=== block 1 ===
Block 1, pin map:
Drawn at 4 px/um. Pins as bars across the die edge, other pins in grey.
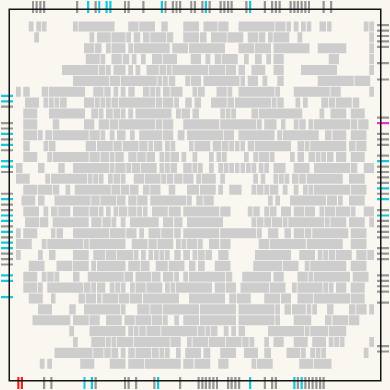
Block 1, close-up of the layout:
Window x 43 to 93, y 43 to 93 um. Cells in grey, sequential cells in the stronger grey; small squares are vias.
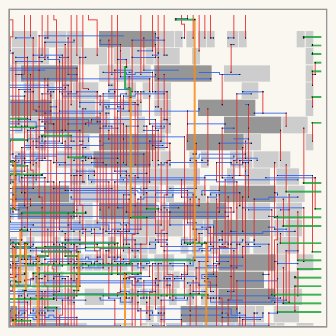
## config.mk

```make
export PLATFORM = sky130hd
export DESIGN_NAME = pc_update_unit_flat
export DESIGN_NICKNAME = d
export VERILOG_FILES = /design/src/rtl/pc_update_if.sv /design/src/rtl/pc_update_unit.sv /design/src/flat_wrapper.sv
export SDC_FILE = /design/constraint.sdc
export NUM_CORES = 1
export LEC_CHECK = 0
export ABC_AREA = 1
export CAP_MARGIN = 30
export CORE_UTILIZATION = 45
export CTS_BUF_LIST = sky130_fd_sc_hd__clkbuf_4
export CTS_CLUSTER_DIAMETER = 100
export DETAILED_ROUTE_END_ITERATION = 12
export MAX_ROUTING_LAYER = met4
export PLACE_DENSITY = 0.82
export SETUP_SLACK_MARGIN = 0.15
export SYNTH_ARGS = -nofsm -noshare
export SYNTH_HDL_FRONTEND = slang
export SYNTH_SLANG_ARGS = --single-unit
```

## constraint.sdc

```tcl
create_clock -name clk -period 1.66 [get_ports clk]
set_input_delay 0.498 -clock clk [delete_from_list [all_inputs] [get_ports clk]]
set_output_delay 0.498 -clock clk [all_outputs]
set_load 0.02 [all_outputs]
```

## src/rtl/pc_update_if.sv

```systemverilog
// PC update bundle: PC-source mux, ALU flags and control-unit requests in;
// PC, EPC, load/trap status and optional PC history read port out.
interface pc_update_if #(
  parameter int HIST_DEPTH = 4
);
  localparam int IW = (HIST_DEPTH > 1) ? $clog2(HIST_DEPTH) : 1;

  logic [31:0]   pc_next;
  logic          pc_write;
  logic          pc_write_cond;
  logic [1:0]    branch_type;
  logic          alu_zero;
  logic          alu_neg;
  logic          epc_write;
  logic          exc_ack;
  logic [IW-1:0] hist_idx;
  logic [31:0]   pc_out;
  logic [31:0]   epc_out;
  logic          pc_loaded;
  logic          misalign_exc;
  logic          in_trap;
  logic [31:0]   hist_pc;

  modport master (
    output pc_next, pc_write, pc_write_cond, branch_type,
    output alu_zero, alu_neg, epc_write, exc_ack, hist_idx,
    input  pc_out, epc_out, pc_loaded, misalign_exc,
    input  in_trap, hist_pc
  );

  modport slave (
    input  pc_next, pc_write, pc_write_cond, branch_type,
    input  alu_zero, alu_neg, epc_write, exc_ack, hist_idx,
    output pc_out, epc_out, pc_loaded, misalign_exc,
    output in_trap, hist_pc
  );
endinterface

```

## src/rtl/pc_update_unit.sv

```systemverilog
// PC/EPC register stage with branch resolve, misalign trap FSM (RUN/TRAP)
// and optional PC history buffer (define PC_HIST_EN). Ports: clk, reset_n, bus.
module pc_update_unit #(
  parameter logic [31:0] RESET_PC    = 32'h0000_0000,
  parameter bit          CHECK_ALIGN = 1'b1,
  parameter int          HIST_DEPTH  = 4
) (
  input  logic         clk,
  input  logic         reset_n,
  pc_update_if.slave   bus
);
  localparam int IW = (HIST_DEPTH > 1) ? $clog2(HIST_DEPTH) : 1;

  localparam logic [0:0] S_RUN  = 1'b0;
  localparam logic [0:0] S_TRAP = 1'b1;

  logic [0:0]  state;
  logic [31:0] pc;
  logic [31:0] epc;
  logic        loaded;
  logic        exc;
  logic        cond;
  logic        take;
  logic        bad;
  logic        load_en;
  logic        trap_en;
  logic [31:0] pc_m4;

  always_comb begin
    cond = 1'b0;
    unique case (bus.branch_type)
      2'd0: cond = bus.alu_zero;
      2'd1: cond = !bus.alu_zero;
      2'd2: cond = bus.alu_neg | bus.alu_zero;
      2'd3: cond = !bus.alu_neg & !bus.alu_zero;
      default: cond = 1'b0;
    endcase
  end

  assign take  = bus.pc_write | (bus.pc_write_cond & cond);
  assign bad   = CHECK_ALIGN & (bus.pc_next[1:0] != 2'b00);
  assign pc_m4 = pc - 32'd4;

  // In TRAP only an aligned unconditional write (handler vector) loads.
  always_comb begin
    load_en = 1'b0;
    trap_en = 1'b0;
    unique case (1'b1)
      (state == S_RUN): begin
        load_en = take & !bad;
        trap_en = take & bad;
      end
      (state == S_TRAP): begin
        load_en = bus.pc_write & !bad;
      end
      default: ;
    endcase
  end

  always_ff @(posedge clk or negedge reset_n) begin
    if (!reset_n) begin
      state  <= S_RUN;
      pc     <= RESET_PC;
      epc    <= 32'd0;
      loaded <= 1'b0;
      exc    <= 1'b0;
    end else begin
      loaded <= load_en;
      exc    <= trap_en;
      if (load_en) pc <= bus.pc_next;
      if (state == S_RUN) begin
        if (trap_en || bus.epc_write) epc <= pc_m4;
        if (trap_en) state <= S_TRAP;
      end else if (bus.exc_ack) begin
        state <= S_RUN;
      end
    end
  end

  assign bus.pc_out       = pc;
  assign bus.epc_out      = epc;
  assign bus.pc_loaded    = loaded;
  assign bus.misalign_exc = exc;
  assign bus.in_trap      = (state == S_TRAP);

`ifdef PC_HIST_EN
  logic [31:0]   hist [HIST_DEPTH];
  logic [IW-1:0] wptr;
  logic [IW-1:0] ridx;

  // wptr is the next slot; newest entry sits at wptr-1.
  always_ff @(posedge clk or negedge reset_n) begin
    if (!reset_n) begin
      wptr <= '0;
      for (int i = 0; i < HIST_DEPTH; i++) hist[i] <= 32'd0;
    end else if (load_en) begin
      hist[wptr] <= pc;
      wptr       <= wptr + IW'(1);
    end
  end

  assign ridx        = wptr - IW'(1) - bus.hist_idx;
  assign bus.hist_pc = hist[ridx];
`else
  logic unused_idx;
  assign unused_idx  = ^bus.hist_idx;
  assign bus.hist_pc = 32'd0;
`endif
endmodule

```

## src/flat_wrapper.sv

```systemverilog
// flat-port wrapper written by rule: the top's interface ports become plain ports
module pc_update_unit_flat 
#(
  parameter logic [31:0] RESET_PC    = 32'h0000_0000,
  parameter bit          CHECK_ALIGN = 1'b1,
  parameter int          HIST_DEPTH  = 4
)
  (clk, reset_n, bus_pc_next, bus_pc_write, bus_pc_write_cond, bus_branch_type, bus_alu_zero, bus_alu_neg, bus_epc_write, bus_exc_ack, bus_hist_idx, bus_pc_out, bus_epc_out, bus_pc_loaded, bus_misalign_exc, bus_in_trap, bus_hist_pc);
  pc_update_if #(.HIST_DEPTH(HIST_DEPTH)) bus_i ();
  input  logic clk;
  input  logic reset_n;
  input wire logic [$bits(bus_i.pc_next)-1:0] bus_pc_next;
  input wire logic [$bits(bus_i.pc_write)-1:0] bus_pc_write;
  input wire logic [$bits(bus_i.pc_write_cond)-1:0] bus_pc_write_cond;
  input wire logic [$bits(bus_i.branch_type)-1:0] bus_branch_type;
  input wire logic [$bits(bus_i.alu_zero)-1:0] bus_alu_zero;
  input wire logic [$bits(bus_i.alu_neg)-1:0] bus_alu_neg;
  input wire logic [$bits(bus_i.epc_write)-1:0] bus_epc_write;
  input wire logic [$bits(bus_i.exc_ack)-1:0] bus_exc_ack;
  input wire logic [$bits(bus_i.hist_idx)-1:0] bus_hist_idx;
  output wire logic [$bits(bus_i.pc_out)-1:0] bus_pc_out;
  output wire logic [$bits(bus_i.epc_out)-1:0] bus_epc_out;
  output wire logic [$bits(bus_i.pc_loaded)-1:0] bus_pc_loaded;
  output wire logic [$bits(bus_i.misalign_exc)-1:0] bus_misalign_exc;
  output wire logic [$bits(bus_i.in_trap)-1:0] bus_in_trap;
  output wire logic [$bits(bus_i.hist_pc)-1:0] bus_hist_pc;
  assign bus_i.pc_next = bus_pc_next;
  assign bus_i.pc_write = bus_pc_write;
  assign bus_i.pc_write_cond = bus_pc_write_cond;
  assign bus_i.branch_type = bus_branch_type;
  assign bus_i.alu_zero = bus_alu_zero;
  assign bus_i.alu_neg = bus_alu_neg;
  assign bus_i.epc_write = bus_epc_write;
  assign bus_i.exc_ack = bus_exc_ack;
  assign bus_i.hist_idx = bus_hist_idx;
  assign bus_pc_out = bus_i.pc_out;
  assign bus_epc_out = bus_i.epc_out;
  assign bus_pc_loaded = bus_i.pc_loaded;
  assign bus_misalign_exc = bus_i.misalign_exc;
  assign bus_in_trap = bus_i.in_trap;
  assign bus_hist_pc = bus_i.hist_pc;
  pc_update_unit #(.RESET_PC(RESET_PC), .CHECK_ALIGN(CHECK_ALIGN), .HIST_DEPTH(HIST_DEPTH)) u_core (.clk(clk), .reset_n(reset_n), .bus(bus_i));
endmodule
```

==> impl_metrics.toml <==
# generated from flow reports
[run_status]
status = "finished, final reports clean"

[finish]
fin_nets = 710
n_all_buffers = 191
fill_cells = 565
comb.multi_input.count = 351
seq_area_um2 = 1680

[power_and_ir_drop]
combinationalPowerShare = 0.546
switchingPower_uw = 3360
switching_share = 0.425

[synthesis]
top_cell = "nand2_1"
yosysCellCount = 480
xor_share = 0.0285
ys_seq_share = 0.455

[clock_network]
worstSkewPairLatency_ns = 0.46
htree_levels = 3

[grt]
grt_pass1_vias = 3519
track_usage = 0.258

[worst_setup_path]
cp_slowest_cell = "dfrtp_2"
cp_num_buf_inv = 1
critPathLaunch = "u_core.bus.pc_out[7]$_DFFE_PN0P_"
cp_max_fo = 4
rrSetupSlack_ns = 0.11
worstSetupPathType = "flip-flop to output port"

[timing]
finalClockPeriodUsage = 0.949
fin_crit_ns = 1.58
setup_slack_ns = 0.0845
final_hold_viol_count = 0

[floorplan]
core_um2 = 7810
Notes on 'pin map' of block 1 above:
[bus_pc_next] cyan | pins: 32 | direction: input | edge: 15 west, 7 north, 6 south, 4 east
[bus_hist_idx] red | pins: 2 | direction: input | edge: south
[bus_misalign_exc] magenta | pins: 1 | direction: output | edge: east
all pins by edge: 41 north, 37 east, 36 south, 29 west
IO buf count: 108
Die X: 92.5 um
Die Y: 92.5 um

Notes on 'close-up of the layout' of block 1 above:
[met1] blue
[met2] red
[met3] green
[met4] orange
sequential cells in the window: 20
netlist names of flops here include: u_core.bus.epc_out (12), u_core.bus.pc_out (6)
most frequent: nand2_1 (46), dfrtp_1 (20)
cells with their middle in the window: 192

[through the flow]
stage	cells	hold slack (ns)	setup TNS (ns)
floorplan	511	0.202	0
global placement	693	0.480	-12.27
detailed placement	693	0.493	-14.54
CTS	732	0.0716	0
global route	772	0.0587	0
finish	772	0.0399	0
[registers in the layout (all words and copies together) (netlist names)]
signal                   count
u_core.bus.epc_out          32
u_core.bus.in_trap           1
u_core.bus.misalign_exc      1
u_core.bus.pc_loaded         1
u_core.bus.pc_out           32

=== block 2 ===
Block 2, met3 routing:
Drawn at 6 px/um.
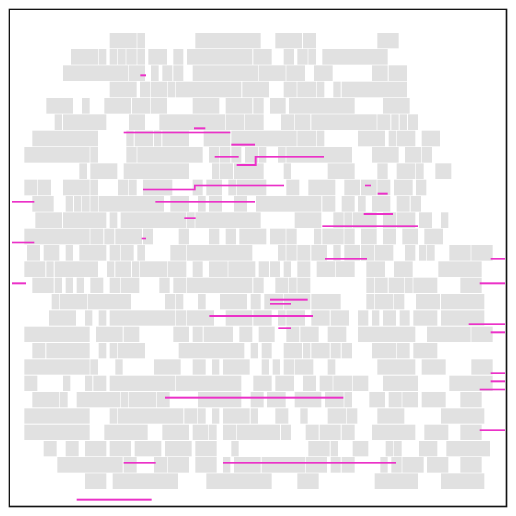
Block 2, pin map:
Drawn at 4 px/um. Pins as bars across the die edge, other pins in grey.
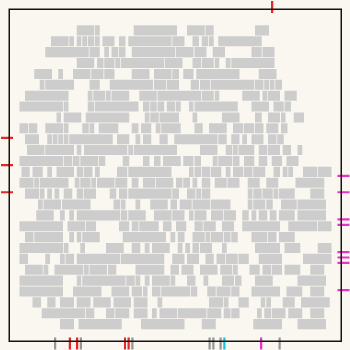
--- src/rtl/fir_transposed.sv ---
// fir_transposed: transposed-form FIR with ready/valid handshakes, round-half-up scaling and output saturation
module fir_transposed #(
   parameter int IW = 8,
   parameter int OW = 9,
   parameter int NTAPS = 4,
   parameter int CW = 4,
   parameter logic signed [CW-1:0] COEFFS [NTAPS] = '{4'sd1, 4'sd2, 4'sd3, 4'sd4},
   parameter int SHIFT = 2
) (
   input  logic          clk,
   input  logic          rst,
   input  logic          flush,
   input  logic          in_valid,
   output logic          in_ready,
   input  logic [IW-1:0] in_data,
   output logic          out_valid,
   input  logic          out_ready,
   output logic [OW-1:0] out_data,
   output logic          out_sat
);
   localparam int AW = IW + CW + $clog2(NTAPS);
   localparam logic signed [AW:0] HALF = SHIFT == 0 ? '0 : (AW+1)'(1) <<< (SHIFT == 0 ? 0 : SHIFT - 1);
   localparam logic signed [AW:0] MAXV = (AW+1)'((1 <<< (OW - 1)) - 1);
   localparam logic signed [AW:0] MINV = -(AW+1)'(1 <<< (OW - 1));
   logic signed [AW-1:0] s [NTAPS-1];
   logic signed [AW-1:0] sx [NTAPS];
   logic signed [AW-1:0] prod [NTAPS];
   logic signed [AW-1:0] nxt [NTAPS-1];
   logic signed [AW-1:0] acc;
   logic signed [AW:0] r;
   logic accept, sat_hi, sat_lo;
   assign in_ready = !rst && !flush && (!out_valid || out_ready);
   assign accept = in_valid && in_ready;
   // sx pads the partial-sum chain with a zero so the last tap needs no special case
   always_comb begin
      for (int k = 0; k < NTAPS; k++) prod[k] = AW'(COEFFS[k]) * AW'($signed(in_data));
      for (int k = 0; k < NTAPS - 1; k++) sx[k] = s[k];
      sx[NTAPS-1] = '0;
      for (int k = 0; k < NTAPS - 1; k++) nxt[k] = prod[k + 1] + sx[k + 1];
      acc = prod[0] + s[0];
      r = ((AW+1)'(acc) + HALF) >>> SHIFT;
      sat_hi = r > MAXV;
      sat_lo = r < MINV;
   end
   always_ff @(posedge clk) begin
      if (rst) begin
         for (int k = 0; k < NTAPS - 1; k++) s[k] <= '0;
         out_valid <= 1'b0;
         out_data <= '0;
         out_sat <= 1'b0;
      end else if (flush) begin
         for (int k = 0; k < NTAPS - 1; k++) s[k] <= '0;
         out_valid <= 1'b0;
      end else if (accept) begin
         for (int k = 0; k < NTAPS - 1; k++) s[k] <= nxt[k];
         out_valid <= 1'b1;
         out_data <= sat_hi ? MAXV[OW-1:0] : sat_lo ? MINV[OW-1:0] : r[OW-1:0];
         out_sat <= sat_hi || sat_lo;
      end else if (out_ready) begin
         out_valid <= 1'b0;
      end
   end
endmodule

--- config.mk ---
export PLATFORM = sky130hd
export DESIGN_NAME = fir_transposed
export DESIGN_NICKNAME = d
export VERILOG_FILES = /design/src/rtl/fir_transposed.sv
export SDC_FILE = /design/constraint.sdc
export NUM_CORES = 1
export LEC_CHECK = 0
export ABC_CLOCK_PERIOD_IN_PS = 4400
export CAP_MARGIN = 20
export CORE_MARGIN = 2
export CORE_UTILIZATION = 60
export CTS_CLUSTER_SIZE = 24
export DETAILED_ROUTE_END_ITERATION = 10
export PLACE_DENSITY = 0.78
export SLEW_MARGIN = 30
export SYNTH_ARGS = -nofsm -noshare
export SYNTH_HDL_FRONTEND = slang
export SYNTH_SLANG_ARGS = --single-unit
--- constraint.sdc ---
create_clock -name clk -period 4.4 [get_ports clk]
set_input_delay 0.44 -clock clk [delete_from_list [all_inputs] [get_ports clk]]
set_output_delay 0.44 -clock clk [all_outputs]
set_load 0.03 [all_outputs]
==> impl_metrics.toml <==
# generated from flow reports
[grt]
grt.met2_usage = 0.410
grt_pass1_vias = 2719
grt_max_degree = 36

[finish]
antenna_cells = 0
largest_class = "multi-input combinational cells"
ff_count = 46
top_regs = "s x35, out_data x9"
regMostFlops = "s"

[timing]
slew_violations = 0
setup_slack_ns = 0.564

[place]
gp_congestion = 0.972

[worst_setup_path]
cp-start-kind = "primary input"
worstRegToRegCells = 10

[power_and_ir_drop]
cellLeakagePower_uw = 0.00181

[flow_run]
cap_violations = 0

[synthesis]
synth_warnings = 0
top_area_frac = 0.283
yosysUniqueCellTypes = 54
synth-edff-count = 35
ys_seq_elements = 46

[clock_network]
cts_root_buf = "clkbuf_8"
clock_path_buffers = 2
cts_resized = 0

[routing]
drt-initial-drc-count = 132
wl_met2_um = 3660

[floorplan]
fp_util = 0.623

[run_status]
status = "finished, final reports clean"
About 'met3 routing' of block 2:
longest straight run: 29.4 um
share of all routed wire: 3.6%
wire length on this layer: 252 um
nets with wire on the layer: 28
main direction: horizontal
wirelength, routed: 7100 um
Vias: 2,820
M3 GR Usage: 0.0380

About 'pin map' of block 2:
[in_data] red | pins: 8 | direction: input | edge: 4 south, 3 west, 1 north
[out_ready] cyan | pins: 1 | direction: input | edge: south
[out_data] magenta | pins: 9 | direction: output | edge: 8 east, 1 south
all pins by edge: 13 south, 8 east, 3 west, 1 north
IO buf count: 24
Die Y: 82.6 um
Die X: 82.6 um

[stage by stage]
stage,area (um^2),total power (uW),instances
final,4120,1310,484
after floorplan,3710,934,382
after CTS,4120,1310,484
after global placement,4040,1050,477
after detailed placement,4040,1070,477
after global routing,4120,1390,484
[cell usage in the layout (no fill, tap or decap), drive strengths merged, types with 7 or more instances in the layout]
master / instances
fa: 9
xor2: 8
and3: 16
nor2: 34
xnor2: 24
edfxtp: 35
clkdlybuf4s50: 24
ha: 42
dfxtp: 11
inv: 42
a21oi: 28
nand2: 13
o21ai: 10
nor3: 8
clkbuf: 7
nor2b: 8
a221o: 7

=== block 3 ===
Block 3, met3 routing:
Drawn at 2 px/um.
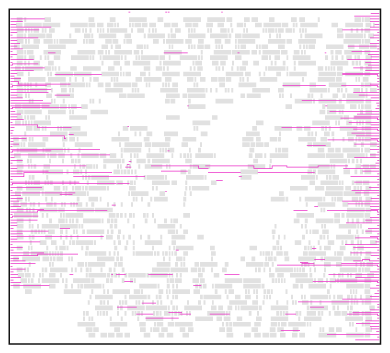
Block 3, close-up of the layout:
Window x 114 to 164, y 100 to 150 um. Cells in grey, sequential cells in the stronger grey; small squares are vias.
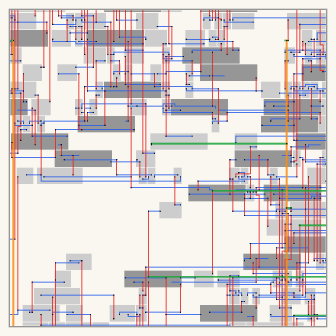
Block 3, pin map:
Drawn at 2 px/um. Pins as bars across the die edge, other pins in grey.
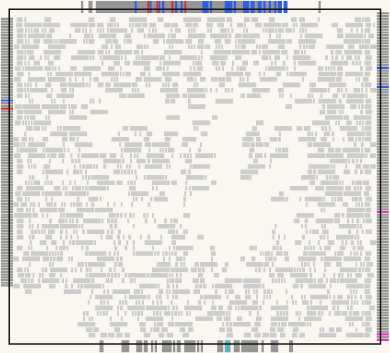
===== src/rtl/mem_stage.sv =====
// Memory stage: drives a single-outstanding data bus request for loads/stores,
// formats load data and registers the MEM/WB results.
module mem_stage #(
  parameter int NUM_LANES = 4,
  parameter int VEC_W     = 8
) (
  input  logic                         clk,
  input  logic                         rst,
  input  logic [4:0]                   mem_wd,
  input  logic [31:0]                  mem_wdata,
  input  logic                         mem_wreg,
  input  logic                         mem_whilo,
  input  logic [31:0]                  mem_hi,
  input  logic [31:0]                  mem_lo,
  input  logic [2:0]                   mem_op,
  input  logic [31:0]                  mem_addr,
  input  logic [31:0]                  mem_sdata,
  output logic                         dbus_req,
  output logic                         dbus_we,
  output logic [31:0]                  dbus_addr,
  output logic [NUM_LANES-1:0]         dbus_be,
  output logic [31:0]                  dbus_wdata,
  input  logic                         dbus_ack,
  input  logic [31:0]                  dbus_rdata,
  output logic                         stallreq,
  output logic                         excp_adel,
  output logic                         excp_ades,
  output logic [4:0]                   wb_wd,
  output logic [31:0]                  wb_wdata,
  output logic                         wb_wreg,
  output logic                         wb_whilo,
  output logic [31:0]                  wb_hi,
  output logic [31:0]                  wb_lo
);

  typedef enum logic [1:0] {IDLE, BUSY, DONE} state_t;

  localparam logic [2:0] OP_LW  = 3'd1;
  localparam logic [2:0] OP_LB  = 3'd2;
  localparam logic [2:0] OP_LBU = 3'd3;
  localparam logic [2:0] OP_SW  = 3'd4;
  localparam logic [2:0] OP_SB  = 3'd5;

  state_t      state;
  logic [31:0] load_q;

  logic is_word, is_byte, is_store, is_load, valid_acc;
  logic [NUM_LANES-1:0] be_nxt;
  logic [31:0] wdata_nxt, sb_rep, load_fmt;
  logic [VEC_W-1:0] lane_byte;

  assign is_word  = (mem_op == OP_LW) || (mem_op == OP_SW);
  assign is_byte  = (mem_op == OP_LB) || (mem_op == OP_LBU) || (mem_op == OP_SB);
  assign is_store = (mem_op == OP_SW) || (mem_op == OP_SB);
  assign is_load  = (mem_op == OP_LW) || (mem_op == OP_LB) || (mem_op == OP_LBU);

  assign excp_adel = (mem_op == OP_LW) && (mem_addr[1:0] != 2'b00);
  assign excp_ades = (mem_op == OP_SW) && (mem_addr[1:0] != 2'b00);
  assign valid_acc = (is_word && (mem_addr[1:0] == 2'b00)) || is_byte;

  assign stallreq = ((state == IDLE) && valid_acc) || (state == BUSY);

  // Store byte replicated onto every lane; byte enables pick the real target.
  for (genvar i = 0; i < NUM_LANES; i++) begin : g_lane
    assign sb_rep[i*VEC_W +: VEC_W] = mem_sdata[VEC_W-1:0];
  end

  assign be_nxt    = is_word ? {NUM_LANES{1'b1}} : (NUM_LANES'(1) << mem_addr[1:0]);
  assign wdata_nxt = (mem_op == OP_SB) ? sb_rep : mem_sdata;

  // mem_addr is held through DONE, so it still selects the right lane here.
  assign lane_byte = load_q[mem_addr[1:0]*VEC_W +: VEC_W];

  always_comb begin
    load_fmt = load_q;
    case (mem_op)
      OP_LB:   load_fmt = {{24{lane_byte[7]}}, lane_byte};
      OP_LBU:  load_fmt = {24'h0, lane_byte};
      default: load_fmt = load_q;
    endcase
  end

  always_ff @(posedge clk or negedge rst) begin
    if (!rst) begin
      state      <= IDLE;
      dbus_req   <= 1'b0;
      dbus_we    <= 1'b0;
      dbus_addr  <= '0;
      dbus_be    <= '0;
      dbus_wdata <= '0;
      load_q     <= '0;
    end else begin
      case (state)
        IDLE: if (valid_acc) begin
          state      <= BUSY;
          dbus_req   <= 1'b1;
          dbus_we    <= is_store;
          dbus_addr  <= {mem_addr[31:2], 2'b00};
          dbus_be    <= be_nxt;
          dbus_wdata <= wdata_nxt;
        end
        BUSY: if (dbus_ack) begin
          load_q   <= dbus_rdata;
          dbus_req <= 1'b0;
          state    <= DONE;
        end
        DONE:    state <= IDLE;
        default: state <= IDLE;
      endcase
    end
  end

  always_ff @(posedge clk or negedge rst) begin
    if (!rst) begin
      wb_wd    <= '0;
      wb_wdata <= '0;
      wb_wreg  <= 1'b0;
      wb_whilo <= 1'b0;
      wb_hi    <= '0;
      wb_lo    <= '0;
    end else if (stallreq) begin
      wb_wreg  <= 1'b0;
      wb_whilo <= 1'b0;
    end else begin
      wb_wd    <= mem_wd;
      wb_wreg  <= mem_wreg && !(excp_adel || excp_ades);
      wb_whilo <= mem_whilo;
      wb_hi    <= mem_hi;
      wb_lo    <= mem_lo;
      wb_wdata <= ((state == DONE) && is_load) ? load_fmt : mem_wdata;
    end
  end

endmodule


===== config.mk =====
export PLATFORM = sky130hd
export DESIGN_NAME = mem_stage
export DESIGN_NICKNAME = d
export VERILOG_FILES = /design/src/rtl/mem_stage.sv
export SDC_FILE = /design/constraint.sdc
export NUM_CORES = 1
export LEC_CHECK = 0
export ABC_AREA = 1
export ABC_CLOCK_PERIOD_IN_PS = 1650
export CORE_ASPECT_RATIO = 0.9
export CORE_MARGIN = 1
export CORE_UTILIZATION = 30
export DETAILED_ROUTE_END_ITERATION = 12
export PLACE_DENSITY = 0.6
export SLEW_MARGIN = 20
export SYNTH_ARGS = -nofsm -noshare
export SYNTH_HDL_FRONTEND = slang
export SYNTH_SLANG_ARGS = --single-unit
export TNS_END_PERCENT = 1

===== constraint.sdc =====
create_clock -name clk -period 1.65 [get_ports clk]
set_input_delay 0.2475 -clock clk [delete_from_list [all_inputs] [get_ports clk]]
set_output_delay 0.2475 -clock clk [all_outputs]
set_load 0.01 [all_outputs]

==> impl_metrics.toml <==
# generated from flow reports
[timing]
maxSlewHeadroom = 0.568
fin_crit_ns = 1.61
setup_slack_ns = 0.0442
setup_tns_ns = 0
fin_skew_ns = 0.0277

[synthesis]
synthTopCellsByCount = "549 x nand2_1, 205 x dfrtp_1, 102 x nor2_1"
ys_top_cells_by_area = "dfrtp_1 57%, nand2_1 23%, nand3_1 5.1%"
mux_area_frac = 0
yosysUniqueCellTypes = 21
ys_seq_share = 0.568
synthArstFlopShare = 1.00

[grt]
grt_max_degree = 76
antenna_found_initial = 6

[routing]
via_per_inst = 4.46

[flow_run]
cap_violations = 0

[power_and_ir_drop]
combinationalPowerShare = 0.362
clk-power_uw = 5410
power.total_uw = 21100

[finish]
area_growth_pct = 56.0
fin_nets = 1738
final_cell_count_no_fill = 1949

[worst_setup_path]
critical_path.cell_chain = "clkdlybuf4s50_1"
timing.rr.end = "wb_hi[29]$_DFFE_PN0N_"
cp-start-kind = "flip-flop"
worstSetupPathType = "flip-flop to output port"

[clock_network]
htree_levels = 1
clk_pin_slew_ns = 0.06

[run_status]
status = "finished, final reports clean"

[floorplan]
pin_count = 381
About 'met3 routing' of block 3:
main direction: horizontal
nets with wire on the layer: 242
Vias: 8,686
M3 GR Usage: 0.0625
wirelength, routed: 30,900 um

About 'close-up of the layout' of block 3:
[met2] red
[met3] green
[met4] orange
[met1] blue
sequential cells in the window: 19
cells with their middle in the window: 109
netlist names of flops here include: dbus_addr (9), wb_hi (9)
most frequent: nand2_1 (43), dfrtp_1 (19), dlygate4sd2_1 (13)

About 'pin map' of block 3:
[mem_wd] red | pins: 5 | direction: input | edge: 4 north, 1 west
[mem_wreg] cyan | pins: 1 | direction: input | edge: south
[wb_hi] blue | pins: 32 | direction: output | edge: 29 north, 2 east, 1 west
[mem_op] magenta | pins: 3 | direction: input | edge: east
Die X: 185 um
Die Y: 167 um
IO buf count: 378

==> flip-flops by register name, indices dropped and copies added (netlist names), 2 cells and up <==
signal and flops:
dbus_addr 30, dbus_be 4, dbus_wdata 32, load_q 32, state 2, wb_hi 32
wb_lo 32, wb_wd 5, wb_wdata 32
==> area by class of cell <==
type | count | share of cell area
tap | 396 | 0.0352
clock buffer | 36 | 0.0501
inverter | 45 | 0.0120
antenna | 4 | 0.000710
timing repair buffer | 428 | 0.291
sequential | 205 | 0.364
multi-input combinational | 829 | 0.241
clock inverter | 6 | 0.00648

=== block 4 ===
Block 4, met3 routing:
Drawn at 4 px/um.
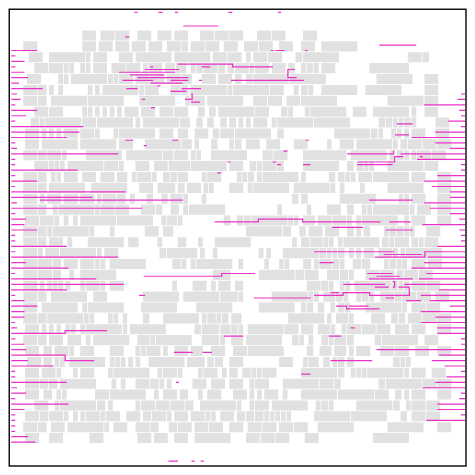
$ cat config.mk
export PLATFORM = sky130hd
export DESIGN_NAME = mem_access_unit_flat
export DESIGN_NICKNAME = d
export VERILOG_FILES = /design/src/rtl/mem_access_unit_pkg.sv /design/src/rtl/mem_access_unit_if.sv /design/src/rtl/mem_access_unit_load_extend.sv /design/src/rtl/mem_access_unit.sv /design/src/flat_wrapper.sv
export SDC_FILE = /design/constraint.sdc
export NUM_CORES = 1
export LEC_CHECK = 0
export CAP_MARGIN = 30
export CORE_MARGIN = 3
export CORE_UTILIZATION = 44
export DETAILED_ROUTE_END_ITERATION = 12
export GPL_TIMING_DRIVEN = 0
export HOLD_SLACK_MARGIN = 0.12
export PLACE_DENSITY = 0.86
export RECOVER_POWER = 100
export SETUP_SLACK_MARGIN = 0.15
export SLEW_MARGIN = 0
export SYNTH_ARGS = -nofsm -noshare
export SYNTH_HDL_FRONTEND = slang
export SYNTH_SLANG_ARGS = --single-unit
$ cat constraint.sdc
create_clock -name clk -period 6.35 [get_ports clk]
set_input_delay 1.27 -clock clk [delete_from_list [all_inputs] [get_ports clk]]
set_output_delay 1.27 -clock clk [all_outputs]
set_load 0.005 [all_outputs]
$ cat src/rtl/mem_access_unit_pkg.sv
// mem_access_unit_pkg
//   Shared definitions for the memory-stage load/store unit: execute-stage op
//   codes, bus size encodings, FSM state encoding, load-type enum and small
//   decode helpers used by the unit.
package mem_access_unit_pkg;

    localparam logic [7:0] EXE_LB_OP  = 8'b1110_0000;
    localparam logic [7:0] EXE_LH_OP  = 8'b1110_0001;
    localparam logic [7:0] EXE_LW_OP  = 8'b1110_0011;
    localparam logic [7:0] EXE_LBU_OP = 8'b1110_0100;
    localparam logic [7:0] EXE_LHU_OP = 8'b1110_0101;
    localparam logic [7:0] EXE_SB_OP  = 8'b1110_1000;
    localparam logic [7:0] EXE_SH_OP  = 8'b1110_1001;
    localparam logic [7:0] EXE_SW_OP  = 8'b1110_1011;

    localparam logic [1:0] SIZE_BYTE = 2'd0;
    localparam logic [1:0] SIZE_HALF = 2'd1;
    localparam logic [1:0] SIZE_WORD = 2'd2;

    typedef enum logic [1:0] {
        ST_IDLE = 2'd0,
        ST_REQ  = 2'd1,
        ST_WAIT = 2'd2,
        ST_DONE = 2'd3
    } state_t;

    typedef enum logic [2:0] {
        LT_B  = 3'd0,
        LT_BU = 3'd1,
        LT_H  = 3'd2,
        LT_HU = 3'd3,
        LT_W  = 3'd4
    } load_t;

    typedef struct packed {
        logic       is_mem;
        logic       is_store;
        logic [1:0] size;
        load_t      ltype;
    } op_info_t;

    function automatic op_info_t decode_op(input logic [7:0] op);
        op_info_t info;
        info.is_mem   = 1'b0;
        info.is_store = 1'b0;
        info.size     = SIZE_WORD;
        info.ltype    = LT_W;
        case (op)
            EXE_LB_OP:  begin info.is_mem = 1'b1; info.size = SIZE_BYTE; info.ltype = LT_B;  end
            EXE_LBU_OP: begin info.is_mem = 1'b1; info.size = SIZE_BYTE; info.ltype = LT_BU; end
            EXE_LH_OP:  begin info.is_mem = 1'b1; info.size = SIZE_HALF; info.ltype = LT_H;  end
            EXE_LHU_OP: begin info.is_mem = 1'b1; info.size = SIZE_HALF; info.ltype = LT_HU; end
            EXE_LW_OP:  begin info.is_mem = 1'b1; info.size = SIZE_WORD; info.ltype = LT_W;  end
            EXE_SB_OP:  begin info.is_mem = 1'b1; info.is_store = 1'b1; info.size = SIZE_BYTE; end
            EXE_SH_OP:  begin info.is_mem = 1'b1; info.is_store = 1'b1; info.size = SIZE_HALF; end
            EXE_SW_OP:  begin info.is_mem = 1'b1; info.is_store = 1'b1; info.size = SIZE_WORD; end
            default: ;
        endcase
        return info;
    endfunction

    function automatic logic is_aligned(input logic [1:0] size, input logic [1:0] addr_lo);
        case (size)
            SIZE_HALF: return ~addr_lo[0];
            SIZE_WORD: return (addr_lo == 2'b00);
            default:   return 1'b1;
        endcase
    endfunction

    // The bus has no byte enables; the slave picks the lane from addr/size,
    // so narrow stores are replicated across every lane.
    function automatic logic [31:0] store_lanes(input logic [1:0] size, input logic [31:0] wdata);
        case (size)
            SIZE_BYTE: return {4{wdata[7:0]}};
            SIZE_HALF: return {2{wdata[15:0]}};
            default:   return wdata;
        endcase
    endfunction

endpackage

$ cat src/rtl/mem_access_unit_if.sv
// mem_access_unit_if
//   SRAM-like data bus between the load/store unit (master) and memory (slave).
//   data_req/data_wr/data_size/data_addr/data_wdata : request from master
//   data_addr_ok : request accepted, data_data_ok : read data valid / write done
//   data_rdata   : read data
interface mem_access_unit_if #(
    parameter int ADDR_W = 32,
    parameter int DATA_W = 32
);
    logic              data_req;
    logic              data_wr;
    logic [1:0]        data_size;
    logic [ADDR_W-1:0] data_addr;
    logic [DATA_W-1:0] data_wdata;
    logic              data_addr_ok;
    logic              data_data_ok;
    logic [DATA_W-1:0] data_rdata;

    modport master (
        output data_req, data_wr, data_size, data_addr, data_wdata,
        input  data_addr_ok, data_data_ok, data_rdata
    );

    modport slave (
        input  data_req, data_wr, data_size, data_addr, data_wdata,
        output data_addr_ok, data_data_ok, data_rdata
    );
endinterface

$ cat src/rtl/mem_access_unit_load_extend.sv
// mem_access_unit_load_extend
//   Combinational load formatter: picks the byte/half lane addressed by
//   i_addr_lo (little-endian) and sign- or zero-extends it per i_ltype.
//   i_rdata : raw bus word, i_addr_lo : address bits [1:0],
//   i_ltype : load type, o_data : extended result
module mem_access_unit_load_extend
    import mem_access_unit_pkg::*;
(
    input  logic [31:0] i_rdata,
    input  logic [1:0]  i_addr_lo,
    input  load_t       i_ltype,
    output logic [31:0] o_data
);
    logic [7:0]  w_byte;
    logic [15:0] w_half;

    always_comb begin
        w_byte = i_rdata[{i_addr_lo, 3'b000} +: 8];
        w_half = i_addr_lo[1] ? i_rdata[31:16] : i_rdata[15:0];
        case (i_ltype)
            LT_B:    o_data = {{24{w_byte[7]}}, w_byte};
            LT_BU:   o_data = {24'h0, w_byte};
            LT_H:    o_data = {{16{w_half[15]}}, w_half};
            LT_HU:   o_data = {16'h0, w_half};
            default: o_data = i_rdata;
        endcase
    end
endmodule

$ cat src/rtl/mem_access_unit.sv
// mem_access_unit
//   Memory-stage load/store unit. Checks alignment, runs one transaction at a
//   time on the SRAM-like bus, stalls the pipeline meanwhile and returns the
//   extended load result with a one-cycle done pulse.
//   clk, rst          : clock, async active-high reset
//   valid_i, op_i     : M-stage instruction valid and EXE_*_OP code
//   addr_i, wdata_i   : effective address, store source data
//   flush_i           : cancel current op
//   stall_o, done_o   : pipeline hold, completion pulse
//   rdata_o           : extended load data (valid with done_o)
//   adel_o, ades_o    : load/store address error, badvaddr_o : faulting addr
//   bus               : data bus master port
//
//   state  | meaning
//   IDLE   | no transaction; accept or raise address error
//   REQ    | data_req high, waiting for data_addr_ok
//   WAIT   | request accepted, waiting for data_data_ok
//   DONE   | one-cycle completion, pipeline released
module mem_access_unit
    import mem_access_unit_pkg::*;
#(
    parameter int ADDR_W = 32,
    parameter int DATA_W = 32
) (
    input  logic              clk,
    input  logic              rst,
    input  logic              valid_i,
    input  logic [7:0]        op_i,
    input  logic [ADDR_W-1:0] addr_i,
    input  logic [DATA_W-1:0] wdata_i,
    input  logic              flush_i,
    output logic              stall_o,
    output logic              done_o,
    output logic [DATA_W-1:0] rdata_o,
    output logic              adel_o,
    output logic              ades_o,
    output logic [ADDR_W-1:0] badvaddr_o,
    mem_access_unit_if.master bus
);
    state_t            r_state;
    state_t            w_next;
    logic              r_wr;
    logic [1:0]        r_size;
    logic [ADDR_W-1:0] r_addr;
    logic [DATA_W-1:0] r_wdata;
    load_t             r_ltype;
    logic              r_cancel;
    logic [DATA_W-1:0] r_rdata;

    op_info_t          w_info;
    logic              w_aligned;
    logic              w_try;
    logic              w_accept;
    logic              w_misalign;
    logic              w_busy;
    logic              w_cancel;
    logic              w_resp;
    logic [31:0]       w_ext;

    assign w_info     = decode_op(op_i);
    assign w_aligned  = is_aligned(w_info.size, addr_i[1:0]);
    assign w_try      = (r_state == ST_IDLE) && valid_i && w_info.is_mem && !flush_i;
    assign w_accept   = w_try && w_aligned;
    assign w_misalign = w_try && !w_aligned;
    assign w_busy     = (r_state == ST_REQ) || (r_state == ST_WAIT);
    // A flush arriving in the same cycle as the response still cancels it.
    assign w_cancel   = r_cancel || (flush_i && w_busy);
    assign w_resp     = bus.data_data_ok &&
                        (((r_state == ST_REQ) && bus.data_addr_ok) || (r_state == ST_WAIT));

    assign adel_o     = w_misalign && !w_info.is_store;
    assign ades_o     = w_misalign && w_info.is_store;
    assign badvaddr_o = w_misalign ? addr_i : '0;
    assign rdata_o    = r_rdata;

    assign bus.data_req   = (r_state == ST_REQ);
    assign bus.data_wr    = r_wr;
    assign bus.data_size  = r_size;
    assign bus.data_addr  = r_addr;
    assign bus.data_wdata = r_wdata;

    mem_access_unit_load_extend u_load_extend (
        .i_rdata   (bus.data_rdata),
        .i_addr_lo (r_addr[1:0]),
        .i_ltype   (r_ltype),
        .o_data    (w_ext)
    );

    always_comb begin
        w_next  = r_state;
        stall_o = 1'b0;
        done_o  = 1'b0;
        case (r_state)
            ST_IDLE: begin
                stall_o = w_accept;
                if (w_accept) w_next = ST_REQ;
            end
            ST_REQ: begin
                stall_o = !w_cancel;
                if (bus.data_addr_ok) begin
                    if (!bus.data_data_ok) w_next = ST_WAIT;
                    else if (w_cancel)     w_next = ST_IDLE;
                    else                   w_next = ST_DONE;
                end
            end
            ST_WAIT: begin
                stall_o = !w_cancel;
                if (bus.data_data_ok) w_next = w_cancel ? ST_IDLE : ST_DONE;
            end
            ST_DONE: begin
                done_o = 1'b1;
                w_next = ST_IDLE;
            end
            default: w_next = ST_IDLE;
        endcase
    end

    always_ff @(posedge clk or posedge rst) begin
        if (rst) begin
            r_state  <= ST_IDLE;
            r_wr     <= 1'b0;
            r_size   <= 2'b00;
            r_addr   <= '0;
            r_wdata  <= '0;
            r_ltype  <= LT_B;
            r_cancel <= 1'b0;
            r_rdata  <= '0;
        end else begin
            r_state <= w_next;
            if (w_accept) begin
                r_wr    <= w_info.is_store;
                r_size  <= w_info.size;
                r_addr  <= addr_i;
                r_wdata <= store_lanes(w_info.size, wdata_i);
                r_ltype <= w_info.ltype;
            end
            if (w_next == ST_IDLE)        r_cancel <= 1'b0;
            else if (flush_i && w_busy)   r_cancel <= 1'b1;
            if (w_resp && !r_wr && !w_cancel) r_rdata <= w_ext;
        end
    end
endmodule

$ cat src/flat_wrapper.sv
// flat-port wrapper written by rule: the top's interface ports become plain ports
module mem_access_unit_flat import mem_access_unit_pkg::*;
#(
    parameter int ADDR_W = 32,
    parameter int DATA_W = 32
)
  (clk, rst, valid_i, op_i, addr_i, wdata_i, flush_i, stall_o, done_o, rdata_o, adel_o, ades_o, badvaddr_o, bus_data_req, bus_data_wr, bus_data_size, bus_data_addr, bus_data_wdata, bus_data_addr_ok, bus_data_data_ok, bus_data_rdata);
  mem_access_unit_if #(.ADDR_W(ADDR_W), .DATA_W(DATA_W)) bus_i ();
  input  logic clk;
  input  logic rst;
  input  logic valid_i;
  input  logic [7:0] op_i;
  input  logic [ADDR_W-1:0] addr_i;
  input  logic [DATA_W-1:0] wdata_i;
  input  logic flush_i;
  output logic stall_o;
  output logic done_o;
  output logic [DATA_W-1:0] rdata_o;
  output logic adel_o;
  output logic ades_o;
  output logic [ADDR_W-1:0] badvaddr_o;
  output wire logic [$bits(bus_i.data_req)-1:0] bus_data_req;
  output wire logic [$bits(bus_i.data_wr)-1:0] bus_data_wr;
  output wire logic [$bits(bus_i.data_size)-1:0] bus_data_size;
  output wire logic [$bits(bus_i.data_addr)-1:0] bus_data_addr;
  output wire logic [$bits(bus_i.data_wdata)-1:0] bus_data_wdata;
  input wire logic [$bits(bus_i.data_addr_ok)-1:0] bus_data_addr_ok;
  input wire logic [$bits(bus_i.data_data_ok)-1:0] bus_data_data_ok;
  input wire logic [$bits(bus_i.data_rdata)-1:0] bus_data_rdata;
  assign bus_data_req = bus_i.data_req;
  assign bus_data_wr = bus_i.data_wr;
  assign bus_data_size = bus_i.data_size;
  assign bus_data_addr = bus_i.data_addr;
  assign bus_data_wdata = bus_i.data_wdata;
  assign bus_i.data_addr_ok = bus_data_addr_ok;
  assign bus_i.data_data_ok = bus_data_data_ok;
  assign bus_i.data_rdata = bus_data_rdata;
  mem_access_unit #(.ADDR_W(ADDR_W), .DATA_W(DATA_W)) u_core (.clk(clk), .rst(rst), .valid_i(valid_i), .op_i(op_i), .addr_i(addr_i), .wdata_i(wdata_i), .flush_i(flush_i), .stall_o(stall_o), .done_o(done_o), .rdata_o(rdata_o), .adel_o(adel_o), .ades_o(ades_o), .badvaddr_o(badvaddr_o), .bus(bus_i));
endmodule
==> impl_metrics.toml <==
# generated from flow reports
[worst_setup_path]
r2r-start = "u_core.r_state[0]$_DFF_PP0_"
timing.rr.end = "u_core.rdata_o[22]$_DFFE_PP0P_"
critPathRequiredTime_ns = 5.08
critPathLaunch = "op_i[2]"
worstRegToRegCells = 9
critical_path.cell_chain = "dlygate4sd3_1 -> a21oi_1 -> o21ai_0 -> or2_0 -> clkbuf_1 -> clkbuf_1 -> a21oi_1 -> dlygate4sd3_1"

[timing]
maxSlewHeadroom = -0.121
fin_skew_ns = 0.00444
max_freq_ghz = 0.186
slew_violations = 36

[synthesis]
yosysCellCount = 582
ys.flop_type = "dfrtp_1"

[run_status]
status = "complete, but fails checks"
violations = "max-capacitance violations, max-slew violations"

[clock_network]
cts_sinks = 105
cts-buffers-inserted = 9
cts_resized = 0
cts_root_buf = "clkbuf_16"

[flow_run]
cap_violations = 1

[finish]
fill_cells = 834
fin_nets = 953
antenna_cells = 0
largest_class = "sequential cells"

[hold_path]
hold_path_depth = 2

[grt]
grt_most_used_layer = "met2"
grt_max_degree = 71

[place]
dpl_cell_area_um2 = 7760
About 'met3 routing' of block 4:
longest straight run: 35.4 um
nets with wire on the layer: 189
share of all routed wire: 8.0%
main direction: horizontal
wire length on this layer: 1,400 um
wirelength, routed: 17,600 um
Vias: 5,331
M3 GR Usage: 0.0589

cells by family after synthesis:
logic type	synth area share
AND/OR/NAND/NOR	0.246
buffers and inverters	0.0467
flip-flops	0.514
adder cells (fa/ha/maj)	0.0122
multiplexers	0.0489
AND-OR/OR-AND	0.133
flip-flops by register name, indices dropped and copies added, names as in the netlist:
signal / flops
u_core.bus.data_wr: 1
u_core.r_ltype: 3
u_core.rdata_o: 32
u_core.bus.data_size: 2
u_core.bus.data_wdata: 32
u_core.r_state: 2
u_core.r_cancel: 1
u_core.bus.data_addr: 32

=== block 5 ===
Block 5, pin map:
Drawn at 1.5 px/um. Pins as bars across the die edge, other pins in grey.
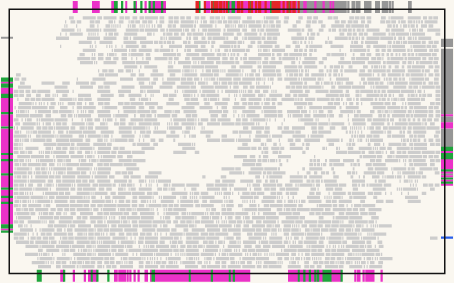
Block 5, met3 routing:
Drawn at 2 px/um.
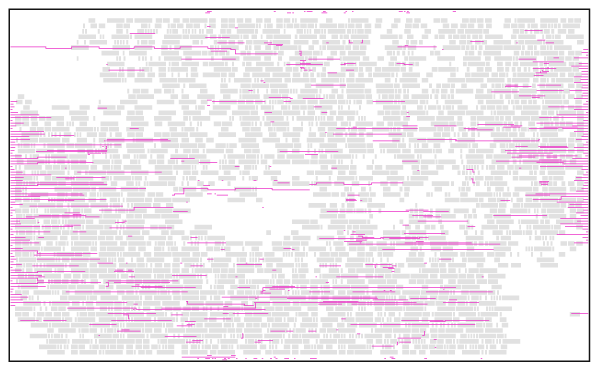
Block 5, clock wiring as the flow saved it:
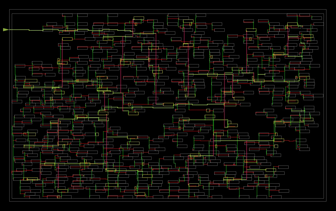
<file path="config.mk">
export PLATFORM = sky130hd
export DESIGN_NAME = baser_257b_transcoder
export DESIGN_NICKNAME = d
export VERILOG_FILES = /design/src/rtl/baser_pkg.sv /design/src/rtl/baser_257b_pack.sv /design/src/rtl/baser_257b_transcoder.sv
export SDC_FILE = /design/constraint.sdc
export NUM_CORES = 1
export LEC_CHECK = 0
export CAP_MARGIN = 25
export CORE_ASPECT_RATIO = 0.6
export CORE_MARGIN = 2
export CORE_UTILIZATION = 55
export CTS_BUF_LIST = sky130_fd_sc_hd__clkbuf_16
export DETAILED_ROUTE_END_ITERATION = 12
export PLACE_DENSITY = 0.91
export SLEW_MARGIN = 25
export SYNTH_ARGS = -nofsm -noshare
export SYNTH_HDL_FRONTEND = slang
export SYNTH_HIERARCHICAL = 1
export SYNTH_SLANG_ARGS = --single-unit
</file>
<file path="constraint.sdc">
create_clock -name clk -period 6.6 [get_ports clk]
set_input_delay 0.99 -clock clk [delete_from_list [all_inputs] [get_ports clk]]
set_output_delay 0.99 -clock clk [all_outputs]
set_load 0.005 [all_outputs]
</file>
<file path="src/rtl/baser_pkg.sv">
// Shared 64B/66B and 256B/257B definitions used by the transcoder and the receive checker.
package baser_pkg;

  localparam int unsigned DATA_WIDTH    = 64;
  localparam int unsigned HDR_WIDTH     = 2;
  localparam int unsigned FRAME_WIDTH   = DATA_WIDTH + HDR_WIDTH;
  localparam int unsigned TC_DATA_WIDTH = 4 * DATA_WIDTH;
  localparam int unsigned TC_WIDTH      = TC_DATA_WIDTH + 1;
  localparam int unsigned LANES         = 4;
  localparam int unsigned CNT_WIDTH     = 32;

  localparam logic [1:0] SH_DATA = 2'b10;
  localparam logic [1:0] SH_CTRL = 2'b01;

  localparam logic [7:0] BT_C8 = 8'h1E;
  localparam logic [7:0] BT_S0 = 8'h78;
  localparam logic [7:0] BT_O0 = 8'h4B;
  localparam logic [7:0] BT_T0 = 8'h87;
  localparam logic [7:0] BT_T1 = 8'h99;
  localparam logic [7:0] BT_T2 = 8'hAA;
  localparam logic [7:0] BT_T3 = 8'hB4;
  localparam logic [7:0] BT_T4 = 8'hCC;
  localparam logic [7:0] BT_T5 = 8'hD2;
  localparam logic [7:0] BT_T6 = 8'hE1;
  localparam logic [7:0] BT_T7 = 8'hFF;

  // One 66b block: sync header in the low two bits, payload above it.
  typedef struct packed {
    logic [DATA_WIDTH-1:0] payload;
    logic [HDR_WIDTH-1:0]  sh;
  } block66_t;

  // Block types whose low nibble uniquely identifies them, so the upper nibble can be dropped.
  function automatic logic is_valid_first_type(input logic [7:0] bt);
    case (bt)
      BT_C8, BT_S0, BT_O0, BT_T0, BT_T1, BT_T2,
      BT_T3, BT_T4, BT_T5, BT_T6, BT_T7: is_valid_first_type = 1'b1;
      default:                          is_valid_first_type = 1'b0;
    endcase
  endfunction

endpackage

</file>
<file path="src/rtl/baser_257b_pack.sv">
// Combinational 4x66b -> 257b transcoder with data/error classification.
module baser_257b_pack
  import baser_pkg::*;
(
  input  block66_t [LANES-1:0]  blocks,
  output logic [TC_WIDTH-1:0]   xcoded_c,
  output logic                  is_data_c,
  output logic                  is_err_c
);

  logic [TC_DATA_WIDTH-1:0] payloads_c;
  logic                     bad_sh_c;
  logic                     found_c;
  logic [1:0]               first_k_c;
  logic [7:0]               first_type_c;

  // Scan headers: all-data flag, illegal headers, position and type of the first ctrl block.
  always_comb begin
    payloads_c   = '0;
    is_data_c    = 1'b1;
    bad_sh_c     = 1'b0;
    found_c      = 1'b0;
    first_k_c    = 2'd0;
    first_type_c = 8'd0;
    for (int i = 0; i < int'(LANES); i++) begin
      payloads_c[i*DATA_WIDTH +: DATA_WIDTH] = blocks[i].payload;
      if (blocks[i].sh != SH_DATA) is_data_c = 1'b0;
      if (blocks[i].sh != SH_DATA && blocks[i].sh != SH_CTRL) bad_sh_c = 1'b1;
      if (blocks[i].sh == SH_CTRL && !found_c) begin
        found_c      = 1'b1;
        first_k_c    = 2'(i);
        first_type_c = blocks[i].payload[7:0];
      end
    end
    is_err_c = bad_sh_c | (found_c & ~is_valid_first_type(first_type_c));
  end

  // Assemble the 257b word; blocks before the first ctrl shift up by 4 to make room for the flags.
  always_comb begin
    xcoded_c = '0;
    if (is_err_c) begin
      xcoded_c = {payloads_c[TC_DATA_WIDTH-1:8], payloads_c[3:0], 4'b1111, 1'b0};
    end else if (is_data_c) begin
      xcoded_c = {payloads_c, 1'b1};
    end else begin
      for (int i = 0; i < int'(LANES); i++) begin
        xcoded_c[i+1] = (blocks[i].sh == SH_DATA);
        if (2'(i) < first_k_c) begin
          xcoded_c[i*DATA_WIDTH+5 +: DATA_WIDTH] = blocks[i].payload;
        end else if (2'(i) == first_k_c) begin
          xcoded_c[i*DATA_WIDTH+5 +: 4]  = blocks[i].payload[3:0];
          xcoded_c[i*DATA_WIDTH+9 +: 56] = blocks[i].payload[63:8];
        end else begin
          xcoded_c[i*DATA_WIDTH+1 +: DATA_WIDTH] = blocks[i].payload;
        end
      end
    end
  end

endmodule

</file>
<file path="src/rtl/baser_257b_transcoder.sv">
// Tx 64B/66B -> 256B/257B transcoder: gathers four 66b blocks and emits one registered 257b block.
module baser_257b_transcoder
  import baser_pkg::*;
(
  input  logic                   clk,
  input  logic                   i_rst_n,
  input  logic                   i_valid,
  input  logic [FRAME_WIDTH-1:0] i_tx_coded,
  output logic                   o_valid,
  output logic [TC_WIDTH-1:0]    o_tx_xcoded,
  output logic [1:0]             o_lane,
  output logic [CNT_WIDTH-1:0]   o_block_count,
  output logic [CNT_WIDTH-1:0]   o_data_count,
  output logic [CNT_WIDTH-1:0]   o_ctrl_count,
  output logic [CNT_WIDTH-1:0]   o_err_count
);

  block66_t [LANES-2:0] slots;
  block66_t [LANES-1:0] group_c;
  logic [TC_WIDTH-1:0]  xcoded_c;
  logic                 is_data_c;
  logic                 is_err_c;
  logic                 emit_c;

  // The live input stands in as slot 3 so the word is ready on the accepting edge.
  assign group_c = {i_tx_coded, slots};
  assign emit_c  = i_valid && (o_lane == 2'd3);

  baser_257b_pack u_pack (
    .blocks    (group_c),
    .xcoded_c  (xcoded_c),
    .is_data_c (is_data_c),
    .is_err_c  (is_err_c)
  );

  // Lane counter, gather slots, output register and statistics counters.
  always_ff @(posedge clk or negedge i_rst_n) begin
    if (!i_rst_n) begin
      o_lane        <= 2'd0;
      slots         <= '0;
      o_valid       <= 1'b0;
      o_tx_xcoded   <= '0;
      o_block_count <= '0;
      o_data_count  <= '0;
      o_ctrl_count  <= '0;
      o_err_count   <= '0;
    end else begin
      o_valid <= 1'b0;
      if (i_valid) begin
        o_lane <= o_lane + 2'd1;
        if (o_lane != 2'd3) slots[o_lane] <= i_tx_coded;
      end
      if (emit_c) begin
        o_valid       <= 1'b1;
        o_tx_xcoded   <= xcoded_c;
        o_block_count <= o_block_count + 32'd1;
        if (is_err_c)       o_err_count  <= o_err_count + 32'd1;
        else if (is_data_c) o_data_count <= o_data_count + 32'd1;
        else                o_ctrl_count <= o_ctrl_count + 32'd1;
      end
    end
  end

endmodule

</file>
==> impl_metrics.toml <==
# generated from flow reports
[timing]
rsz0062_at_grt = "false"

[finish]
seq_share = 0.441
fill_cells = 3301

[run_status]
status = "finished, final reports clean"

[worst_setup_path]
worstRegToRegCells = 14

[floorplan]
core_um2 = 48000

[power_and_ir_drop]
power.total_uw = 14600
intPower_uw = 9670

[hold_path]
hp-class = "primary input to async pin"

[synthesis]
synth-edff-count = 0
synth_area_um2 = 26900
ys_sh_adder = 0.00745

[clock_network]
cts_tree = "yes"

[place]
numPlacedInstances = 3379

[routing]
drt-initial-drc-count = 1677
## Picture notes: 'pin map' of block 5
[i_tx_coded] green | pins: 66 | direction: input | edge: 25 south, 17 west, 16 north, 8 east
[o_tx_xcoded] magenta | pins: 257 | direction: output | edge: 126 south, 59 west, 58 north, 14 east
[o_block_count] red | pins: 32 | direction: output | edge: north
[i_rst_n] blue | pins: 1 | direction: input | edge: east
all pins by edge: 157 north, 151 south, 77 west, 72 east
Die Y: 175 um
IO buf count: 456
Die X: 289 um

## Picture notes: 'met3 routing' of block 5
nets with wire on the layer: 344
share of all routed wire: 7.1%
M3 GR Usage: 0.0615
wirelength, routed: 75,200 um
Vias: 19,800

## Picture notes: 'clock wiring as the flow saved it' of block 5
CTS Sinks: 586
Layout clock buffers: 55
Num CTS Buffers: 53

flip-flops by register name (all words and copies together) (netlist names):
register,count
o_valid,1
o_err_count,32
o_tx_xcoded,257
o_data_count,32
o_lane,2
group_c,198
o_ctrl_count,32
o_block_count,32
cells in the final DEF (no fill, tap or decap), types with 14 or more instances in the layout:
cell type	count
ha_1	16
dfrtp_1	586
nand3_1	39
nor3_1	24
nor4_1	16
nand2_1	829
buf_4	14
clkbuf_16	55
mux2_4	72
inv_1	36
nor2_1	23
xnor2_1	80
clkdlybuf4s50_1	455
mux2_2	323
and3_1	15
xor2_1	45
clkinv_1	15
nand4_1	51

=== block 6 ===
`config.mk`:
```
export PLATFORM = sky130hd
export DESIGN_NAME = dmem_arbiter
export DESIGN_NICKNAME = d
export VERILOG_FILES = /design/src/rtl/dmem_arbiter.sv
export SDC_FILE = /design/constraint.sdc
export NUM_CORES = 1
export LEC_CHECK = 0
export CAP_MARGIN = 5
export CORE_AREA = 2 2 121 123
export DETAILED_ROUTE_END_ITERATION = 12
export DIE_AREA = 0 0 123 125
export GPL_TIMING_DRIVEN = 0
export PLACE_DENSITY = 0.6
export SLEW_MARGIN = 30
export SYNTH_ARGS = -nofsm -noshare
export SYNTH_HDL_FRONTEND = slang
export SYNTH_SLANG_ARGS = --single-unit
```
`constraint.sdc`:
```
create_clock -name i_clk -period 5.65 [get_ports i_clk]
set_clock_uncertainty 0.05 [all_clocks]
set_input_delay 1.4125 -clock i_clk [delete_from_list [all_inputs] [get_ports i_clk]]
set_output_delay 1.4125 -clock i_clk [all_outputs]
set_load 0.03 [all_outputs]
```
`src/rtl/dmem_arbiter.sv`:
```
// ============================================================================
// Module      : dmem_arbiter
// Description : Single-port data memory arbiter. The pipeline MEM port (P) has
//               priority over the debug/loader port (D). A saturating
//               starvation counter forces a D grant, and a lock mode lets D
//               own the memory exclusively. Read data is routed back to the
//               port that issued the read, one cycle after the strobe.
// Revision    : 1.0 - initial release
// ============================================================================
`default_nettype none

module dmem_arbiter #(
  parameter int unsigned STARVE_MAX = 8,
  parameter int unsigned ADDR_W     = 32
) (
  input  logic              i_clk,
  input  logic              i_rst,
  input  logic              i_p_req,
  input  logic              i_p_wren,
  input  logic [ADDR_W-1:0] i_p_addr,
  input  logic [31:0]       i_p_wdata,
  input  logic [3:0]        i_p_bmask,
  output logic              o_p_stall,
  output logic              o_p_rvalid,
  output logic [31:0]       o_p_rdata,
  input  logic              i_d_req,
  input  logic              i_d_wren,
  input  logic [ADDR_W-1:0] i_d_addr,
  input  logic [31:0]       i_d_wdata,
  input  logic [3:0]        i_d_bmask,
  input  logic              i_d_lock,
  output logic              o_d_gnt,
  output logic              o_d_rvalid,
  output logic [31:0]       o_d_rdata,
  output logic              o_m_req,
  output logic              o_m_wren,
  output logic [ADDR_W-1:0] o_m_addr,
  output logic [31:0]       o_m_wdata,
  output logic [3:0]        o_m_bmask,
  input  logic [31:0]       i_m_rdata
);

  localparam logic [0:0] c_st_arb  = 1'b0;
  localparam logic [0:0] c_st_lock = 1'b1;
  localparam logic [7:0] c_starve_max = 8'(STARVE_MAX);

  logic [0:0] state_q, state_d;
  logic [7:0] starve_q, starve_d;
  logic       rd_pend_q, rd_pend_d;   // a read was strobed last cycle
  logic       rd_own_d_q, rd_own_d_d; // owner of that read: 1 = D, 0 = P
  logic       w_gnt_p;
  logic       w_gnt_d;

  // State, starvation counter and read-owner tag registers
  always_ff @(posedge i_clk) begin
    if (i_rst) begin
      state_q    <= c_st_arb;
      starve_q   <= 8'd0;
      rd_pend_q  <= 1'b0;
      rd_own_d_q <= 1'b0;
    end else begin
      state_q    <= state_d;
      starve_q   <= starve_d;
      rd_pend_q  <= rd_pend_d;
      rd_own_d_q <= rd_own_d_d;
    end
  end

  // Next-state: lock is entered only on an actual D grant, left when lock drops
  always_comb begin
    state_d = state_q;
    case (state_q)
      c_st_arb:  if (w_gnt_d && i_d_lock) state_d = c_st_lock;
      c_st_lock: if (!i_d_lock)           state_d = c_st_arb;
      default:                            state_d = c_st_arb;
    endcase
  end

  // Grant decision; everything is forced idle while reset is held
  always_comb begin
    w_gnt_p = 1'b0;
    w_gnt_d = 1'b0;
    if (!i_rst) begin
      if (state_q == c_st_lock) begin
        w_gnt_d = i_d_req;
      end else begin
        w_gnt_d = i_d_req && (!i_p_req || (starve_q == c_starve_max));
        w_gnt_p = i_p_req && !w_gnt_d;
      end
    end
  end

  // Counter and read-tag next values follow from the grant of this cycle
  always_comb begin
    starve_d   = 8'd0;
    rd_pend_d  = 1'b0;
    rd_own_d_d = 1'b0;
    if (state_q == c_st_arb && i_d_req && !w_gnt_d) begin
      starve_d = (starve_q >= c_starve_max) ? c_starve_max : starve_q + 8'd1;
    end
    if (w_gnt_d && !i_d_wren) begin
      rd_pend_d  = 1'b1;
      rd_own_d_d = 1'b1;
    end else if (w_gnt_p && !i_p_wren) begin
      rd_pend_d  = 1'b1;
    end
  end

  // Memory-side mux and port-side status/response outputs
  always_comb begin
    o_m_req   = w_gnt_p | w_gnt_d;
    o_m_wren  = 1'b0;
    o_m_addr  = '0;
    o_m_wdata = 32'd0;
    o_m_bmask = 4'd0;
    if (w_gnt_d) begin
      o_m_wren  = i_d_wren;
      o_m_addr  = i_d_addr;
      o_m_wdata = i_d_wdata;
      o_m_bmask = i_d_bmask;
    end else if (w_gnt_p) begin
      o_m_wren  = i_p_wren;
      o_m_addr  = i_p_addr;
      o_m_wdata = i_p_wdata;
      o_m_bmask = i_p_bmask;
    end
    o_p_stall  = !i_rst && i_p_req && !w_gnt_p;
    o_d_gnt    = w_gnt_d;
    // An in-flight read is dropped if reset arrives before its data
    o_p_rvalid = !i_rst && rd_pend_q && !rd_own_d_q;
    o_d_rvalid = !i_rst && rd_pend_q &&  rd_own_d_q;
    o_p_rdata  = o_p_rvalid ? i_m_rdata : 32'd0;
    o_d_rdata  = o_d_rvalid ? i_m_rdata : 32'd0;
  end

endmodule

`default_nettype wire

```
==> impl_metrics.toml <==
# generated from flow reports
[finish]
num-nonclk-inverters = 5
layout_top_cell = "clkdlybuf4s50_1"
fin_nets = 707
seq_area_um2 = 220

[floorplan]
std_cell_rows = 44
die_y_um = 125

[synthesis]
ys_sh_adder = 0.0142
syn_avg_cell_area_um2 = 8.39
top_area_frac = 0.392
ys_seq_share = 0.125
ys_top_cells_by_area = "a32o_1 39%, and2_1 23%, dfxtp_1 12%"
synth-edff-count = 0

[worst_setup_path]
critical_path.cell_chain = "clkdlybuf4s50_1 -> nor2b_1 -> clkbuf_1 -> clkbuf_1 -> a32o_1 -> clkdlybuf4s50_1"
path_delay_family = "buffers and inverters"

[power_and_ir_drop]
switchingPower_uw = 214
combinationalPowerShare = 0.652
cellLeakagePower_uw = 0.00184
cellPowerDensity_nw_per_um2 = 116
switching_share = 0.355

[flow_run]
cap_violations = 0

[grt]
antenna_found_initial = 0
grt_max_degree = 11

[run_status]
status = "finished, final reports clean"

[timing]
rsz0062_at_grt = "false"
[per-stage QoR]
step	instances	setup TNS [ns]	cell area [um^2]
2_1_floorplan	213	0	1770
3_3_place_gp	709	0	5130
3_5_place_dp	709	-0.0142	5130
4_1_cts	713	0	5210
5_1_grt	713	0	5210
6_report	713	0	5210
[worst register-to-register path, cell delays in order (launching register included)]
cell and delay (ns):
dfxtp_1 0.30, or4_4 0.55, o31a_1 0.31, buf_6 0.17, buf_8 0.16, o2bb2ai_1 0.12
[registers in the layout, summed over array words and instances (netlist names)]
signal      cells
rd_pend_q       1
rd_own_d_q      1
state_q         1
starve_q        8
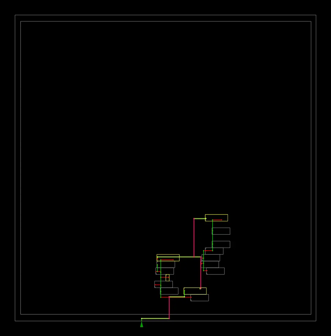
Block 6: clock wiring as the flow saved it
Num CTS Buffers: 3
Late-Pin Clk Latency: 0.24 ns

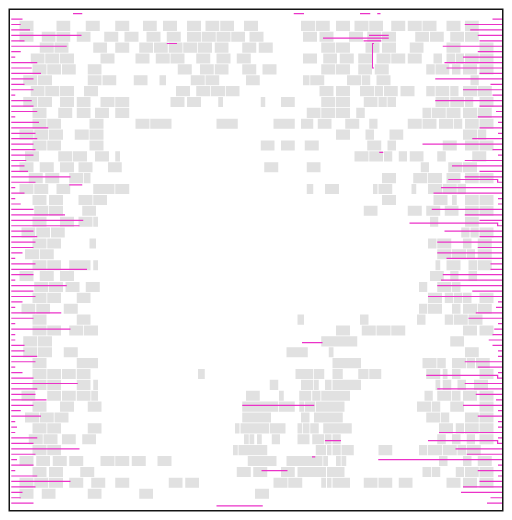
Block 6: met3 routing
Drawn at 4 px/um.
wire length on this layer: 1,300 um
nets with wire on the layer: 192
main direction: horizontal
share of all routed wire: 10%
longest straight run: 30.6 um
Vias: 3,137
wirelength, routed: 12,900 um
M3 GR Usage: 0.0347


=== block 7 ===
Block 7, placed cells, one colour a class:
Drawn at 6 px/um.
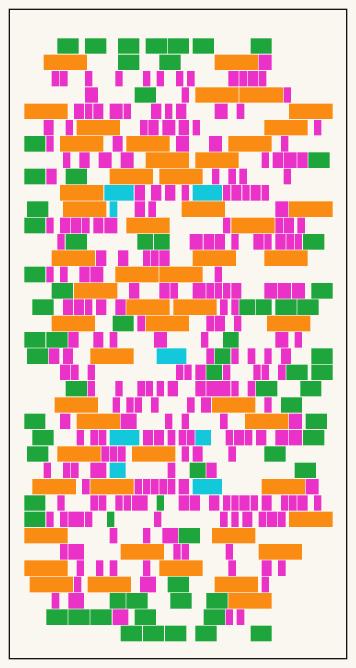
Block 7, wire density map:
Drawn at 3 px/um. The die is cut into 11 by 22 equal tiles; dark purple is low, yellow is high, scaled to the fullest tile. Values are wire area over tile area, all layers added.
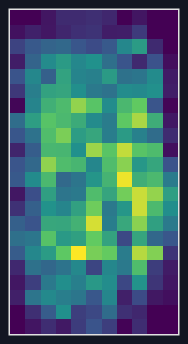
Block 7, clock wiring as the flow saved it:
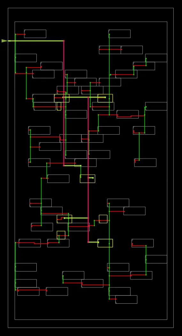
<file path="src/rtl/mem_access_ctrl_if.sv">
// Core request/response and single-port RAM bus seen by mem_access_ctrl.
// slave = controller side, master = core/RAM environment side.
interface mem_access_ctrl_if #(
  parameter int ADDR_W = 6,
  parameter int DATA_W = 10
) ();
  logic              i_req_valid;
  logic              o_req_ready;
  logic              i_req_we;
  logic              i_req_ind;
  logic [ADDR_W-1:0] i_req_addr;
  logic [DATA_W-1:0] i_req_wdata;
  logic              o_rsp_valid;
  logic [DATA_W-1:0] o_rsp_data;
  logic              o_ram_we;
  logic [ADDR_W-1:0] o_ram_addr;
  logic [DATA_W-1:0] o_ram_wdata;
  logic [DATA_W-1:0] i_ram_rdata;

  modport slave (
    input  i_req_valid, i_req_we, i_req_ind, i_req_addr, i_req_wdata, i_ram_rdata,
    output o_req_ready, o_rsp_valid, o_rsp_data, o_ram_we, o_ram_addr, o_ram_wdata
  );

  modport master (
    output i_req_valid, i_req_we, i_req_ind, i_req_addr, i_req_wdata, i_ram_rdata,
    input  o_req_ready, o_rsp_valid, o_rsp_data, o_ram_we, o_ram_addr, o_ram_wdata
  );
endinterface

</file>
<file path="src/rtl/mem_access_ctrl.sv">
// Single-request sequencer to a 1-cycle-latency RAM; response 1/2/3/4 cycles after accept (dir wr/rd, ind wr/rd).
// Accepts only in IDLE (ready low while busy); response is a one-cycle pulse with no backpressure.
module mem_access_ctrl #(
  parameter int ADDR_W = 6,
  parameter int DATA_W = 10
) (
  input logic             clk,
  input logic             rst,
  mem_access_ctrl_if.slave bus
);
  localparam logic [2:0] IDLE     = 3'd0;
  localparam logic [2:0] PTR      = 3'd1;
  localparam logic [2:0] PTR_WAIT = 3'd2;
  localparam logic [2:0] ACC      = 3'd3;
  localparam logic [2:0] RD_WAIT  = 3'd4;

  logic [2:0]        state;
  logic              lat_we;
  logic [ADDR_W-1:0] lat_addr;
  logic [DATA_W-1:0] lat_wdata;
  logic [ADDR_W-1:0] eff_addr;
  logic [ADDR_W-1:0] addr_hold;
  logic [DATA_W-1:0] wdata_hold;
  logic [ADDR_W-1:0] ram_addr;
  logic [DATA_W-1:0] ram_wdata;
  logic              rsp_valid;
  logic [DATA_W-1:0] rsp_data;

  // RAM address/data only move in PTR and ACC; otherwise they replay the last driven value.
  always_comb begin
    ram_addr  = addr_hold;
    ram_wdata = wdata_hold;
    case (state)
      PTR: ram_addr = lat_addr;
      ACC: begin
        ram_addr  = eff_addr;
        ram_wdata = lat_wdata;
      end
      default: ;
    endcase
  end

  assign bus.o_req_ready = (state == IDLE);
  assign bus.o_ram_addr  = ram_addr;
  assign bus.o_ram_wdata = ram_wdata;
  // Gated by rst so a reset landing in ACC can never corrupt the RAM.
  assign bus.o_ram_we    = rst && (state == ACC) && lat_we;
  assign bus.o_rsp_valid = rsp_valid;
  assign bus.o_rsp_data  = rsp_data;

  always_ff @(posedge clk) begin
    if (!rst) begin
      state      <= IDLE;
      lat_we     <= 1'b0;
      lat_addr   <= '0;
      lat_wdata  <= '0;
      eff_addr   <= '0;
      addr_hold  <= '0;
      wdata_hold <= '0;
      rsp_valid  <= 1'b0;
      rsp_data   <= '0;
    end else begin
      addr_hold  <= ram_addr;
      wdata_hold <= ram_wdata;
      rsp_valid  <= 1'b0;
      case (state)
        IDLE: begin
          if (bus.i_req_valid) begin
            lat_we    <= bus.i_req_we;
            lat_addr  <= bus.i_req_addr;
            lat_wdata <= bus.i_req_wdata;
            eff_addr  <= bus.i_req_addr;
            state     <= bus.i_req_ind ? PTR : ACC;
          end
        end
        PTR: state <= PTR_WAIT;
        PTR_WAIT: begin
          // Only the low address bits of the pointer word are meaningful.
          eff_addr <= bus.i_ram_rdata[ADDR_W-1:0];
          state    <= ACC;
        end
        ACC: begin
          if (lat_we) begin
            rsp_valid <= 1'b1;
            rsp_data  <= lat_wdata;
            state     <= IDLE;
          end else begin
            state <= RD_WAIT;
          end
        end
        RD_WAIT: begin
          rsp_valid <= 1'b1;
          rsp_data  <= bus.i_ram_rdata;
          state     <= IDLE;
        end
        default: state <= IDLE;
      endcase
    end
  end
endmodule

</file>
<file path="src/flat_wrapper.sv">
// flat-port wrapper written by rule: the top's interface ports become plain ports
module mem_access_ctrl_flat 
#(
  parameter int ADDR_W = 6,
  parameter int DATA_W = 10
)
  (clk, rst, bus_i_req_valid, bus_i_req_we, bus_i_req_ind, bus_i_req_addr, bus_i_req_wdata, bus_i_ram_rdata, bus_o_req_ready, bus_o_rsp_valid, bus_o_rsp_data, bus_o_ram_we, bus_o_ram_addr, bus_o_ram_wdata);
  mem_access_ctrl_if #(.ADDR_W(ADDR_W), .DATA_W(DATA_W)) bus_i ();
  input logic clk;
  input logic rst;
  input wire logic [$bits(bus_i.i_req_valid)-1:0] bus_i_req_valid;
  input wire logic [$bits(bus_i.i_req_we)-1:0] bus_i_req_we;
  input wire logic [$bits(bus_i.i_req_ind)-1:0] bus_i_req_ind;
  input wire logic [$bits(bus_i.i_req_addr)-1:0] bus_i_req_addr;
  input wire logic [$bits(bus_i.i_req_wdata)-1:0] bus_i_req_wdata;
  input wire logic [$bits(bus_i.i_ram_rdata)-1:0] bus_i_ram_rdata;
  output wire logic [$bits(bus_i.o_req_ready)-1:0] bus_o_req_ready;
  output wire logic [$bits(bus_i.o_rsp_valid)-1:0] bus_o_rsp_valid;
  output wire logic [$bits(bus_i.o_rsp_data)-1:0] bus_o_rsp_data;
  output wire logic [$bits(bus_i.o_ram_we)-1:0] bus_o_ram_we;
  output wire logic [$bits(bus_i.o_ram_addr)-1:0] bus_o_ram_addr;
  output wire logic [$bits(bus_i.o_ram_wdata)-1:0] bus_o_ram_wdata;
  assign bus_i.i_req_valid = bus_i_req_valid;
  assign bus_i.i_req_we = bus_i_req_we;
  assign bus_i.i_req_ind = bus_i_req_ind;
  assign bus_i.i_req_addr = bus_i_req_addr;
  assign bus_i.i_req_wdata = bus_i_req_wdata;
  assign bus_i.i_ram_rdata = bus_i_ram_rdata;
  assign bus_o_req_ready = bus_i.o_req_ready;
  assign bus_o_rsp_valid = bus_i.o_rsp_valid;
  assign bus_o_rsp_data = bus_i.o_rsp_data;
  assign bus_o_ram_we = bus_i.o_ram_we;
  assign bus_o_ram_addr = bus_i.o_ram_addr;
  assign bus_o_ram_wdata = bus_i.o_ram_wdata;
  mem_access_ctrl #(.ADDR_W(ADDR_W), .DATA_W(DATA_W)) u_core (.clk(clk), .rst(rst), .bus(bus_i));
endmodule
</file>
<file path="config.mk">
export PLATFORM = sky130hd
export DESIGN_NAME = mem_access_ctrl_flat
export DESIGN_NICKNAME = d
export VERILOG_FILES = /design/src/rtl/mem_access_ctrl_if.sv /design/src/rtl/mem_access_ctrl.sv /design/src/flat_wrapper.sv
export SDC_FILE = /design/constraint.sdc
export NUM_CORES = 1
export LEC_CHECK = 0
export ABC_AREA = 1
export ABC_CLOCK_PERIOD_IN_PS = 2900
export CAP_MARGIN = 0
export CORE_AREA = 2 2 54 106
export DETAILED_ROUTE_END_ITERATION = 8
export DIE_AREA = 0 0 56 108
export MAX_ROUTING_LAYER = met4
export PLACE_DENSITY_LB_ADDON = 0.05
export RECOVER_POWER = 50
export SYNTH_ARGS = -nofsm -noshare
export SYNTH_HDL_FRONTEND = slang
export SYNTH_SLANG_ARGS = --single-unit
</file>
<file path="constraint.sdc">
create_clock -name clk -period 2.9 [get_ports clk]
set_input_delay 0.58 -clock clk [delete_from_list [all_inputs] [get_ports clk]]
set_output_delay 0.58 -clock clk [all_outputs]
set_load 0.01 [all_outputs]
</file>
==> impl_metrics.toml <==
# generated from flow reports
[synthesis]
ys_seq_elements = 53
synth-simple-area-share = 0.377
logic_family = "simple AND/OR/NAND/NOR gates"
syn_avg_cell_area_um2 = 7.11

[power_and_ir_drop]
switching_share = 0.284
cellPowerDensity_nw_per_um2 = 506
comb-power_uw = 306
intPower_uw = 1090

[run_status]
status = "complete, but fails checks"
violations = "max-capacitance violations, max-slew violations"

[finish]
comb.multi_input.count = 226
fill_cells = 515
area_growth_pct = 32.2
ff_count = 53

[floorplan]
pin_count = 60
nWellTaps = 58

[routing]
drc = 0
antenna_left = 0
dr.pass1.iters = 4

[timing]
slew_violations = 38

[worst_setup_path]
critPathRequiredTime_ns = 2.32
cp-start-kind = "flip-flop"
critPathLaunch = "u_core.state[2]$_SDFFE_PN0P_"

[grt]
grt_max_degree = 38

[flow_run]
cap_violations = 1
openroad.warnings = 26

[hold_path]
hold_path_depth = 2

[clock_network]
postCtsSetupRepairBufs = 2
cts_resized = 0
Notes on 'placed cells, one colour a class' of block 7 above:
[all other logic] magenta | cells: 249 | share of their area: 38%
[other buffers and delay cells] green | cells: 70 | share of their area: 23%
[clock drivers and dummy loads] cyan | cells: 8 | share of their area: 3.0%
[flip-flops] orange | cells: 53 | share of their area: 36%
sequential cell area share: 0.353
core area: 5180 um^2
final core utilization: 0.580
num rows: 37

Notes on 'wire density map' of block 7 above:
nearly empty tiles: 7.0%
tiles over half the peak: 34%
mean over tiles: 0.16
Avg WL per Cell: 14.4 um
wirelength, routed: 6290 um
Vias: 2,210
Total GRT Usage: 0.222

Notes on 'clock wiring as the flow saved it' of block 7 above:
Clock Skew: 0.00494 ns
clock-net power: 414 uW

[Yosys cell counts (all sizes together)]
library cell   n  area [um^2]
dfxtp         53         1060
nor3           3         15.0
nand3b         9         67.6
clkinv         1         3.75
nor2          37          149
buf           12         70.1
o21ai         11         55.1
nand4          7         43.8
a31oi          5         31.3
a21oi         18         90.1
nand3         35          175
clkbuf         6         23.8
inv           22         82.6
or2           10         62.6
nand2         91          344

=== block 8 ===
--- src/rtl/simon_pkg.sv ---
// simon_pkg
//   Shared definitions for the iterative SIMON core:
//     - simon_state_t : controller states
//     - Z_SEQ         : the five 62-bit z sequences, Z_SEQ[j][i] is bit i of z_j
//     - simon_cfg()   : maps (N, M) to round count T and z-sequence index ZI;
//                       ok = 0 flags an unsupported pair
package simon_pkg;

  typedef enum logic [2:0] {
    IDLE,
    KEYEXP,
    READY,
    RUN,
    DONE
  } simon_state_t;

  localparam int unsigned Z_LEN = 62;

  // Ascending range: the leftmost literal bit is sequence element 0.
  localparam logic [0:61] Z_SEQ [5] = '{
    62'b11111010001001010110000111001101111101000100101011000011100110,
    62'b10001110111110010011000010110101000111011111001001100001011010,
    62'b10101111011100000011010010011000101000010001111110010110110011,
    62'b11011011101011000110010111100000010010001010011100110100001111,
    62'b11010001111001101011011000100000010111000011001010010011101111
  };

  typedef struct packed {
    int unsigned t;
    int unsigned zi;
    logic        ok;
  } simon_cfg_t;

  function automatic simon_cfg_t simon_cfg(input int unsigned n, input int unsigned m);
    simon_cfg_t c;
    c = '{t: 0, zi: 0, ok: 1'b0};
    if      (n == 16 && m == 4) c = '{t: 32, zi: 0, ok: 1'b1};
    else if (n == 24 && m == 3) c = '{t: 36, zi: 0, ok: 1'b1};
    else if (n == 24 && m == 4) c = '{t: 36, zi: 1, ok: 1'b1};
    else if (n == 32 && m == 3) c = '{t: 42, zi: 2, ok: 1'b1};
    else if (n == 32 && m == 4) c = '{t: 44, zi: 3, ok: 1'b1};
    return c;
  endfunction

endpackage

--- src/rtl/simon_round.sv ---
// simon_round
//   One combinational SIMON round, shared by encrypt and decrypt.
//   Ports:
//     i_mode : 0 = encrypt round, 1 = decrypt (inverse) round
//     i_x/i_y: current state words
//     i_k    : round key for this round
//     o_x/o_y: next state words
module simon_round #(
  parameter int unsigned N = 16
) (
  input  logic         i_mode,
  input  logic [N-1:0] i_x,
  input  logic [N-1:0] i_y,
  input  logic [N-1:0] i_k,
  output logic [N-1:0] o_x,
  output logic [N-1:0] o_y
);

  function automatic logic [N-1:0] rol(input logic [N-1:0] v, input int unsigned r);
    return (v << r) | (v >> (N - r));
  endfunction

  function automatic logic [N-1:0] f(input logic [N-1:0] v);
    return (rol(v, 1) & rol(v, 8)) ^ rol(v, 2);
  endfunction

  always_comb begin
    if (!i_mode) begin
      o_x = i_y ^ f(i_x) ^ i_k;
      o_y = i_x;
    end else begin
      o_x = i_y;
      o_y = i_x ^ f(i_y) ^ i_k;
    end
  end

endmodule

--- src/rtl/simon_iter_core.sv ---
// simon_iter_core
//   Iterative SIMON block cipher, one round per clock, with on-chip key
//   expansion into a T x N round-key file.
//   Ports:
//     clk, rst                 : clock, asynchronous active-low reset
//     key_in/key_valid/key_ready : master key load (k0 in the low word)
//     din/mode/din_valid/din_ready : input block {x, y} and direction
//     dout/dout_valid/dout_ready : result block {x, y}
//     busy                     : high while expanding a key or running rounds
module simon_iter_core
  import simon_pkg::*;
#(
  parameter int unsigned N = 16,
  parameter int unsigned M = 4
) (
  input  logic           clk,
  input  logic           rst,
  input  logic [M*N-1:0] key_in,
  input  logic           key_valid,
  output logic           key_ready,
  input  logic [2*N-1:0] din,
  input  logic           mode,
  input  logic           din_valid,
  output logic           din_ready,
  output logic [2*N-1:0] dout,
  output logic           dout_valid,
  input  logic           dout_ready,
  output logic           busy
);

  localparam simon_cfg_t CFG = simon_cfg(N, M);
  localparam int unsigned T  = CFG.t;
  localparam int unsigned ZI = CFG.zi;
  localparam int unsigned IW = $clog2(T);

  localparam logic [IW-1:0] KX_LAST  = IW'(T - M - 1);
  localparam logic [IW-1:0] RUN_LAST = IW'(T - 1);

  if (!CFG.ok) begin : g_bad_cfg
    $error("simon_iter_core: unsupported N/M combination");
  end

  simon_state_t  r_state;
  simon_state_t  w_state_nxt;
  logic [N-1:0]  r_rk [T];
  logic [IW-1:0] r_cnt;
  logic [N-1:0]  r_x;
  logic [N-1:0]  r_y;
  logic          r_mode;
  logic [2*N-1:0] r_dout;
  logic          r_key_loaded;

  logic [N-1:0]  w_tmp;
  logic [N-1:0]  w_knew;
  logic          w_zbit;
  logic [IW-1:0] w_kidx;
  logic [N-1:0]  w_rkey;
  logic [N-1:0]  w_xn;
  logic [N-1:0]  w_yn;
  logic          w_key_xfer;
  logic          w_din_xfer;

  function automatic logic [N-1:0] ror(input logic [N-1:0] v, input int unsigned r);
    return (v >> r) | (v << (N - r));
  endfunction

  // Key schedule step for index i = r_cnt; T-M never exceeds 62, so
  // i mod 62 is just i.
  always_comb begin
    w_tmp = ror(r_rk[r_cnt + IW'(M - 1)], 3);
    if (M == 4) w_tmp = w_tmp ^ r_rk[r_cnt + IW'(1)];
    w_zbit = Z_SEQ[ZI][6'(r_cnt)];
    w_knew = ~r_rk[r_cnt] ^ w_tmp ^ ror(w_tmp, 1) ^ N'(w_zbit) ^ N'(3);
  end

  // Decrypt walks the key file backwards with the same up-counter.
  assign w_kidx = r_mode ? (RUN_LAST - r_cnt) : r_cnt;
  assign w_rkey = r_rk[w_kidx];

  simon_round #(.N(N)) u_round (
    .i_mode (r_mode),
    .i_x    (r_x),
    .i_y    (r_y),
    .i_k    (w_rkey),
    .o_x    (w_xn),
    .o_y    (w_yn)
  );

  always_comb begin
    w_state_nxt = r_state;
    key_ready   = 1'b0;
    din_ready   = 1'b0;
    dout_valid  = 1'b0;
    busy        = 1'b0;
    unique case (r_state)
      IDLE: begin
        key_ready = 1'b1;
        if (key_valid) w_state_nxt = KEYEXP;
      end
      KEYEXP: begin
        busy = 1'b1;
        if (r_cnt == KX_LAST) w_state_nxt = READY;
      end
      READY: begin
        key_ready = 1'b1;
        // A pending key load takes priority over a block.
        din_ready = r_key_loaded && !key_valid;
        if (key_valid)                       w_state_nxt = KEYEXP;
        else if (din_valid && r_key_loaded)  w_state_nxt = RUN;
      end
      RUN: begin
        busy = 1'b1;
        if (r_cnt == RUN_LAST) w_state_nxt = DONE;
      end
      DONE: begin
        dout_valid = 1'b1;
        if (dout_ready) w_state_nxt = READY;
      end
      default: w_state_nxt = IDLE;
    endcase
  end

  assign w_key_xfer = key_valid && key_ready;
  assign w_din_xfer = din_valid && din_ready;
  assign dout       = r_dout;

  always_ff @(posedge clk or negedge rst) begin
    if (!rst) r_state <= IDLE;
    else      r_state <= w_state_nxt;
  end

  always_ff @(posedge clk or negedge rst) begin
    if (!rst) begin
      r_cnt        <= '0;
      r_x          <= '0;
      r_y          <= '0;
      r_mode       <= 1'b0;
      r_dout       <= '0;
      r_key_loaded <= 1'b0;
      for (int unsigned i = 0; i < T; i++) r_rk[IW'(i)] <= '0;
    end else if (w_key_xfer) begin
      for (int unsigned k = 0; k < M; k++) r_rk[IW'(k)] <= key_in[k*N +: N];
      r_cnt        <= '0;
      r_key_loaded <= 1'b0;
    end else if (w_din_xfer) begin
      r_x    <= din[2*N-1:N];
      r_y    <= din[N-1:0];
      r_mode <= mode;
      r_cnt  <= '0;
    end else if (r_state == KEYEXP) begin
      r_rk[r_cnt + IW'(M)] <= w_knew;
      r_cnt                <= r_cnt + IW'(1);
      if (r_cnt == KX_LAST) r_key_loaded <= 1'b1;
    end else if (r_state == RUN) begin
      r_x   <= w_xn;
      r_y   <= w_yn;
      r_cnt <= r_cnt + IW'(1);
      if (r_cnt == RUN_LAST) r_dout <= {w_xn, w_yn};
    end
  end

endmodule

--- config.mk ---
export PLATFORM = sky130hd
export DESIGN_NAME = simon_iter_core
export DESIGN_NICKNAME = d
export VERILOG_FILES = /design/src/rtl/simon_pkg.sv /design/src/rtl/simon_round.sv /design/src/rtl/simon_iter_core.sv
export SDC_FILE = /design/constraint.sdc
export NUM_CORES = 2
export LEC_CHECK = 0
export CAP_MARGIN = 40
export CORE_AREA = 2 2 362 364
export DETAILED_ROUTE_END_ITERATION = 10
export DIE_AREA = 0 0 364 366
export MAX_ROUTING_LAYER = met4
export PLACE_DENSITY = 0.5
export SLEW_MARGIN = 10
export SYNTH_ARGS = -nofsm -noshare
export SYNTH_HDL_FRONTEND = slang
export SYNTH_SLANG_ARGS = --single-unit
--- constraint.sdc ---
create_clock -name clk -period 6.4 [get_ports clk]
set_input_delay 1.6 -clock clk [delete_from_list [all_inputs] [get_ports clk]]
set_output_delay 1.6 -clock clk [all_outputs]
set_load 0.02 [all_outputs]
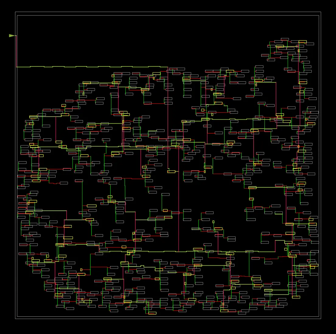
Block 8: clock wiring as the flow saved it
Num CTS Buffers: 74
FF+latch count: 586

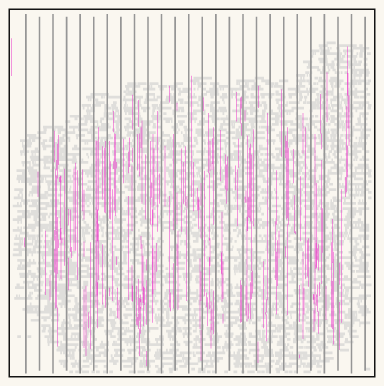
Block 8: met4 routing
Drawn at 1 px/um. Supply wires on this layer in grey.
nets with wire on the layer: 172
wire length on this layer: 10,900 um
wirelength, routed: 201,000 um
Vias: 41,600

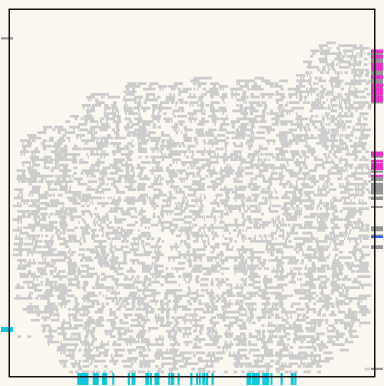
Block 8: pin map
Drawn at 1 px/um. Pins as bars across the die edge, other pins in grey.
[key_in] cyan | pins: 64 | direction: input | edge: 61 south, 3 west
[din] magenta | pins: 32 | direction: input | edge: east
[din_ready] blue | pins: 1 | direction: output | edge: east
Die X: 364 um
IO buf count: 137
Die Y: 366 um

==> impl_metrics.toml <==
# generated from flow reports
[run_status]
status = "finished, final reports clean"

[synthesis]
ys.flop_type = "dfrtp_1"
syn_inst = 4617
top_cell = "nand2_1"
ys_sh_aoi = 0.195

[finish]
largest_reg_flops = 512
seq_area_um2 = 14700
final_cell_count_no_fill = 6331

[clock_network]
clock_path_buffers = 3
worstSkewPairLatency_ns = 0.71
cts_sinks = 586

[worst_setup_path]
timing.rr.end = "r_rk[457]$_DFFE_PN0P_"
rrSetupSlack_ns = 1.11
worstSetupEndpointType = "flip-flop"

[timing]
fin_skew_ns = 0.0437
rsz0062_at_grt = "false"

[floorplan]
dieArea_um2 = 133000

[grt]
antenna_found_initial = 0
grt_pass1_wl_um = 292000
track_usage = 0.307

[hold_path]
hold_path_depth = 2
hp-class = "flip-flop to flip-flop"

[routing]
drt-initial-drc-count = 5622
metal layers:
layer  global-route usage  share of wire
met5                    -              0
met4                0.137          0.054
met3               0.0764           0.10
met2                0.438           0.43
met1                0.409           0.41
cell type report:
type	count	share of cell area
inverters	23	0.00194
well taps	1742	0.0427
repair buffers	327	0.0632
clock buffers	107	0.0433
clock inverters	25	0.00671
diodes	1	0.0000490
multi-input cells	3520	0.555
flip-flops and latches	586	0.288

=== block 9 ===
File: src/rtl/fetch_sequencer.sv
// rtl/fetch_sequencer.sv - instruction fetch sequencer with one-entry skid buffer and redirect kill
module fetch_sequencer #(
    parameter logic [31:0] RESET_PC = 32'h00000000
) (
    input  logic        clk,
    input  logic        rst,
    input  logic        PCSrcE,
    input  logic [31:0] PCTargetE,
    input  logic        StallD,
    output logic        imem_req,
    output logic [31:0] imem_addr,
    input  logic        imem_ack,
    input  logic [31:0] imem_rdata,
    output logic [31:0] InstrD,
    output logic [31:0] PCD,
    output logic [31:0] PCPlus4D,
    output logic        ValidD
);

    typedef enum logic [1:0] {IDLE, REQ, HOLD, KILL} stateType;

    stateType    state, stateNext;
    logic [31:0] pc, pcNext;
    logic [31:0] killAddr, killAddrNext;
    logic [31:0] skidInstr, skidInstrNext;
    logic [31:0] skidPc, skidPcNext;
    logic [31:0] instrDNext, pcDNext, pcPlus4DNext;
    logic        validDNext;
    logic [31:0] redirectPc;

    assign redirectPc = {PCTargetE[31:2], 2'b00};

    // KILL keeps presenting the abandoned address until its response drains.
    assign imem_req  = (state == REQ) || (state == KILL);
    assign imem_addr = (state == KILL) ? killAddr : pc;

    always_ff @(posedge clk or negedge rst) begin
        if (!rst) begin
            state     <= IDLE;
            pc        <= RESET_PC;
            killAddr  <= 32'h0;
            skidInstr <= 32'h0;
            skidPc    <= 32'h0;
            InstrD    <= 32'h0;
            PCD       <= 32'h0;
            PCPlus4D  <= 32'h0;
            ValidD    <= 1'b0;
        end else begin
            state     <= stateNext;
            pc        <= pcNext;
            killAddr  <= killAddrNext;
            skidInstr <= skidInstrNext;
            skidPc    <= skidPcNext;
            InstrD    <= instrDNext;
            PCD       <= pcDNext;
            PCPlus4D  <= pcPlus4DNext;
            ValidD    <= validDNext;
        end
    end

    always_comb begin
        stateNext     = state;
        pcNext        = pc;
        killAddrNext  = killAddr;
        skidInstrNext = skidInstr;
        skidPcNext    = skidPc;
        instrDNext    = InstrD;
        pcDNext       = PCD;
        pcPlus4DNext  = PCPlus4D;
        // Decode consumes the instruction unless stalled; a stalled one is frozen.
        validDNext    = ValidD && StallD;

        case (state)
            IDLE: begin
                stateNext = REQ;
                if (PCSrcE) begin
                    pcNext = redirectPc;
                end
            end
            REQ: begin
                if (PCSrcE) begin
                    pcNext = redirectPc;
                    if (!imem_ack) begin
                        killAddrNext = pc;
                        stateNext    = KILL;
                    end
                end else if (imem_ack) begin
                    pcNext = pc + 32'd4;
                    if (StallD && ValidD) begin
                        skidInstrNext = imem_rdata;
                        skidPcNext    = pc;
                        stateNext     = HOLD;
                    end else begin
                        instrDNext   = imem_rdata;
                        pcDNext      = pc;
                        pcPlus4DNext = pc + 32'd4;
                        validDNext   = 1'b1;
                    end
                end
            end
            HOLD: begin
                if (PCSrcE) begin
                    pcNext    = redirectPc;
                    stateNext = REQ;
                end else if (!StallD) begin
                    instrDNext   = skidInstr;
                    pcDNext      = skidPc;
                    pcPlus4DNext = skidPc + 32'd4;
                    validDNext   = 1'b1;
                    stateNext    = REQ;
                end
            end
            KILL: begin
                if (PCSrcE) begin
                    pcNext = redirectPc;
                end
                if (imem_ack) begin
                    stateNext = REQ;
                end
            end
            default: stateNext = IDLE;
        endcase

        // A flush always wins over a stall.
        if (PCSrcE) begin
            validDNext = 1'b0;
        end
    end

endmodule

File: config.mk
export PLATFORM = sky130hd
export DESIGN_NAME = fetch_sequencer
export DESIGN_NICKNAME = d
export VERILOG_FILES = /design/src/rtl/fetch_sequencer.sv
export SDC_FILE = /design/constraint.sdc
export NUM_CORES = 1
export LEC_CHECK = 0
export ABC_CLOCK_PERIOD_IN_PS = 3230
export CORE_MARGIN = 3
export CORE_UTILIZATION = 53
export DETAILED_ROUTE_END_ITERATION = 16
export PLACE_DENSITY_LB_ADDON = 0.1
export SYNTH_ARGS = -nofsm -noshare
export SYNTH_HDL_FRONTEND = slang
export SYNTH_SLANG_ARGS = --single-unit
export TNS_END_PERCENT = 20
File: constraint.sdc
create_clock -name clk -period 3.23 [get_ports clk]
set_clock_uncertainty 0.2 [all_clocks]
set_input_delay 0.646 -clock clk [delete_from_list [all_inputs] [get_ports clk]]
set_output_delay 0.646 -clock clk [all_outputs]
set_load 0.02 [all_outputs]
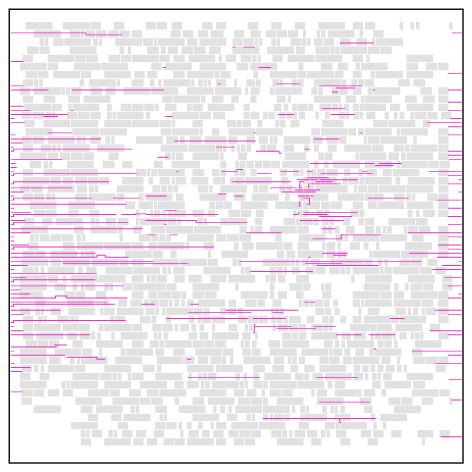
Block 9: met3 routing
Drawn at 3 px/um.
longest straight run: 66.7 um
share of all routed wire: 8.0%
main direction: horizontal
wire length on this layer: 2,270 um
nets with wire on the layer: 161
M3 GR Usage: 0.0662
Vias: 8,579
wirelength, routed: 28,600 um

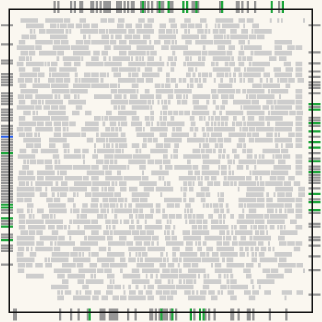
Block 9: pin map
Drawn at 2 px/um. Pins as bars across the die edge, other pins in grey.
[PCSrcE] blue | pins: 1 | direction: input | edge: west
[PCPlus4D] green | pins: 32 | direction: output | edge: 11 east, 9 north, 6 south, 6 west
Die X: 151 um
IO buf count: 190

## flip-flops by register name (all words and copies together), names as in the netlist
signal / flops
killAddr: 30
state: 2
PCD: 30
InstrD: 32
PCPlus4D: 30
pc: 30
skidInstr: 32
ValidD: 1
skidPc: 30
## power by group
| group | switching (uW) | total [uW] | internal (uW) |
|---|---|---|---|
| registers | 893 | 4740 | 3850 |
| clock network | 1070 | 2680 | 1610 |
| logic | 2510 | 5070 | 2560 |
## worst max-delay path, delay by kind of cell, from the launching register on
kind                       cells  cell delay (ns)
adders and majority gates      1             0.21
buffers and inverters          2             0.76
DFF                            1             0.46
muxes                          1             0.35
==> impl_metrics.toml <==
# generated from flow reports
[synthesis]
xor_share = 0.0536
synth_warnings = 0
synth_area_um2 = 11100
yosysCellCount = 1067
synthTopCellsByCount = "217 x dfrtp_1, 154 x nand2_1, 116 x mux2_2"

[worst_setup_path]
rrSetupSlack_ns = 0.54
timing.rr.end = "PCD[12]$_DFFE_PN0P_"
slowest_delay_ns = 0.55

[timing]
max_freq_ghz = 0.317
setup_slack_ns = 0.0801
setup_viol = 0
final_hold_viol_count = 0

[routing]
via_per_inst = 5.68
highest_layer = "met5"
drc = 0

[power_and_ir_drop]
cellPowerDensity_nw_per_um2 = 887

[floorplan]
dieArea_um2 = 22700

[finish]
area_growth_pct = 26.8
final_cell_count_no_fill = 1510
comb.multi_input.count = 744

[run_status]
status = "finished, final reports clean"

[place]
numPlacedInstances = 1471

=== block 10 ===
Block 10, wire density map:
Drawn at 4 px/um. The die is cut into 13 by 13 equal tiles; dark purple is low, yellow is high, scaled to the fullest tile. Values are wire area over tile area, all layers added.
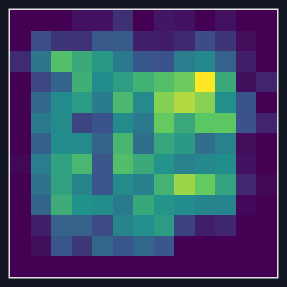
Block 10, pin map:
Drawn at 6 px/um. Pins as bars across the die edge, other pins in grey.
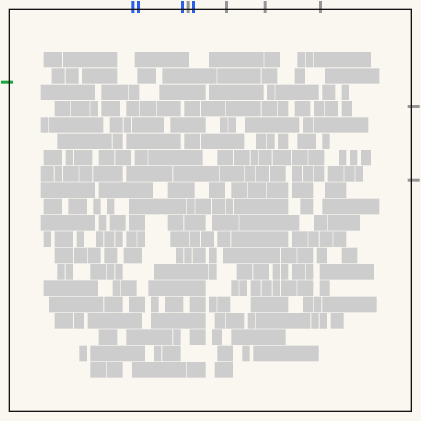
$ cat config.mk
export PLATFORM = sky130hd
export DESIGN_NAME = dcm_lock_supervisor
export DESIGN_NICKNAME = d
export VERILOG_FILES = /design/src/rtl/dcm_sup_pkg.sv /design/src/rtl/sync_2ff.sv /design/src/rtl/dcm_lock_supervisor.sv
export SDC_FILE = /design/constraint.sdc
export NUM_CORES = 1
export LEC_CHECK = 0
export ABC_AREA = 0
export CORE_MARGIN = 5
export CORE_UTILIZATION = 56
export DETAILED_ROUTE_END_ITERATION = 10
export DONT_BUFFER_PORTS = 1
export HOLD_SLACK_MARGIN = 0.03
export PLACE_DENSITY = 0.74
export SYNTH_ARGS = -nofsm -noshare
export SYNTH_HDL_FRONTEND = slang
export SYNTH_SLANG_ARGS = --single-unit
$ cat constraint.sdc
create_clock -name clk_i -period 2.04 [get_ports clk_i]
set_input_delay 0.612 -clock clk_i [delete_from_list [all_inputs] [get_ports clk_i]]
set_output_delay 0.612 -clock clk_i [all_outputs]
set_load 0.02 [all_outputs]
$ cat src/rtl/dcm_sup_pkg.sv
// Shared types and constants for the DCM lock supervisor.
package dcm_sup_pkg;

    typedef enum logic [1:0] {HOLD, WAIT, SETTLE, RUN} state_e;

    localparam int SYNC_STAGES  = 2;
    localparam int BLANK_CYCLES = 3;

    function automatic int max3(input int a, input int b, input int c);
        int m;
        m = (a > b) ? a : b;
        return (m > c) ? m : c;
    endfunction

endpackage

$ cat src/rtl/sync_2ff.sv
// Two-flop synchroniser for a single asynchronous level, resets to 0.
module sync_2ff
    import dcm_sup_pkg::*;
(
    input  logic clk_i,
    input  logic rst_i,
    input  logic d_i,
    output logic q_o
);

    logic [SYNC_STAGES-1:0] sync_q;

    always_ff @(posedge clk_i or posedge rst_i) begin
        if (rst_i) begin
            sync_q <= '0;
        end else begin
            sync_q <= {sync_q[SYNC_STAGES-2:0], d_i};
        end
    end

    assign q_o = sync_q[SYNC_STAGES-1];

endmodule

$ cat src/rtl/dcm_lock_supervisor.sv
// Sequences DCM reset, waits for a stable LOCKED and only then releases the system reset.
// state  | meaning
// HOLD   | dcm_rst asserted for RST_CYCLES
// WAIT   | dcm_rst released, waiting for lock (first BLANK_CYCLES ignore stale lock)
// SETTLE | lock seen, requiring SETTLE_CYCLES consecutive locked cycles
// RUN    | system reset released, lock_ok asserted
module dcm_lock_supervisor
    import dcm_sup_pkg::*;
#(
    parameter int RST_CYCLES    = 4,
    parameter int LOCK_TIMEOUT  = 1000000,
    parameter int SETTLE_CYCLES = 16,
    parameter int RETRY_W       = 4
) (
    input  logic               clk_i,
    input  logic               rst_i,
    input  logic               dcm_locked_i,
    output logic               dcm_rst_o,
    output logic               sys_rst_o,
    output logic               lock_ok_o,
    output logic               lost_lock_o,
    output logic [RETRY_W-1:0] retry_count_o
);

    localparam int CNT_W = $clog2(max3(LOCK_TIMEOUT, SETTLE_CYCLES, RST_CYCLES)) + 1;

    localparam logic [CNT_W-1:0]   RST_LAST    = CNT_W'(RST_CYCLES - 1);
    localparam logic [CNT_W-1:0]   TO_LAST     = CNT_W'(LOCK_TIMEOUT - 1);
    localparam logic [CNT_W-1:0]   SETTLE_LAST = CNT_W'(SETTLE_CYCLES - 1);
    localparam logic [CNT_W-1:0]   BLANK_END   = CNT_W'(BLANK_CYCLES);
    localparam logic [CNT_W-1:0]   CNT_ONE     = CNT_W'(1);
    localparam logic [RETRY_W-1:0] RETRY_ONE   = RETRY_W'(1);
    localparam logic [RETRY_W-1:0] RETRY_MAX   = '1;

    logic               lk;
    state_e             state_q;
    logic [CNT_W-1:0]   cnt_q;
    logic [RETRY_W-1:0] retry_q;
    logic               dcm_rst_q;
    logic               sys_rst_q;
    logic               lock_ok_q;
    logic               lost_lock_q;

    function automatic logic [RETRY_W-1:0] sat_inc(input logic [RETRY_W-1:0] v);
        return (v == RETRY_MAX) ? v : v + RETRY_ONE;
    endfunction

    sync_2ff u_sync_locked (
        .clk_i (clk_i),
        .rst_i (rst_i),
        .d_i   (dcm_locked_i),
        .q_o   (lk)
    );

    always_ff @(posedge clk_i or posedge rst_i) begin
        if (rst_i) begin
            state_q     <= HOLD;
            cnt_q       <= '0;
            retry_q     <= '0;
            dcm_rst_q   <= 1'b1;
            sys_rst_q   <= 1'b1;
            lock_ok_q   <= 1'b0;
            lost_lock_q <= 1'b0;
        end else begin
            case (state_q)
                HOLD: begin
                    if (cnt_q == RST_LAST) begin
                        state_q   <= WAIT;
                        cnt_q     <= '0;
                        dcm_rst_q <= 1'b0;
                    end else begin
                        cnt_q <= cnt_q + CNT_ONE;
                    end
                end
                WAIT: begin
                    // A lock seen on the timeout cycle still counts as a lock.
                    if (cnt_q >= BLANK_END && lk) begin
                        state_q <= SETTLE;
                        cnt_q   <= '0;
                    end else if (cnt_q == TO_LAST) begin
                        state_q   <= HOLD;
                        cnt_q     <= '0;
                        dcm_rst_q <= 1'b1;
                        retry_q   <= sat_inc(retry_q);
                    end else begin
                        cnt_q <= cnt_q + CNT_ONE;
                    end
                end
                SETTLE: begin
                    if (!lk) begin
                        state_q   <= HOLD;
                        cnt_q     <= '0;
                        dcm_rst_q <= 1'b1;
                        retry_q   <= sat_inc(retry_q);
                    end else if (cnt_q == SETTLE_LAST) begin
                        state_q   <= RUN;
                        cnt_q     <= '0;
                        sys_rst_q <= 1'b0;
                        lock_ok_q <= 1'b1;
                    end else begin
                        cnt_q <= cnt_q + CNT_ONE;
                    end
                end
                RUN: begin
                    if (!lk) begin
                        state_q     <= HOLD;
                        cnt_q       <= '0;
                        dcm_rst_q   <= 1'b1;
                        sys_rst_q   <= 1'b1;
                        lock_ok_q   <= 1'b0;
                        lost_lock_q <= 1'b1;
                    end
                end
                default: begin
                    state_q   <= HOLD;
                    cnt_q     <= '0;
                    dcm_rst_q <= 1'b1;
                    sys_rst_q <= 1'b1;
                    lock_ok_q <= 1'b0;
                end
            endcase
        end
    end

    assign dcm_rst_o     = dcm_rst_q;
    assign sys_rst_o     = sys_rst_q;
    assign lock_ok_o     = lock_ok_q;
    assign lost_lock_o   = lost_lock_q;
    assign retry_count_o = retry_q;

endmodule
==> impl_metrics.toml <==
# generated from flow reports
[worst_setup_path]
timing.rr.end = "retry_count_o[1]$_DFFE_PP0P_"
slowest_delay_ns = 0.43
r2r-start = "cnt_q[1]$_DFFE_PP0N_"

[grt]
gr-total-overflow = 0

[power_and_ir_drop]
switchingPower_uw = 942
switching_share = 0.377
largestPowerGroup = "sequential cells"

[synthesis]
syn_avg_cell_area_um2 = 9.55
top_area_frac = 0.430
ys_top_cells_by_area = "dfrtp_1 43%, nor2_1 6.2%, xor2_1 5.3%"

[run_status]
status = "complete, but fails checks"
violations = "negative setup slack"

[timing]
setup_viol = 1
worstMarginPinSlew_ns = 0.428
fin_crit_ns = 2.04
setup_slack_ns = -0.00203

[finish]
design_area_um2 = 2320
logic_area_um2 = 1000

[routing]
via_per_inst = 5.67
About 'wire density map' of block 10:
densest ninth of the die: centre
tiles over half the peak: 21%
nearly empty tiles: 26%
fullest tile: 0.52
emptiest ninth of the die: south-east
wirelength, routed: 4260 um
Avg WL per Cell: 15.8 um
Vias: 1,531

About 'pin map' of block 10:
[retry_count_o] blue | pins: 4 | direction: output | edge: north
[clk_i] green | pins: 1 | direction: input | edge: west
all pins by edge: 8 north, 2 east, 1 west
Die Y: 66.8 um
Die X: 66.8 um
IO buf count: 0

## synthesized netlist by cell type (3+ instances only)
cell and number:
xor2_1 11, clkbuf_1 4, and3_1 4, nand4_1 9, nor3_1 7, nand2_1 11
nor4_2 4, a21oi_1 9, inv_1 11, xnor2_1 7, dfrtp_1 31, buf_2 3
o21ai_0 4, nand3_1 8, nor2b_1 3, nor2_1 30
## kinds of logic after synthesis
kind of cell	count (synthesis)
xor+xnor	18
flops	33
simple gates	87
buf+inv	18
compound gates	30
fa+ha+maj	2
mux	1

=== block 11 ===
==> src/rtl/ps2_keyboard_receiver.sv <==
// PS/2 keyboard frame receiver: synchronizes the pins, decodes 11-bit frames,
// and queues validated scancodes in a small FIFO that is read through the KBDR path.
module ps2_keyboard_receiver #(
  parameter int FIFO_DEPTH     = 8,
  parameter int TIMEOUT_CYCLES = 50000
) (
  input  logic                          Clk,
  input  logic                          Reset,
  input  logic                          PS2_CLK,
  input  logic                          PS2_DAT,
  input  logic                          Pop,
  input  logic                          Clear_Ovf,
  output logic [15:0]                   Data_FromKeyboard,
  output logic                          Ready,
  output logic [$clog2(FIFO_DEPTH):0]   Count,
  output logic                          Frame_Err,
  output logic                          Overflow
);
  localparam int AW = $clog2(FIFO_DEPTH);
  localparam int CW = AW + 1;
  localparam int TW = $clog2(TIMEOUT_CYCLES);

  typedef enum logic [1:0] {IDLE, DATA, PARITY, STOP} state_t;

  // Pin conditioning; flops idle high to match the PS/2 bus idle level
  logic clk_s1, clk_s2, clk_d, dat_s1, dat_s2, fe;

  always_ff @(posedge Clk or negedge Reset) begin
    if (!Reset) begin
      clk_s1 <= 1'b1; clk_s2 <= 1'b1; clk_d <= 1'b1;
      dat_s1 <= 1'b1; dat_s2 <= 1'b1;
    end else begin
      clk_s1 <= PS2_CLK; clk_s2 <= clk_s1; clk_d <= clk_s2;
      dat_s1 <= PS2_DAT; dat_s2 <= dat_s1;
    end
  end

  assign fe = clk_d & ~clk_s2;

  state_t          state_q, state_d;
  logic [7:0]      sh_q, sh_d;
  logic [2:0]      bcnt_q, bcnt_d;
  logic            par_q, par_d;
  logic [TW-1:0]   tcnt_q, tcnt_d;
  logic            push, err;

  always_ff @(posedge Clk or negedge Reset) begin
    if (!Reset) begin
      state_q   <= IDLE;
      sh_q      <= '0;
      bcnt_q    <= '0;
      par_q     <= 1'b0;
      tcnt_q    <= '0;
      Frame_Err <= 1'b0;
    end else begin
      state_q   <= state_d;
      sh_q      <= sh_d;
      bcnt_q    <= bcnt_d;
      par_q     <= par_d;
      tcnt_q    <= tcnt_d;
      Frame_Err <= err;
    end
  end

  always_comb begin
    state_d = state_q;
    sh_d    = sh_q;
    bcnt_d  = bcnt_q;
    par_d   = par_q;
    push    = 1'b0;
    err     = 1'b0;
    tcnt_d  = (fe || state_q == IDLE) ? '0 : tcnt_q + 1'b1;
    // A clock edge arriving on the last timeout cycle still counts as progress
    if (state_q != IDLE && !fe && tcnt_q == TW'(TIMEOUT_CYCLES - 1)) begin
      state_d = IDLE;
      sh_d    = '0;
      tcnt_d  = '0;
      err     = 1'b1;
    end else if (fe) begin
      case (state_q)
        IDLE: if (!dat_s2) begin
          state_d = DATA;
          bcnt_d  = '0;
        end
        DATA: begin
          sh_d   = {dat_s2, sh_q[7:1]};
          bcnt_d = bcnt_q + 3'd1;
          if (bcnt_q == 3'd7) state_d = PARITY;
        end
        PARITY: begin
          par_d   = dat_s2;
          state_d = STOP;
        end
        STOP: begin
          if (dat_s2 && (^sh_q ^ par_q)) push = 1'b1;
          else                           err  = 1'b1;
          state_d = IDLE;
        end
        default: state_d = IDLE;
      endcase
    end
  end

  // Scancode FIFO
  logic [7:0]    mem [FIFO_DEPTH];
  logic [AW-1:0] wptr, rptr;
  logic [CW-1:0] cnt;
  logic          full, empty, do_pop, do_push, ovf_set;

  assign full    = (cnt == CW'(FIFO_DEPTH));
  assign empty   = (cnt == '0);
  assign do_pop  = Pop & ~empty;
  assign do_push = push & (~full | do_pop);
  assign ovf_set = push & full & ~do_pop;

  always_ff @(posedge Clk or negedge Reset) begin
    if (!Reset) begin
      wptr     <= '0;
      rptr     <= '0;
      cnt      <= '0;
      Overflow <= 1'b0;
    end else begin
      if (do_push) wptr <= wptr + 1'b1;
      if (do_pop)  rptr <= rptr + 1'b1;
      cnt <= cnt + CW'(do_push) - CW'(do_pop);
      if (ovf_set)        Overflow <= 1'b1;
      else if (Clear_Ovf) Overflow <= 1'b0;
    end
  end

  always_ff @(posedge Clk) begin
    if (do_push) mem[wptr] <= sh_q;
  end

  assign Count             = cnt;
  assign Ready             = ~empty;
  assign Data_FromKeyboard = empty ? 16'h0000 : {8'h00, mem[rptr]};
endmodule
==> config.mk <==
export PLATFORM = sky130hd
export DESIGN_NAME = ps2_keyboard_receiver
export DESIGN_NICKNAME = d
export VERILOG_FILES = /design/src/rtl/ps2_keyboard_receiver.sv
export SDC_FILE = /design/constraint.sdc
export NUM_CORES = 1
export LEC_CHECK = 0
export CAP_MARGIN = 20
export CORE_MARGIN = 2
export CORE_UTILIZATION = 35
export DETAILED_ROUTE_END_ITERATION = 8
export SLEW_MARGIN = 15
export SYNTH_ARGS = -nofsm -noshare
export SYNTH_HDL_FRONTEND = slang
export SYNTH_SLANG_ARGS = --single-unit
==> constraint.sdc <==
create_clock -name Clk -period 4.4 [get_ports Clk]
set_input_delay 1.1 -clock Clk [delete_from_list [all_inputs] [get_ports Clk]]
set_output_delay 1.1 -clock Clk [all_outputs]
set_load 0.03 [all_outputs]
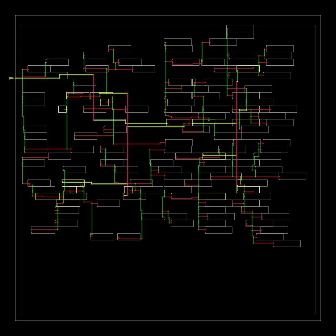
Block 11: clock wiring as the flow saved it
FF+latch count: 111
Late-Pin Clk Latency: 0.34 ns

==> impl_metrics.toml <==
# generated from flow reports
[finish]
largest_reg_flops = 64
fill_cells = 1276
fin_util = 0.410
mostFrequentLayoutCells = "64 x edfxtp_1, 42 x dfrtp_1, 34 x nand2_1, 24 x nor2_1, 19 x clkdlybuf4s50_1"

[synthesis]
top_area_cell = "edfxtp_1"
ys_top_cells_by_area = "edfxtp_1 38%, dfrtp_1 21%, mux4_2 7.2%"
yosys_area_um2 = 5010

[power_and_ir_drop]
combinationalPowerShare = 0.354
pg_seq_uw = 1500
switchingPower_uw = 1240

[floorplan]
std_cell_rows = 43

[worst_setup_path]
timing.rr.end = "Count[2]$_DFF_PN0_"
worstSetupPathType = "flip-flop to output port"
path_delay_family = "flip-flops"

[grt]
grt_most_used_layer = "met2"
track_usage = 0.126

[hold_path]
hold_path_depth = 0

[run_status]
status = "finished, final reports clean"

[clock_network]
clk_pin_slew_ns = 0.07

[timing]
worstMarginPinSlew_ns = 0.785
maxSlewHeadroom = 0.477

[flow_run]
cap_violations = 0

[place]
dpl_cell_area_um2 = 5420
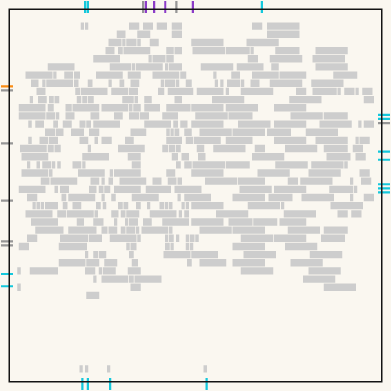
Block 11: pin map
Drawn at 3 px/um. Pins as bars across the die edge, other pins in grey.
[Data_FromKeyboard] cyan | pins: 16 | direction: output | edge: 7 east, 4 south, 3 north, 2 west
[Count] purple | pins: 4 | direction: output | edge: north
[Clk] orange | pins: 1 | direction: input | edge: west
Die X: 124 um
IO buf count: 20
Die Y: 124 um

## worst max-delay path by stage
stage	startpoint	end	slack, ns
6_report	rptr[1]$_DFFE_PN0N_	Data_FromKeyboard[7]	0.80
3_5_place_dp	rptr[1]$_DFFE_PN0N_	Data_FromKeyboard[7]	1.15
4_1_cts	rptr[1]$_DFFE_PN0N_	Data_FromKeyboard[7]	0.75
2_1_floorplan	Pop	mem[0][0]$_DFFE_PP_	1.35
3_3_place_gp	rptr[1]$_DFFE_PN0N_	Data_FromKeyboard[7]	1.17
5_1_grt	rptr[1]$_DFFE_PN0N_	Data_FromKeyboard[7]	0.66

=== block 12 ===
## src/rtl/ldtu_baseline_calc.sv

```systemverilog
// Baseline (pedestal) estimator for one ADC gain channel: on request it averages
// 2^LOG2_NSAMP accepted raw samples and publishes the rounded, clamped mean.
module ldtu_baseline_calc #(
  parameter int Nbits_12   = 12,
  parameter int Nbits_8    = 8,
  parameter int LOG2_NSAMP = 4
) (
  input  logic                DCLK_1,
  input  logic                rst_b,
  input  logic [Nbits_12-1:0] DATA12,
  input  logic                calib_start,
  input  logic [Nbits_12-1:0] reject_thr,
  input  logic [7:0]          max_reject,
  output logic [Nbits_8-1:0]  BSL_VAL,
  output logic                bsl_valid,
  output logic                bsl_sat,
  output logic                calib_busy,
  output logic                calib_done,
  output logic                calib_fail
);

  localparam int AW = Nbits_12 + LOG2_NSAMP + 1;
  localparam int CW = LOG2_NSAMP + 1;
  localparam logic [CW-1:0] LAST = CW'((1 << LOG2_NSAMP) - 1);
  localparam logic [AW-1:0] HALF = AW'(1 << (LOG2_NSAMP - 1));
  localparam logic [AW-1:0] MAXV = AW'((1 << Nbits_8) - 1);

  typedef enum logic [1:0] {IDLE, ACCUM, COMPUTE} state_t;

  state_t              state, state_nxt;
  logic [Nbits_12-1:0] d_reg;
  logic [AW-1:0]       acc;
  logic [CW-1:0]       acc_cnt;
  logic [7:0]          rej_cnt;
  logic [Nbits_12-1:0] thr_q;
  logic [7:0]          mrej_q;
  logic                accept;
  logic                start_run, take, rej_inc, rej_fail, finish;

  // Round half up, then clamp to the output range; MSB of the result flags the clamp.
  function automatic logic [Nbits_8:0] round_sat(input logic [AW-1:0] a);
    logic [AW-1:0] m;
    m = (a + HALF) >> LOG2_NSAMP;
    if (m > MAXV) round_sat = {1'b1, {Nbits_8{1'b1}}};
    else          round_sat = {1'b0, m[Nbits_8-1:0]};
  endfunction

  assign accept = (d_reg <= thr_q);

  always_ff @(posedge DCLK_1) begin
    if (!rst_b) state <= IDLE;
    else        state <= state_nxt;
  end

  always_comb begin
    state_nxt = state;
    case (state)
      IDLE:    if (calib_start) state_nxt = ACCUM;
      ACCUM: begin
        if (accept) begin
          if (acc_cnt == LAST) state_nxt = COMPUTE;
        end else if (rej_cnt == mrej_q) begin
          state_nxt = IDLE;
        end
      end
      COMPUTE: state_nxt = IDLE;
      default: state_nxt = IDLE;
    endcase
  end

  always_comb begin
    start_run = 1'b0;
    take      = 1'b0;
    rej_inc   = 1'b0;
    rej_fail  = 1'b0;
    finish    = 1'b0;
    case (state)
      IDLE:    start_run = calib_start;
      ACCUM: begin
        take     = accept;
        rej_fail = !accept && (rej_cnt == mrej_q);
        rej_inc  = !accept && (rej_cnt != mrej_q);
      end
      COMPUTE: finish = 1'b1;
      default: ;
    endcase
  end

  always_ff @(posedge DCLK_1) begin
    if (!rst_b) begin
      d_reg      <= '0;
      acc        <= '0;
      acc_cnt    <= '0;
      rej_cnt    <= '0;
      thr_q      <= '0;
      mrej_q     <= '0;
      BSL_VAL    <= '0;
      bsl_valid  <= 1'b0;
      bsl_sat    <= 1'b0;
      calib_busy <= 1'b0;
      calib_done <= 1'b0;
      calib_fail <= 1'b0;
    end else begin
      d_reg      <= DATA12;
      calib_done <= rej_fail | finish;
      if (start_run) begin
        acc        <= '0;
        acc_cnt    <= '0;
        rej_cnt    <= '0;
        thr_q      <= reject_thr;
        mrej_q     <= max_reject;
        calib_fail <= 1'b0;
        calib_busy <= 1'b1;
      end
      if (take) begin
        acc     <= acc + AW'(d_reg);
        acc_cnt <= acc_cnt + CW'(1);
      end
      if (rej_inc) rej_cnt <= rej_cnt + 8'd1;
      // A failed run leaves the previously published baseline untouched.
      if (rej_fail) begin
        calib_fail <= 1'b1;
        calib_busy <= 1'b0;
      end
      if (finish) begin
        {bsl_sat, BSL_VAL} <= round_sat(acc);
        bsl_valid          <= 1'b1;
        calib_busy         <= 1'b0;
      end
    end
  end

endmodule
```

## config.mk

```make
export PLATFORM = sky130hd
export DESIGN_NAME = ldtu_baseline_calc
export DESIGN_NICKNAME = d
export VERILOG_FILES = /design/src/rtl/ldtu_baseline_calc.sv
export SDC_FILE = /design/constraint.sdc
export NUM_CORES = 1
export LEC_CHECK = 0
export CAP_MARGIN = 20
export CORE_ASPECT_RATIO = 0.7
export CORE_MARGIN = 3
export CORE_UTILIZATION = 54
export CTS_CLUSTER_SIZE = 30
export DETAILED_ROUTE_END_ITERATION = 8
export HOLD_SLACK_MARGIN = 0.08
export PLACE_DENSITY = 0.85
export RECOVER_POWER = 25
export SYNTH_ARGS = -nofsm -noshare
export SYNTH_HDL_FRONTEND = slang
export SYNTH_SLANG_ARGS = --single-unit
```

## constraint.sdc

```tcl
create_clock -name DCLK_1 -period 3.1 [get_ports DCLK_1]
set_input_delay 0.93 -clock DCLK_1 [delete_from_list [all_inputs] [get_ports DCLK_1]]
set_output_delay 0.93 -clock DCLK_1 [all_outputs]
set_load 0.01 [all_outputs]
```

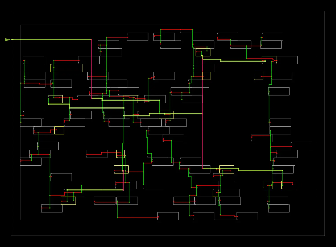
Block 12: clock wiring as the flow saved it
CTS Sinks: 77
FF+latch count: 77

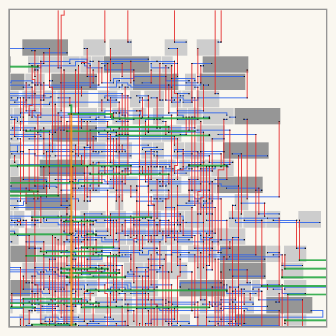
Block 12: close-up of the layout
Window x 57 to 107, y 28 to 78 um. Cells in grey, sequential cells in the stronger grey; small squares are vias.
[met1] blue
[met3] green
[met4] orange
[met2] red
most frequent: a21oi_1 (22), dfxtp_1 (19)
cells with their middle in the window: 184
netlist names of flops here include: BSL_VAL (6), d_reg (6), acc (5)
sequential cells in the window: 19

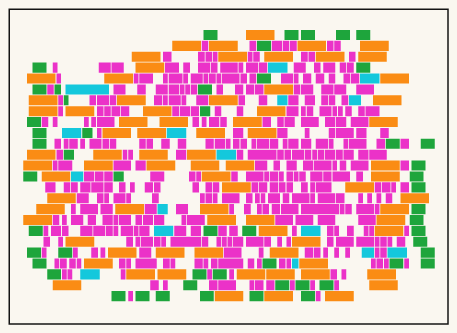
Block 12: placed cells, one colour a class
Drawn at 4 px/um.
[other buffers and delay cells] green | cells: 53 | share of their area: 11%
[flip-flops] orange | cells: 77 | share of their area: 33%
[all other logic] magenta | cells: 383 | share of their area: 52%
[clock drivers and dummy loads] cyan | cells: 16 | share of their area: 4.3%
core area: 7010 um^2
sequential cell area share: 0.323

==> impl_metrics.toml <==
# generated from flow reports
[run_status]
status = "finished, final reports clean"

[hold_path]
hold_start = "thr_q[3]$_SDFFE_PN0P_"
min_delay_worst_endpoint = "thr_q[3]$_SDFFE_PN0P_"

[place]
portBuffers = 47
dp_hpwl_um = 6970

[synthesis]
top_area_frac = 0.382
ys_seq_elements = 77
ys_sh_aoi = 0.199
top_cell = "dfxtp_1"

[routing]
via_per_inst = 5.88

[power_and_ir_drop]
comb-power_uw = 349
cellLeakagePower_uw = 0.00186

[worst_setup_path]
worstSetupPathType = "flip-flop to flip-flop"
cp_slowest_cell = "or4_1"
critPathLaunch = "d_reg[11]$_SDFF_PN0_"

[finish]
largest_class = "multi-input combinational cells"
fin_util = 0.680
final_cell_count_no_fill = 623

[flow_run]
cap_violations = 0
openroad.warnings = 26

[floorplan]
pin_count = 48

[grt]
grt_max_degree = 45

[timing]
fin_skew_ns = 0.00937

[clock_network]
cts_resized = 0
==> per-layer routing <==
metal | part of all wire | wire length (um)
met5 | 0 | 0
met4 | 0.0096 | 97
met3 | 0.071 | 712
met2 | 0.47 | 4760
met1 | 0.45 | 4490
==> per-stage QoR <==
step | instance area (um^2) | hold WS, ns | total power, uW
6_report | 4770 | 0.462 | 2180
5_1_grt | 4770 | 0.477 | 2290
4_1_cts | 4780 | 0.461 | 2190
3_5_place_dp | 4580 | 0.449 | 1430
3_3_place_gp | 4580 | 0.446 | 1410
2_1_floorplan | 4040 | 0.435 | 1310


## Gallery

Clock wiring as the flow saved it.
shot_01.png
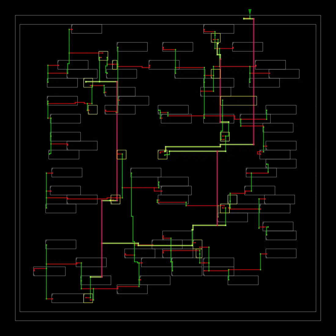
shot_02.png
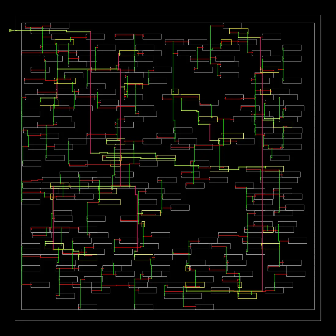
shot_03.png
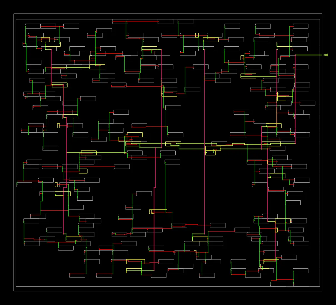
shot_04.png
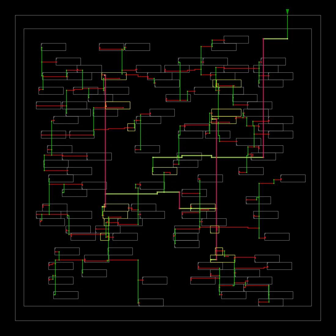
shot_05.png
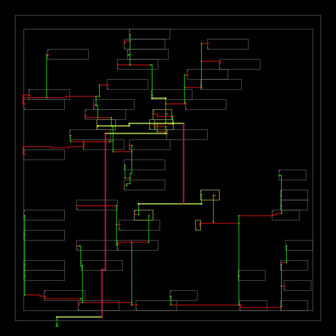
The one with the fewest sequential cells is shot_05.png.
- shot_04.png = block 4
- shot_01.png = block 1
- shot_02.png = block 9
- shot_03.png = block 3
- shot_05.png = block 2


==> screenshots <==
Placed cells, one colour a class.
(a)
Drawn at 8 px/um.
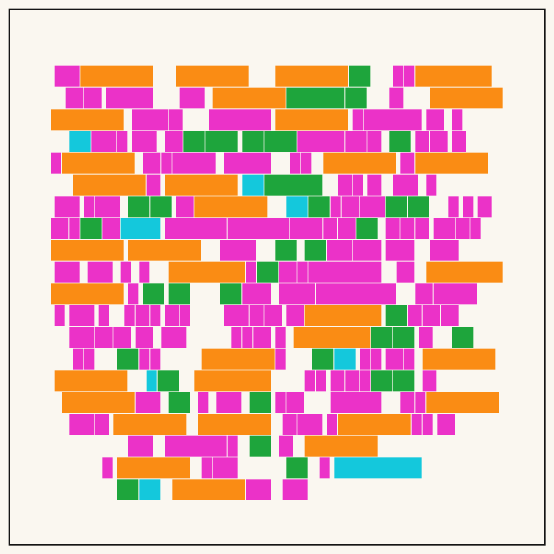
(b)
Drawn at 6 px/um.
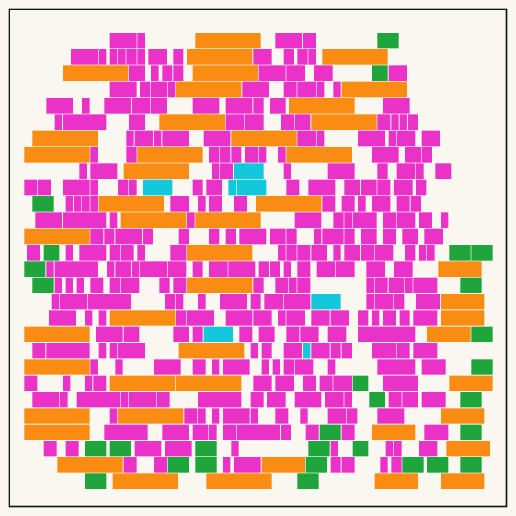
(c)
Drawn at 4 px/um.
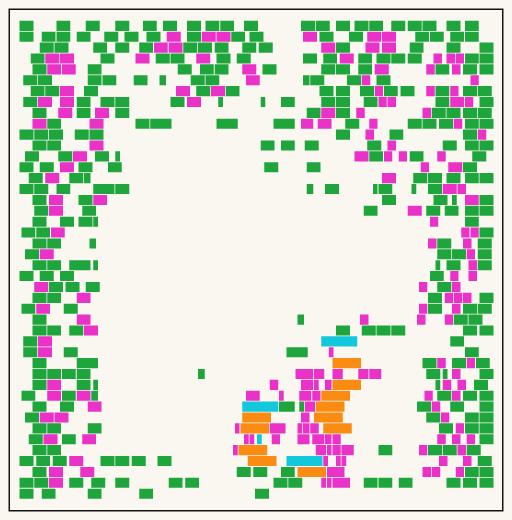
(d)
Drawn at 4 px/um.
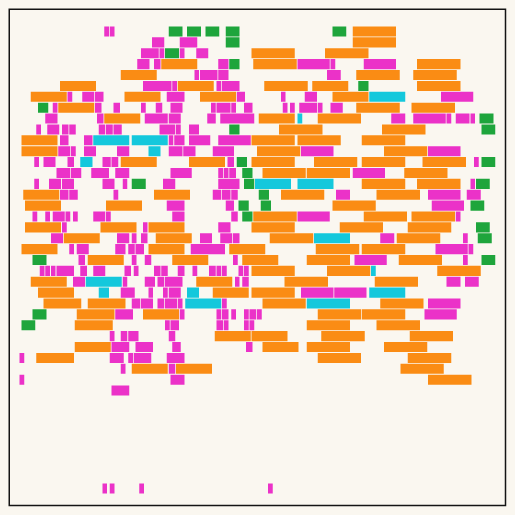
Of these, most sequential cells: (d)
- block 10 = (a)
- block 2 = (b)
- block 6 = (c)
- block 11 = (d)

Key to (b):
[flip-flops] orange | cells: 46 | share of their area: 32%
[clock drivers and dummy loads] cyan | cells: 7 | share of their area: 1.9%
[other buffers and delay cells] green | cells: 29 | share of their area: 6.9%
[all other logic] magenta | cells: 327 | share of their area: 60%

Power and IR drop assume default switching activity.
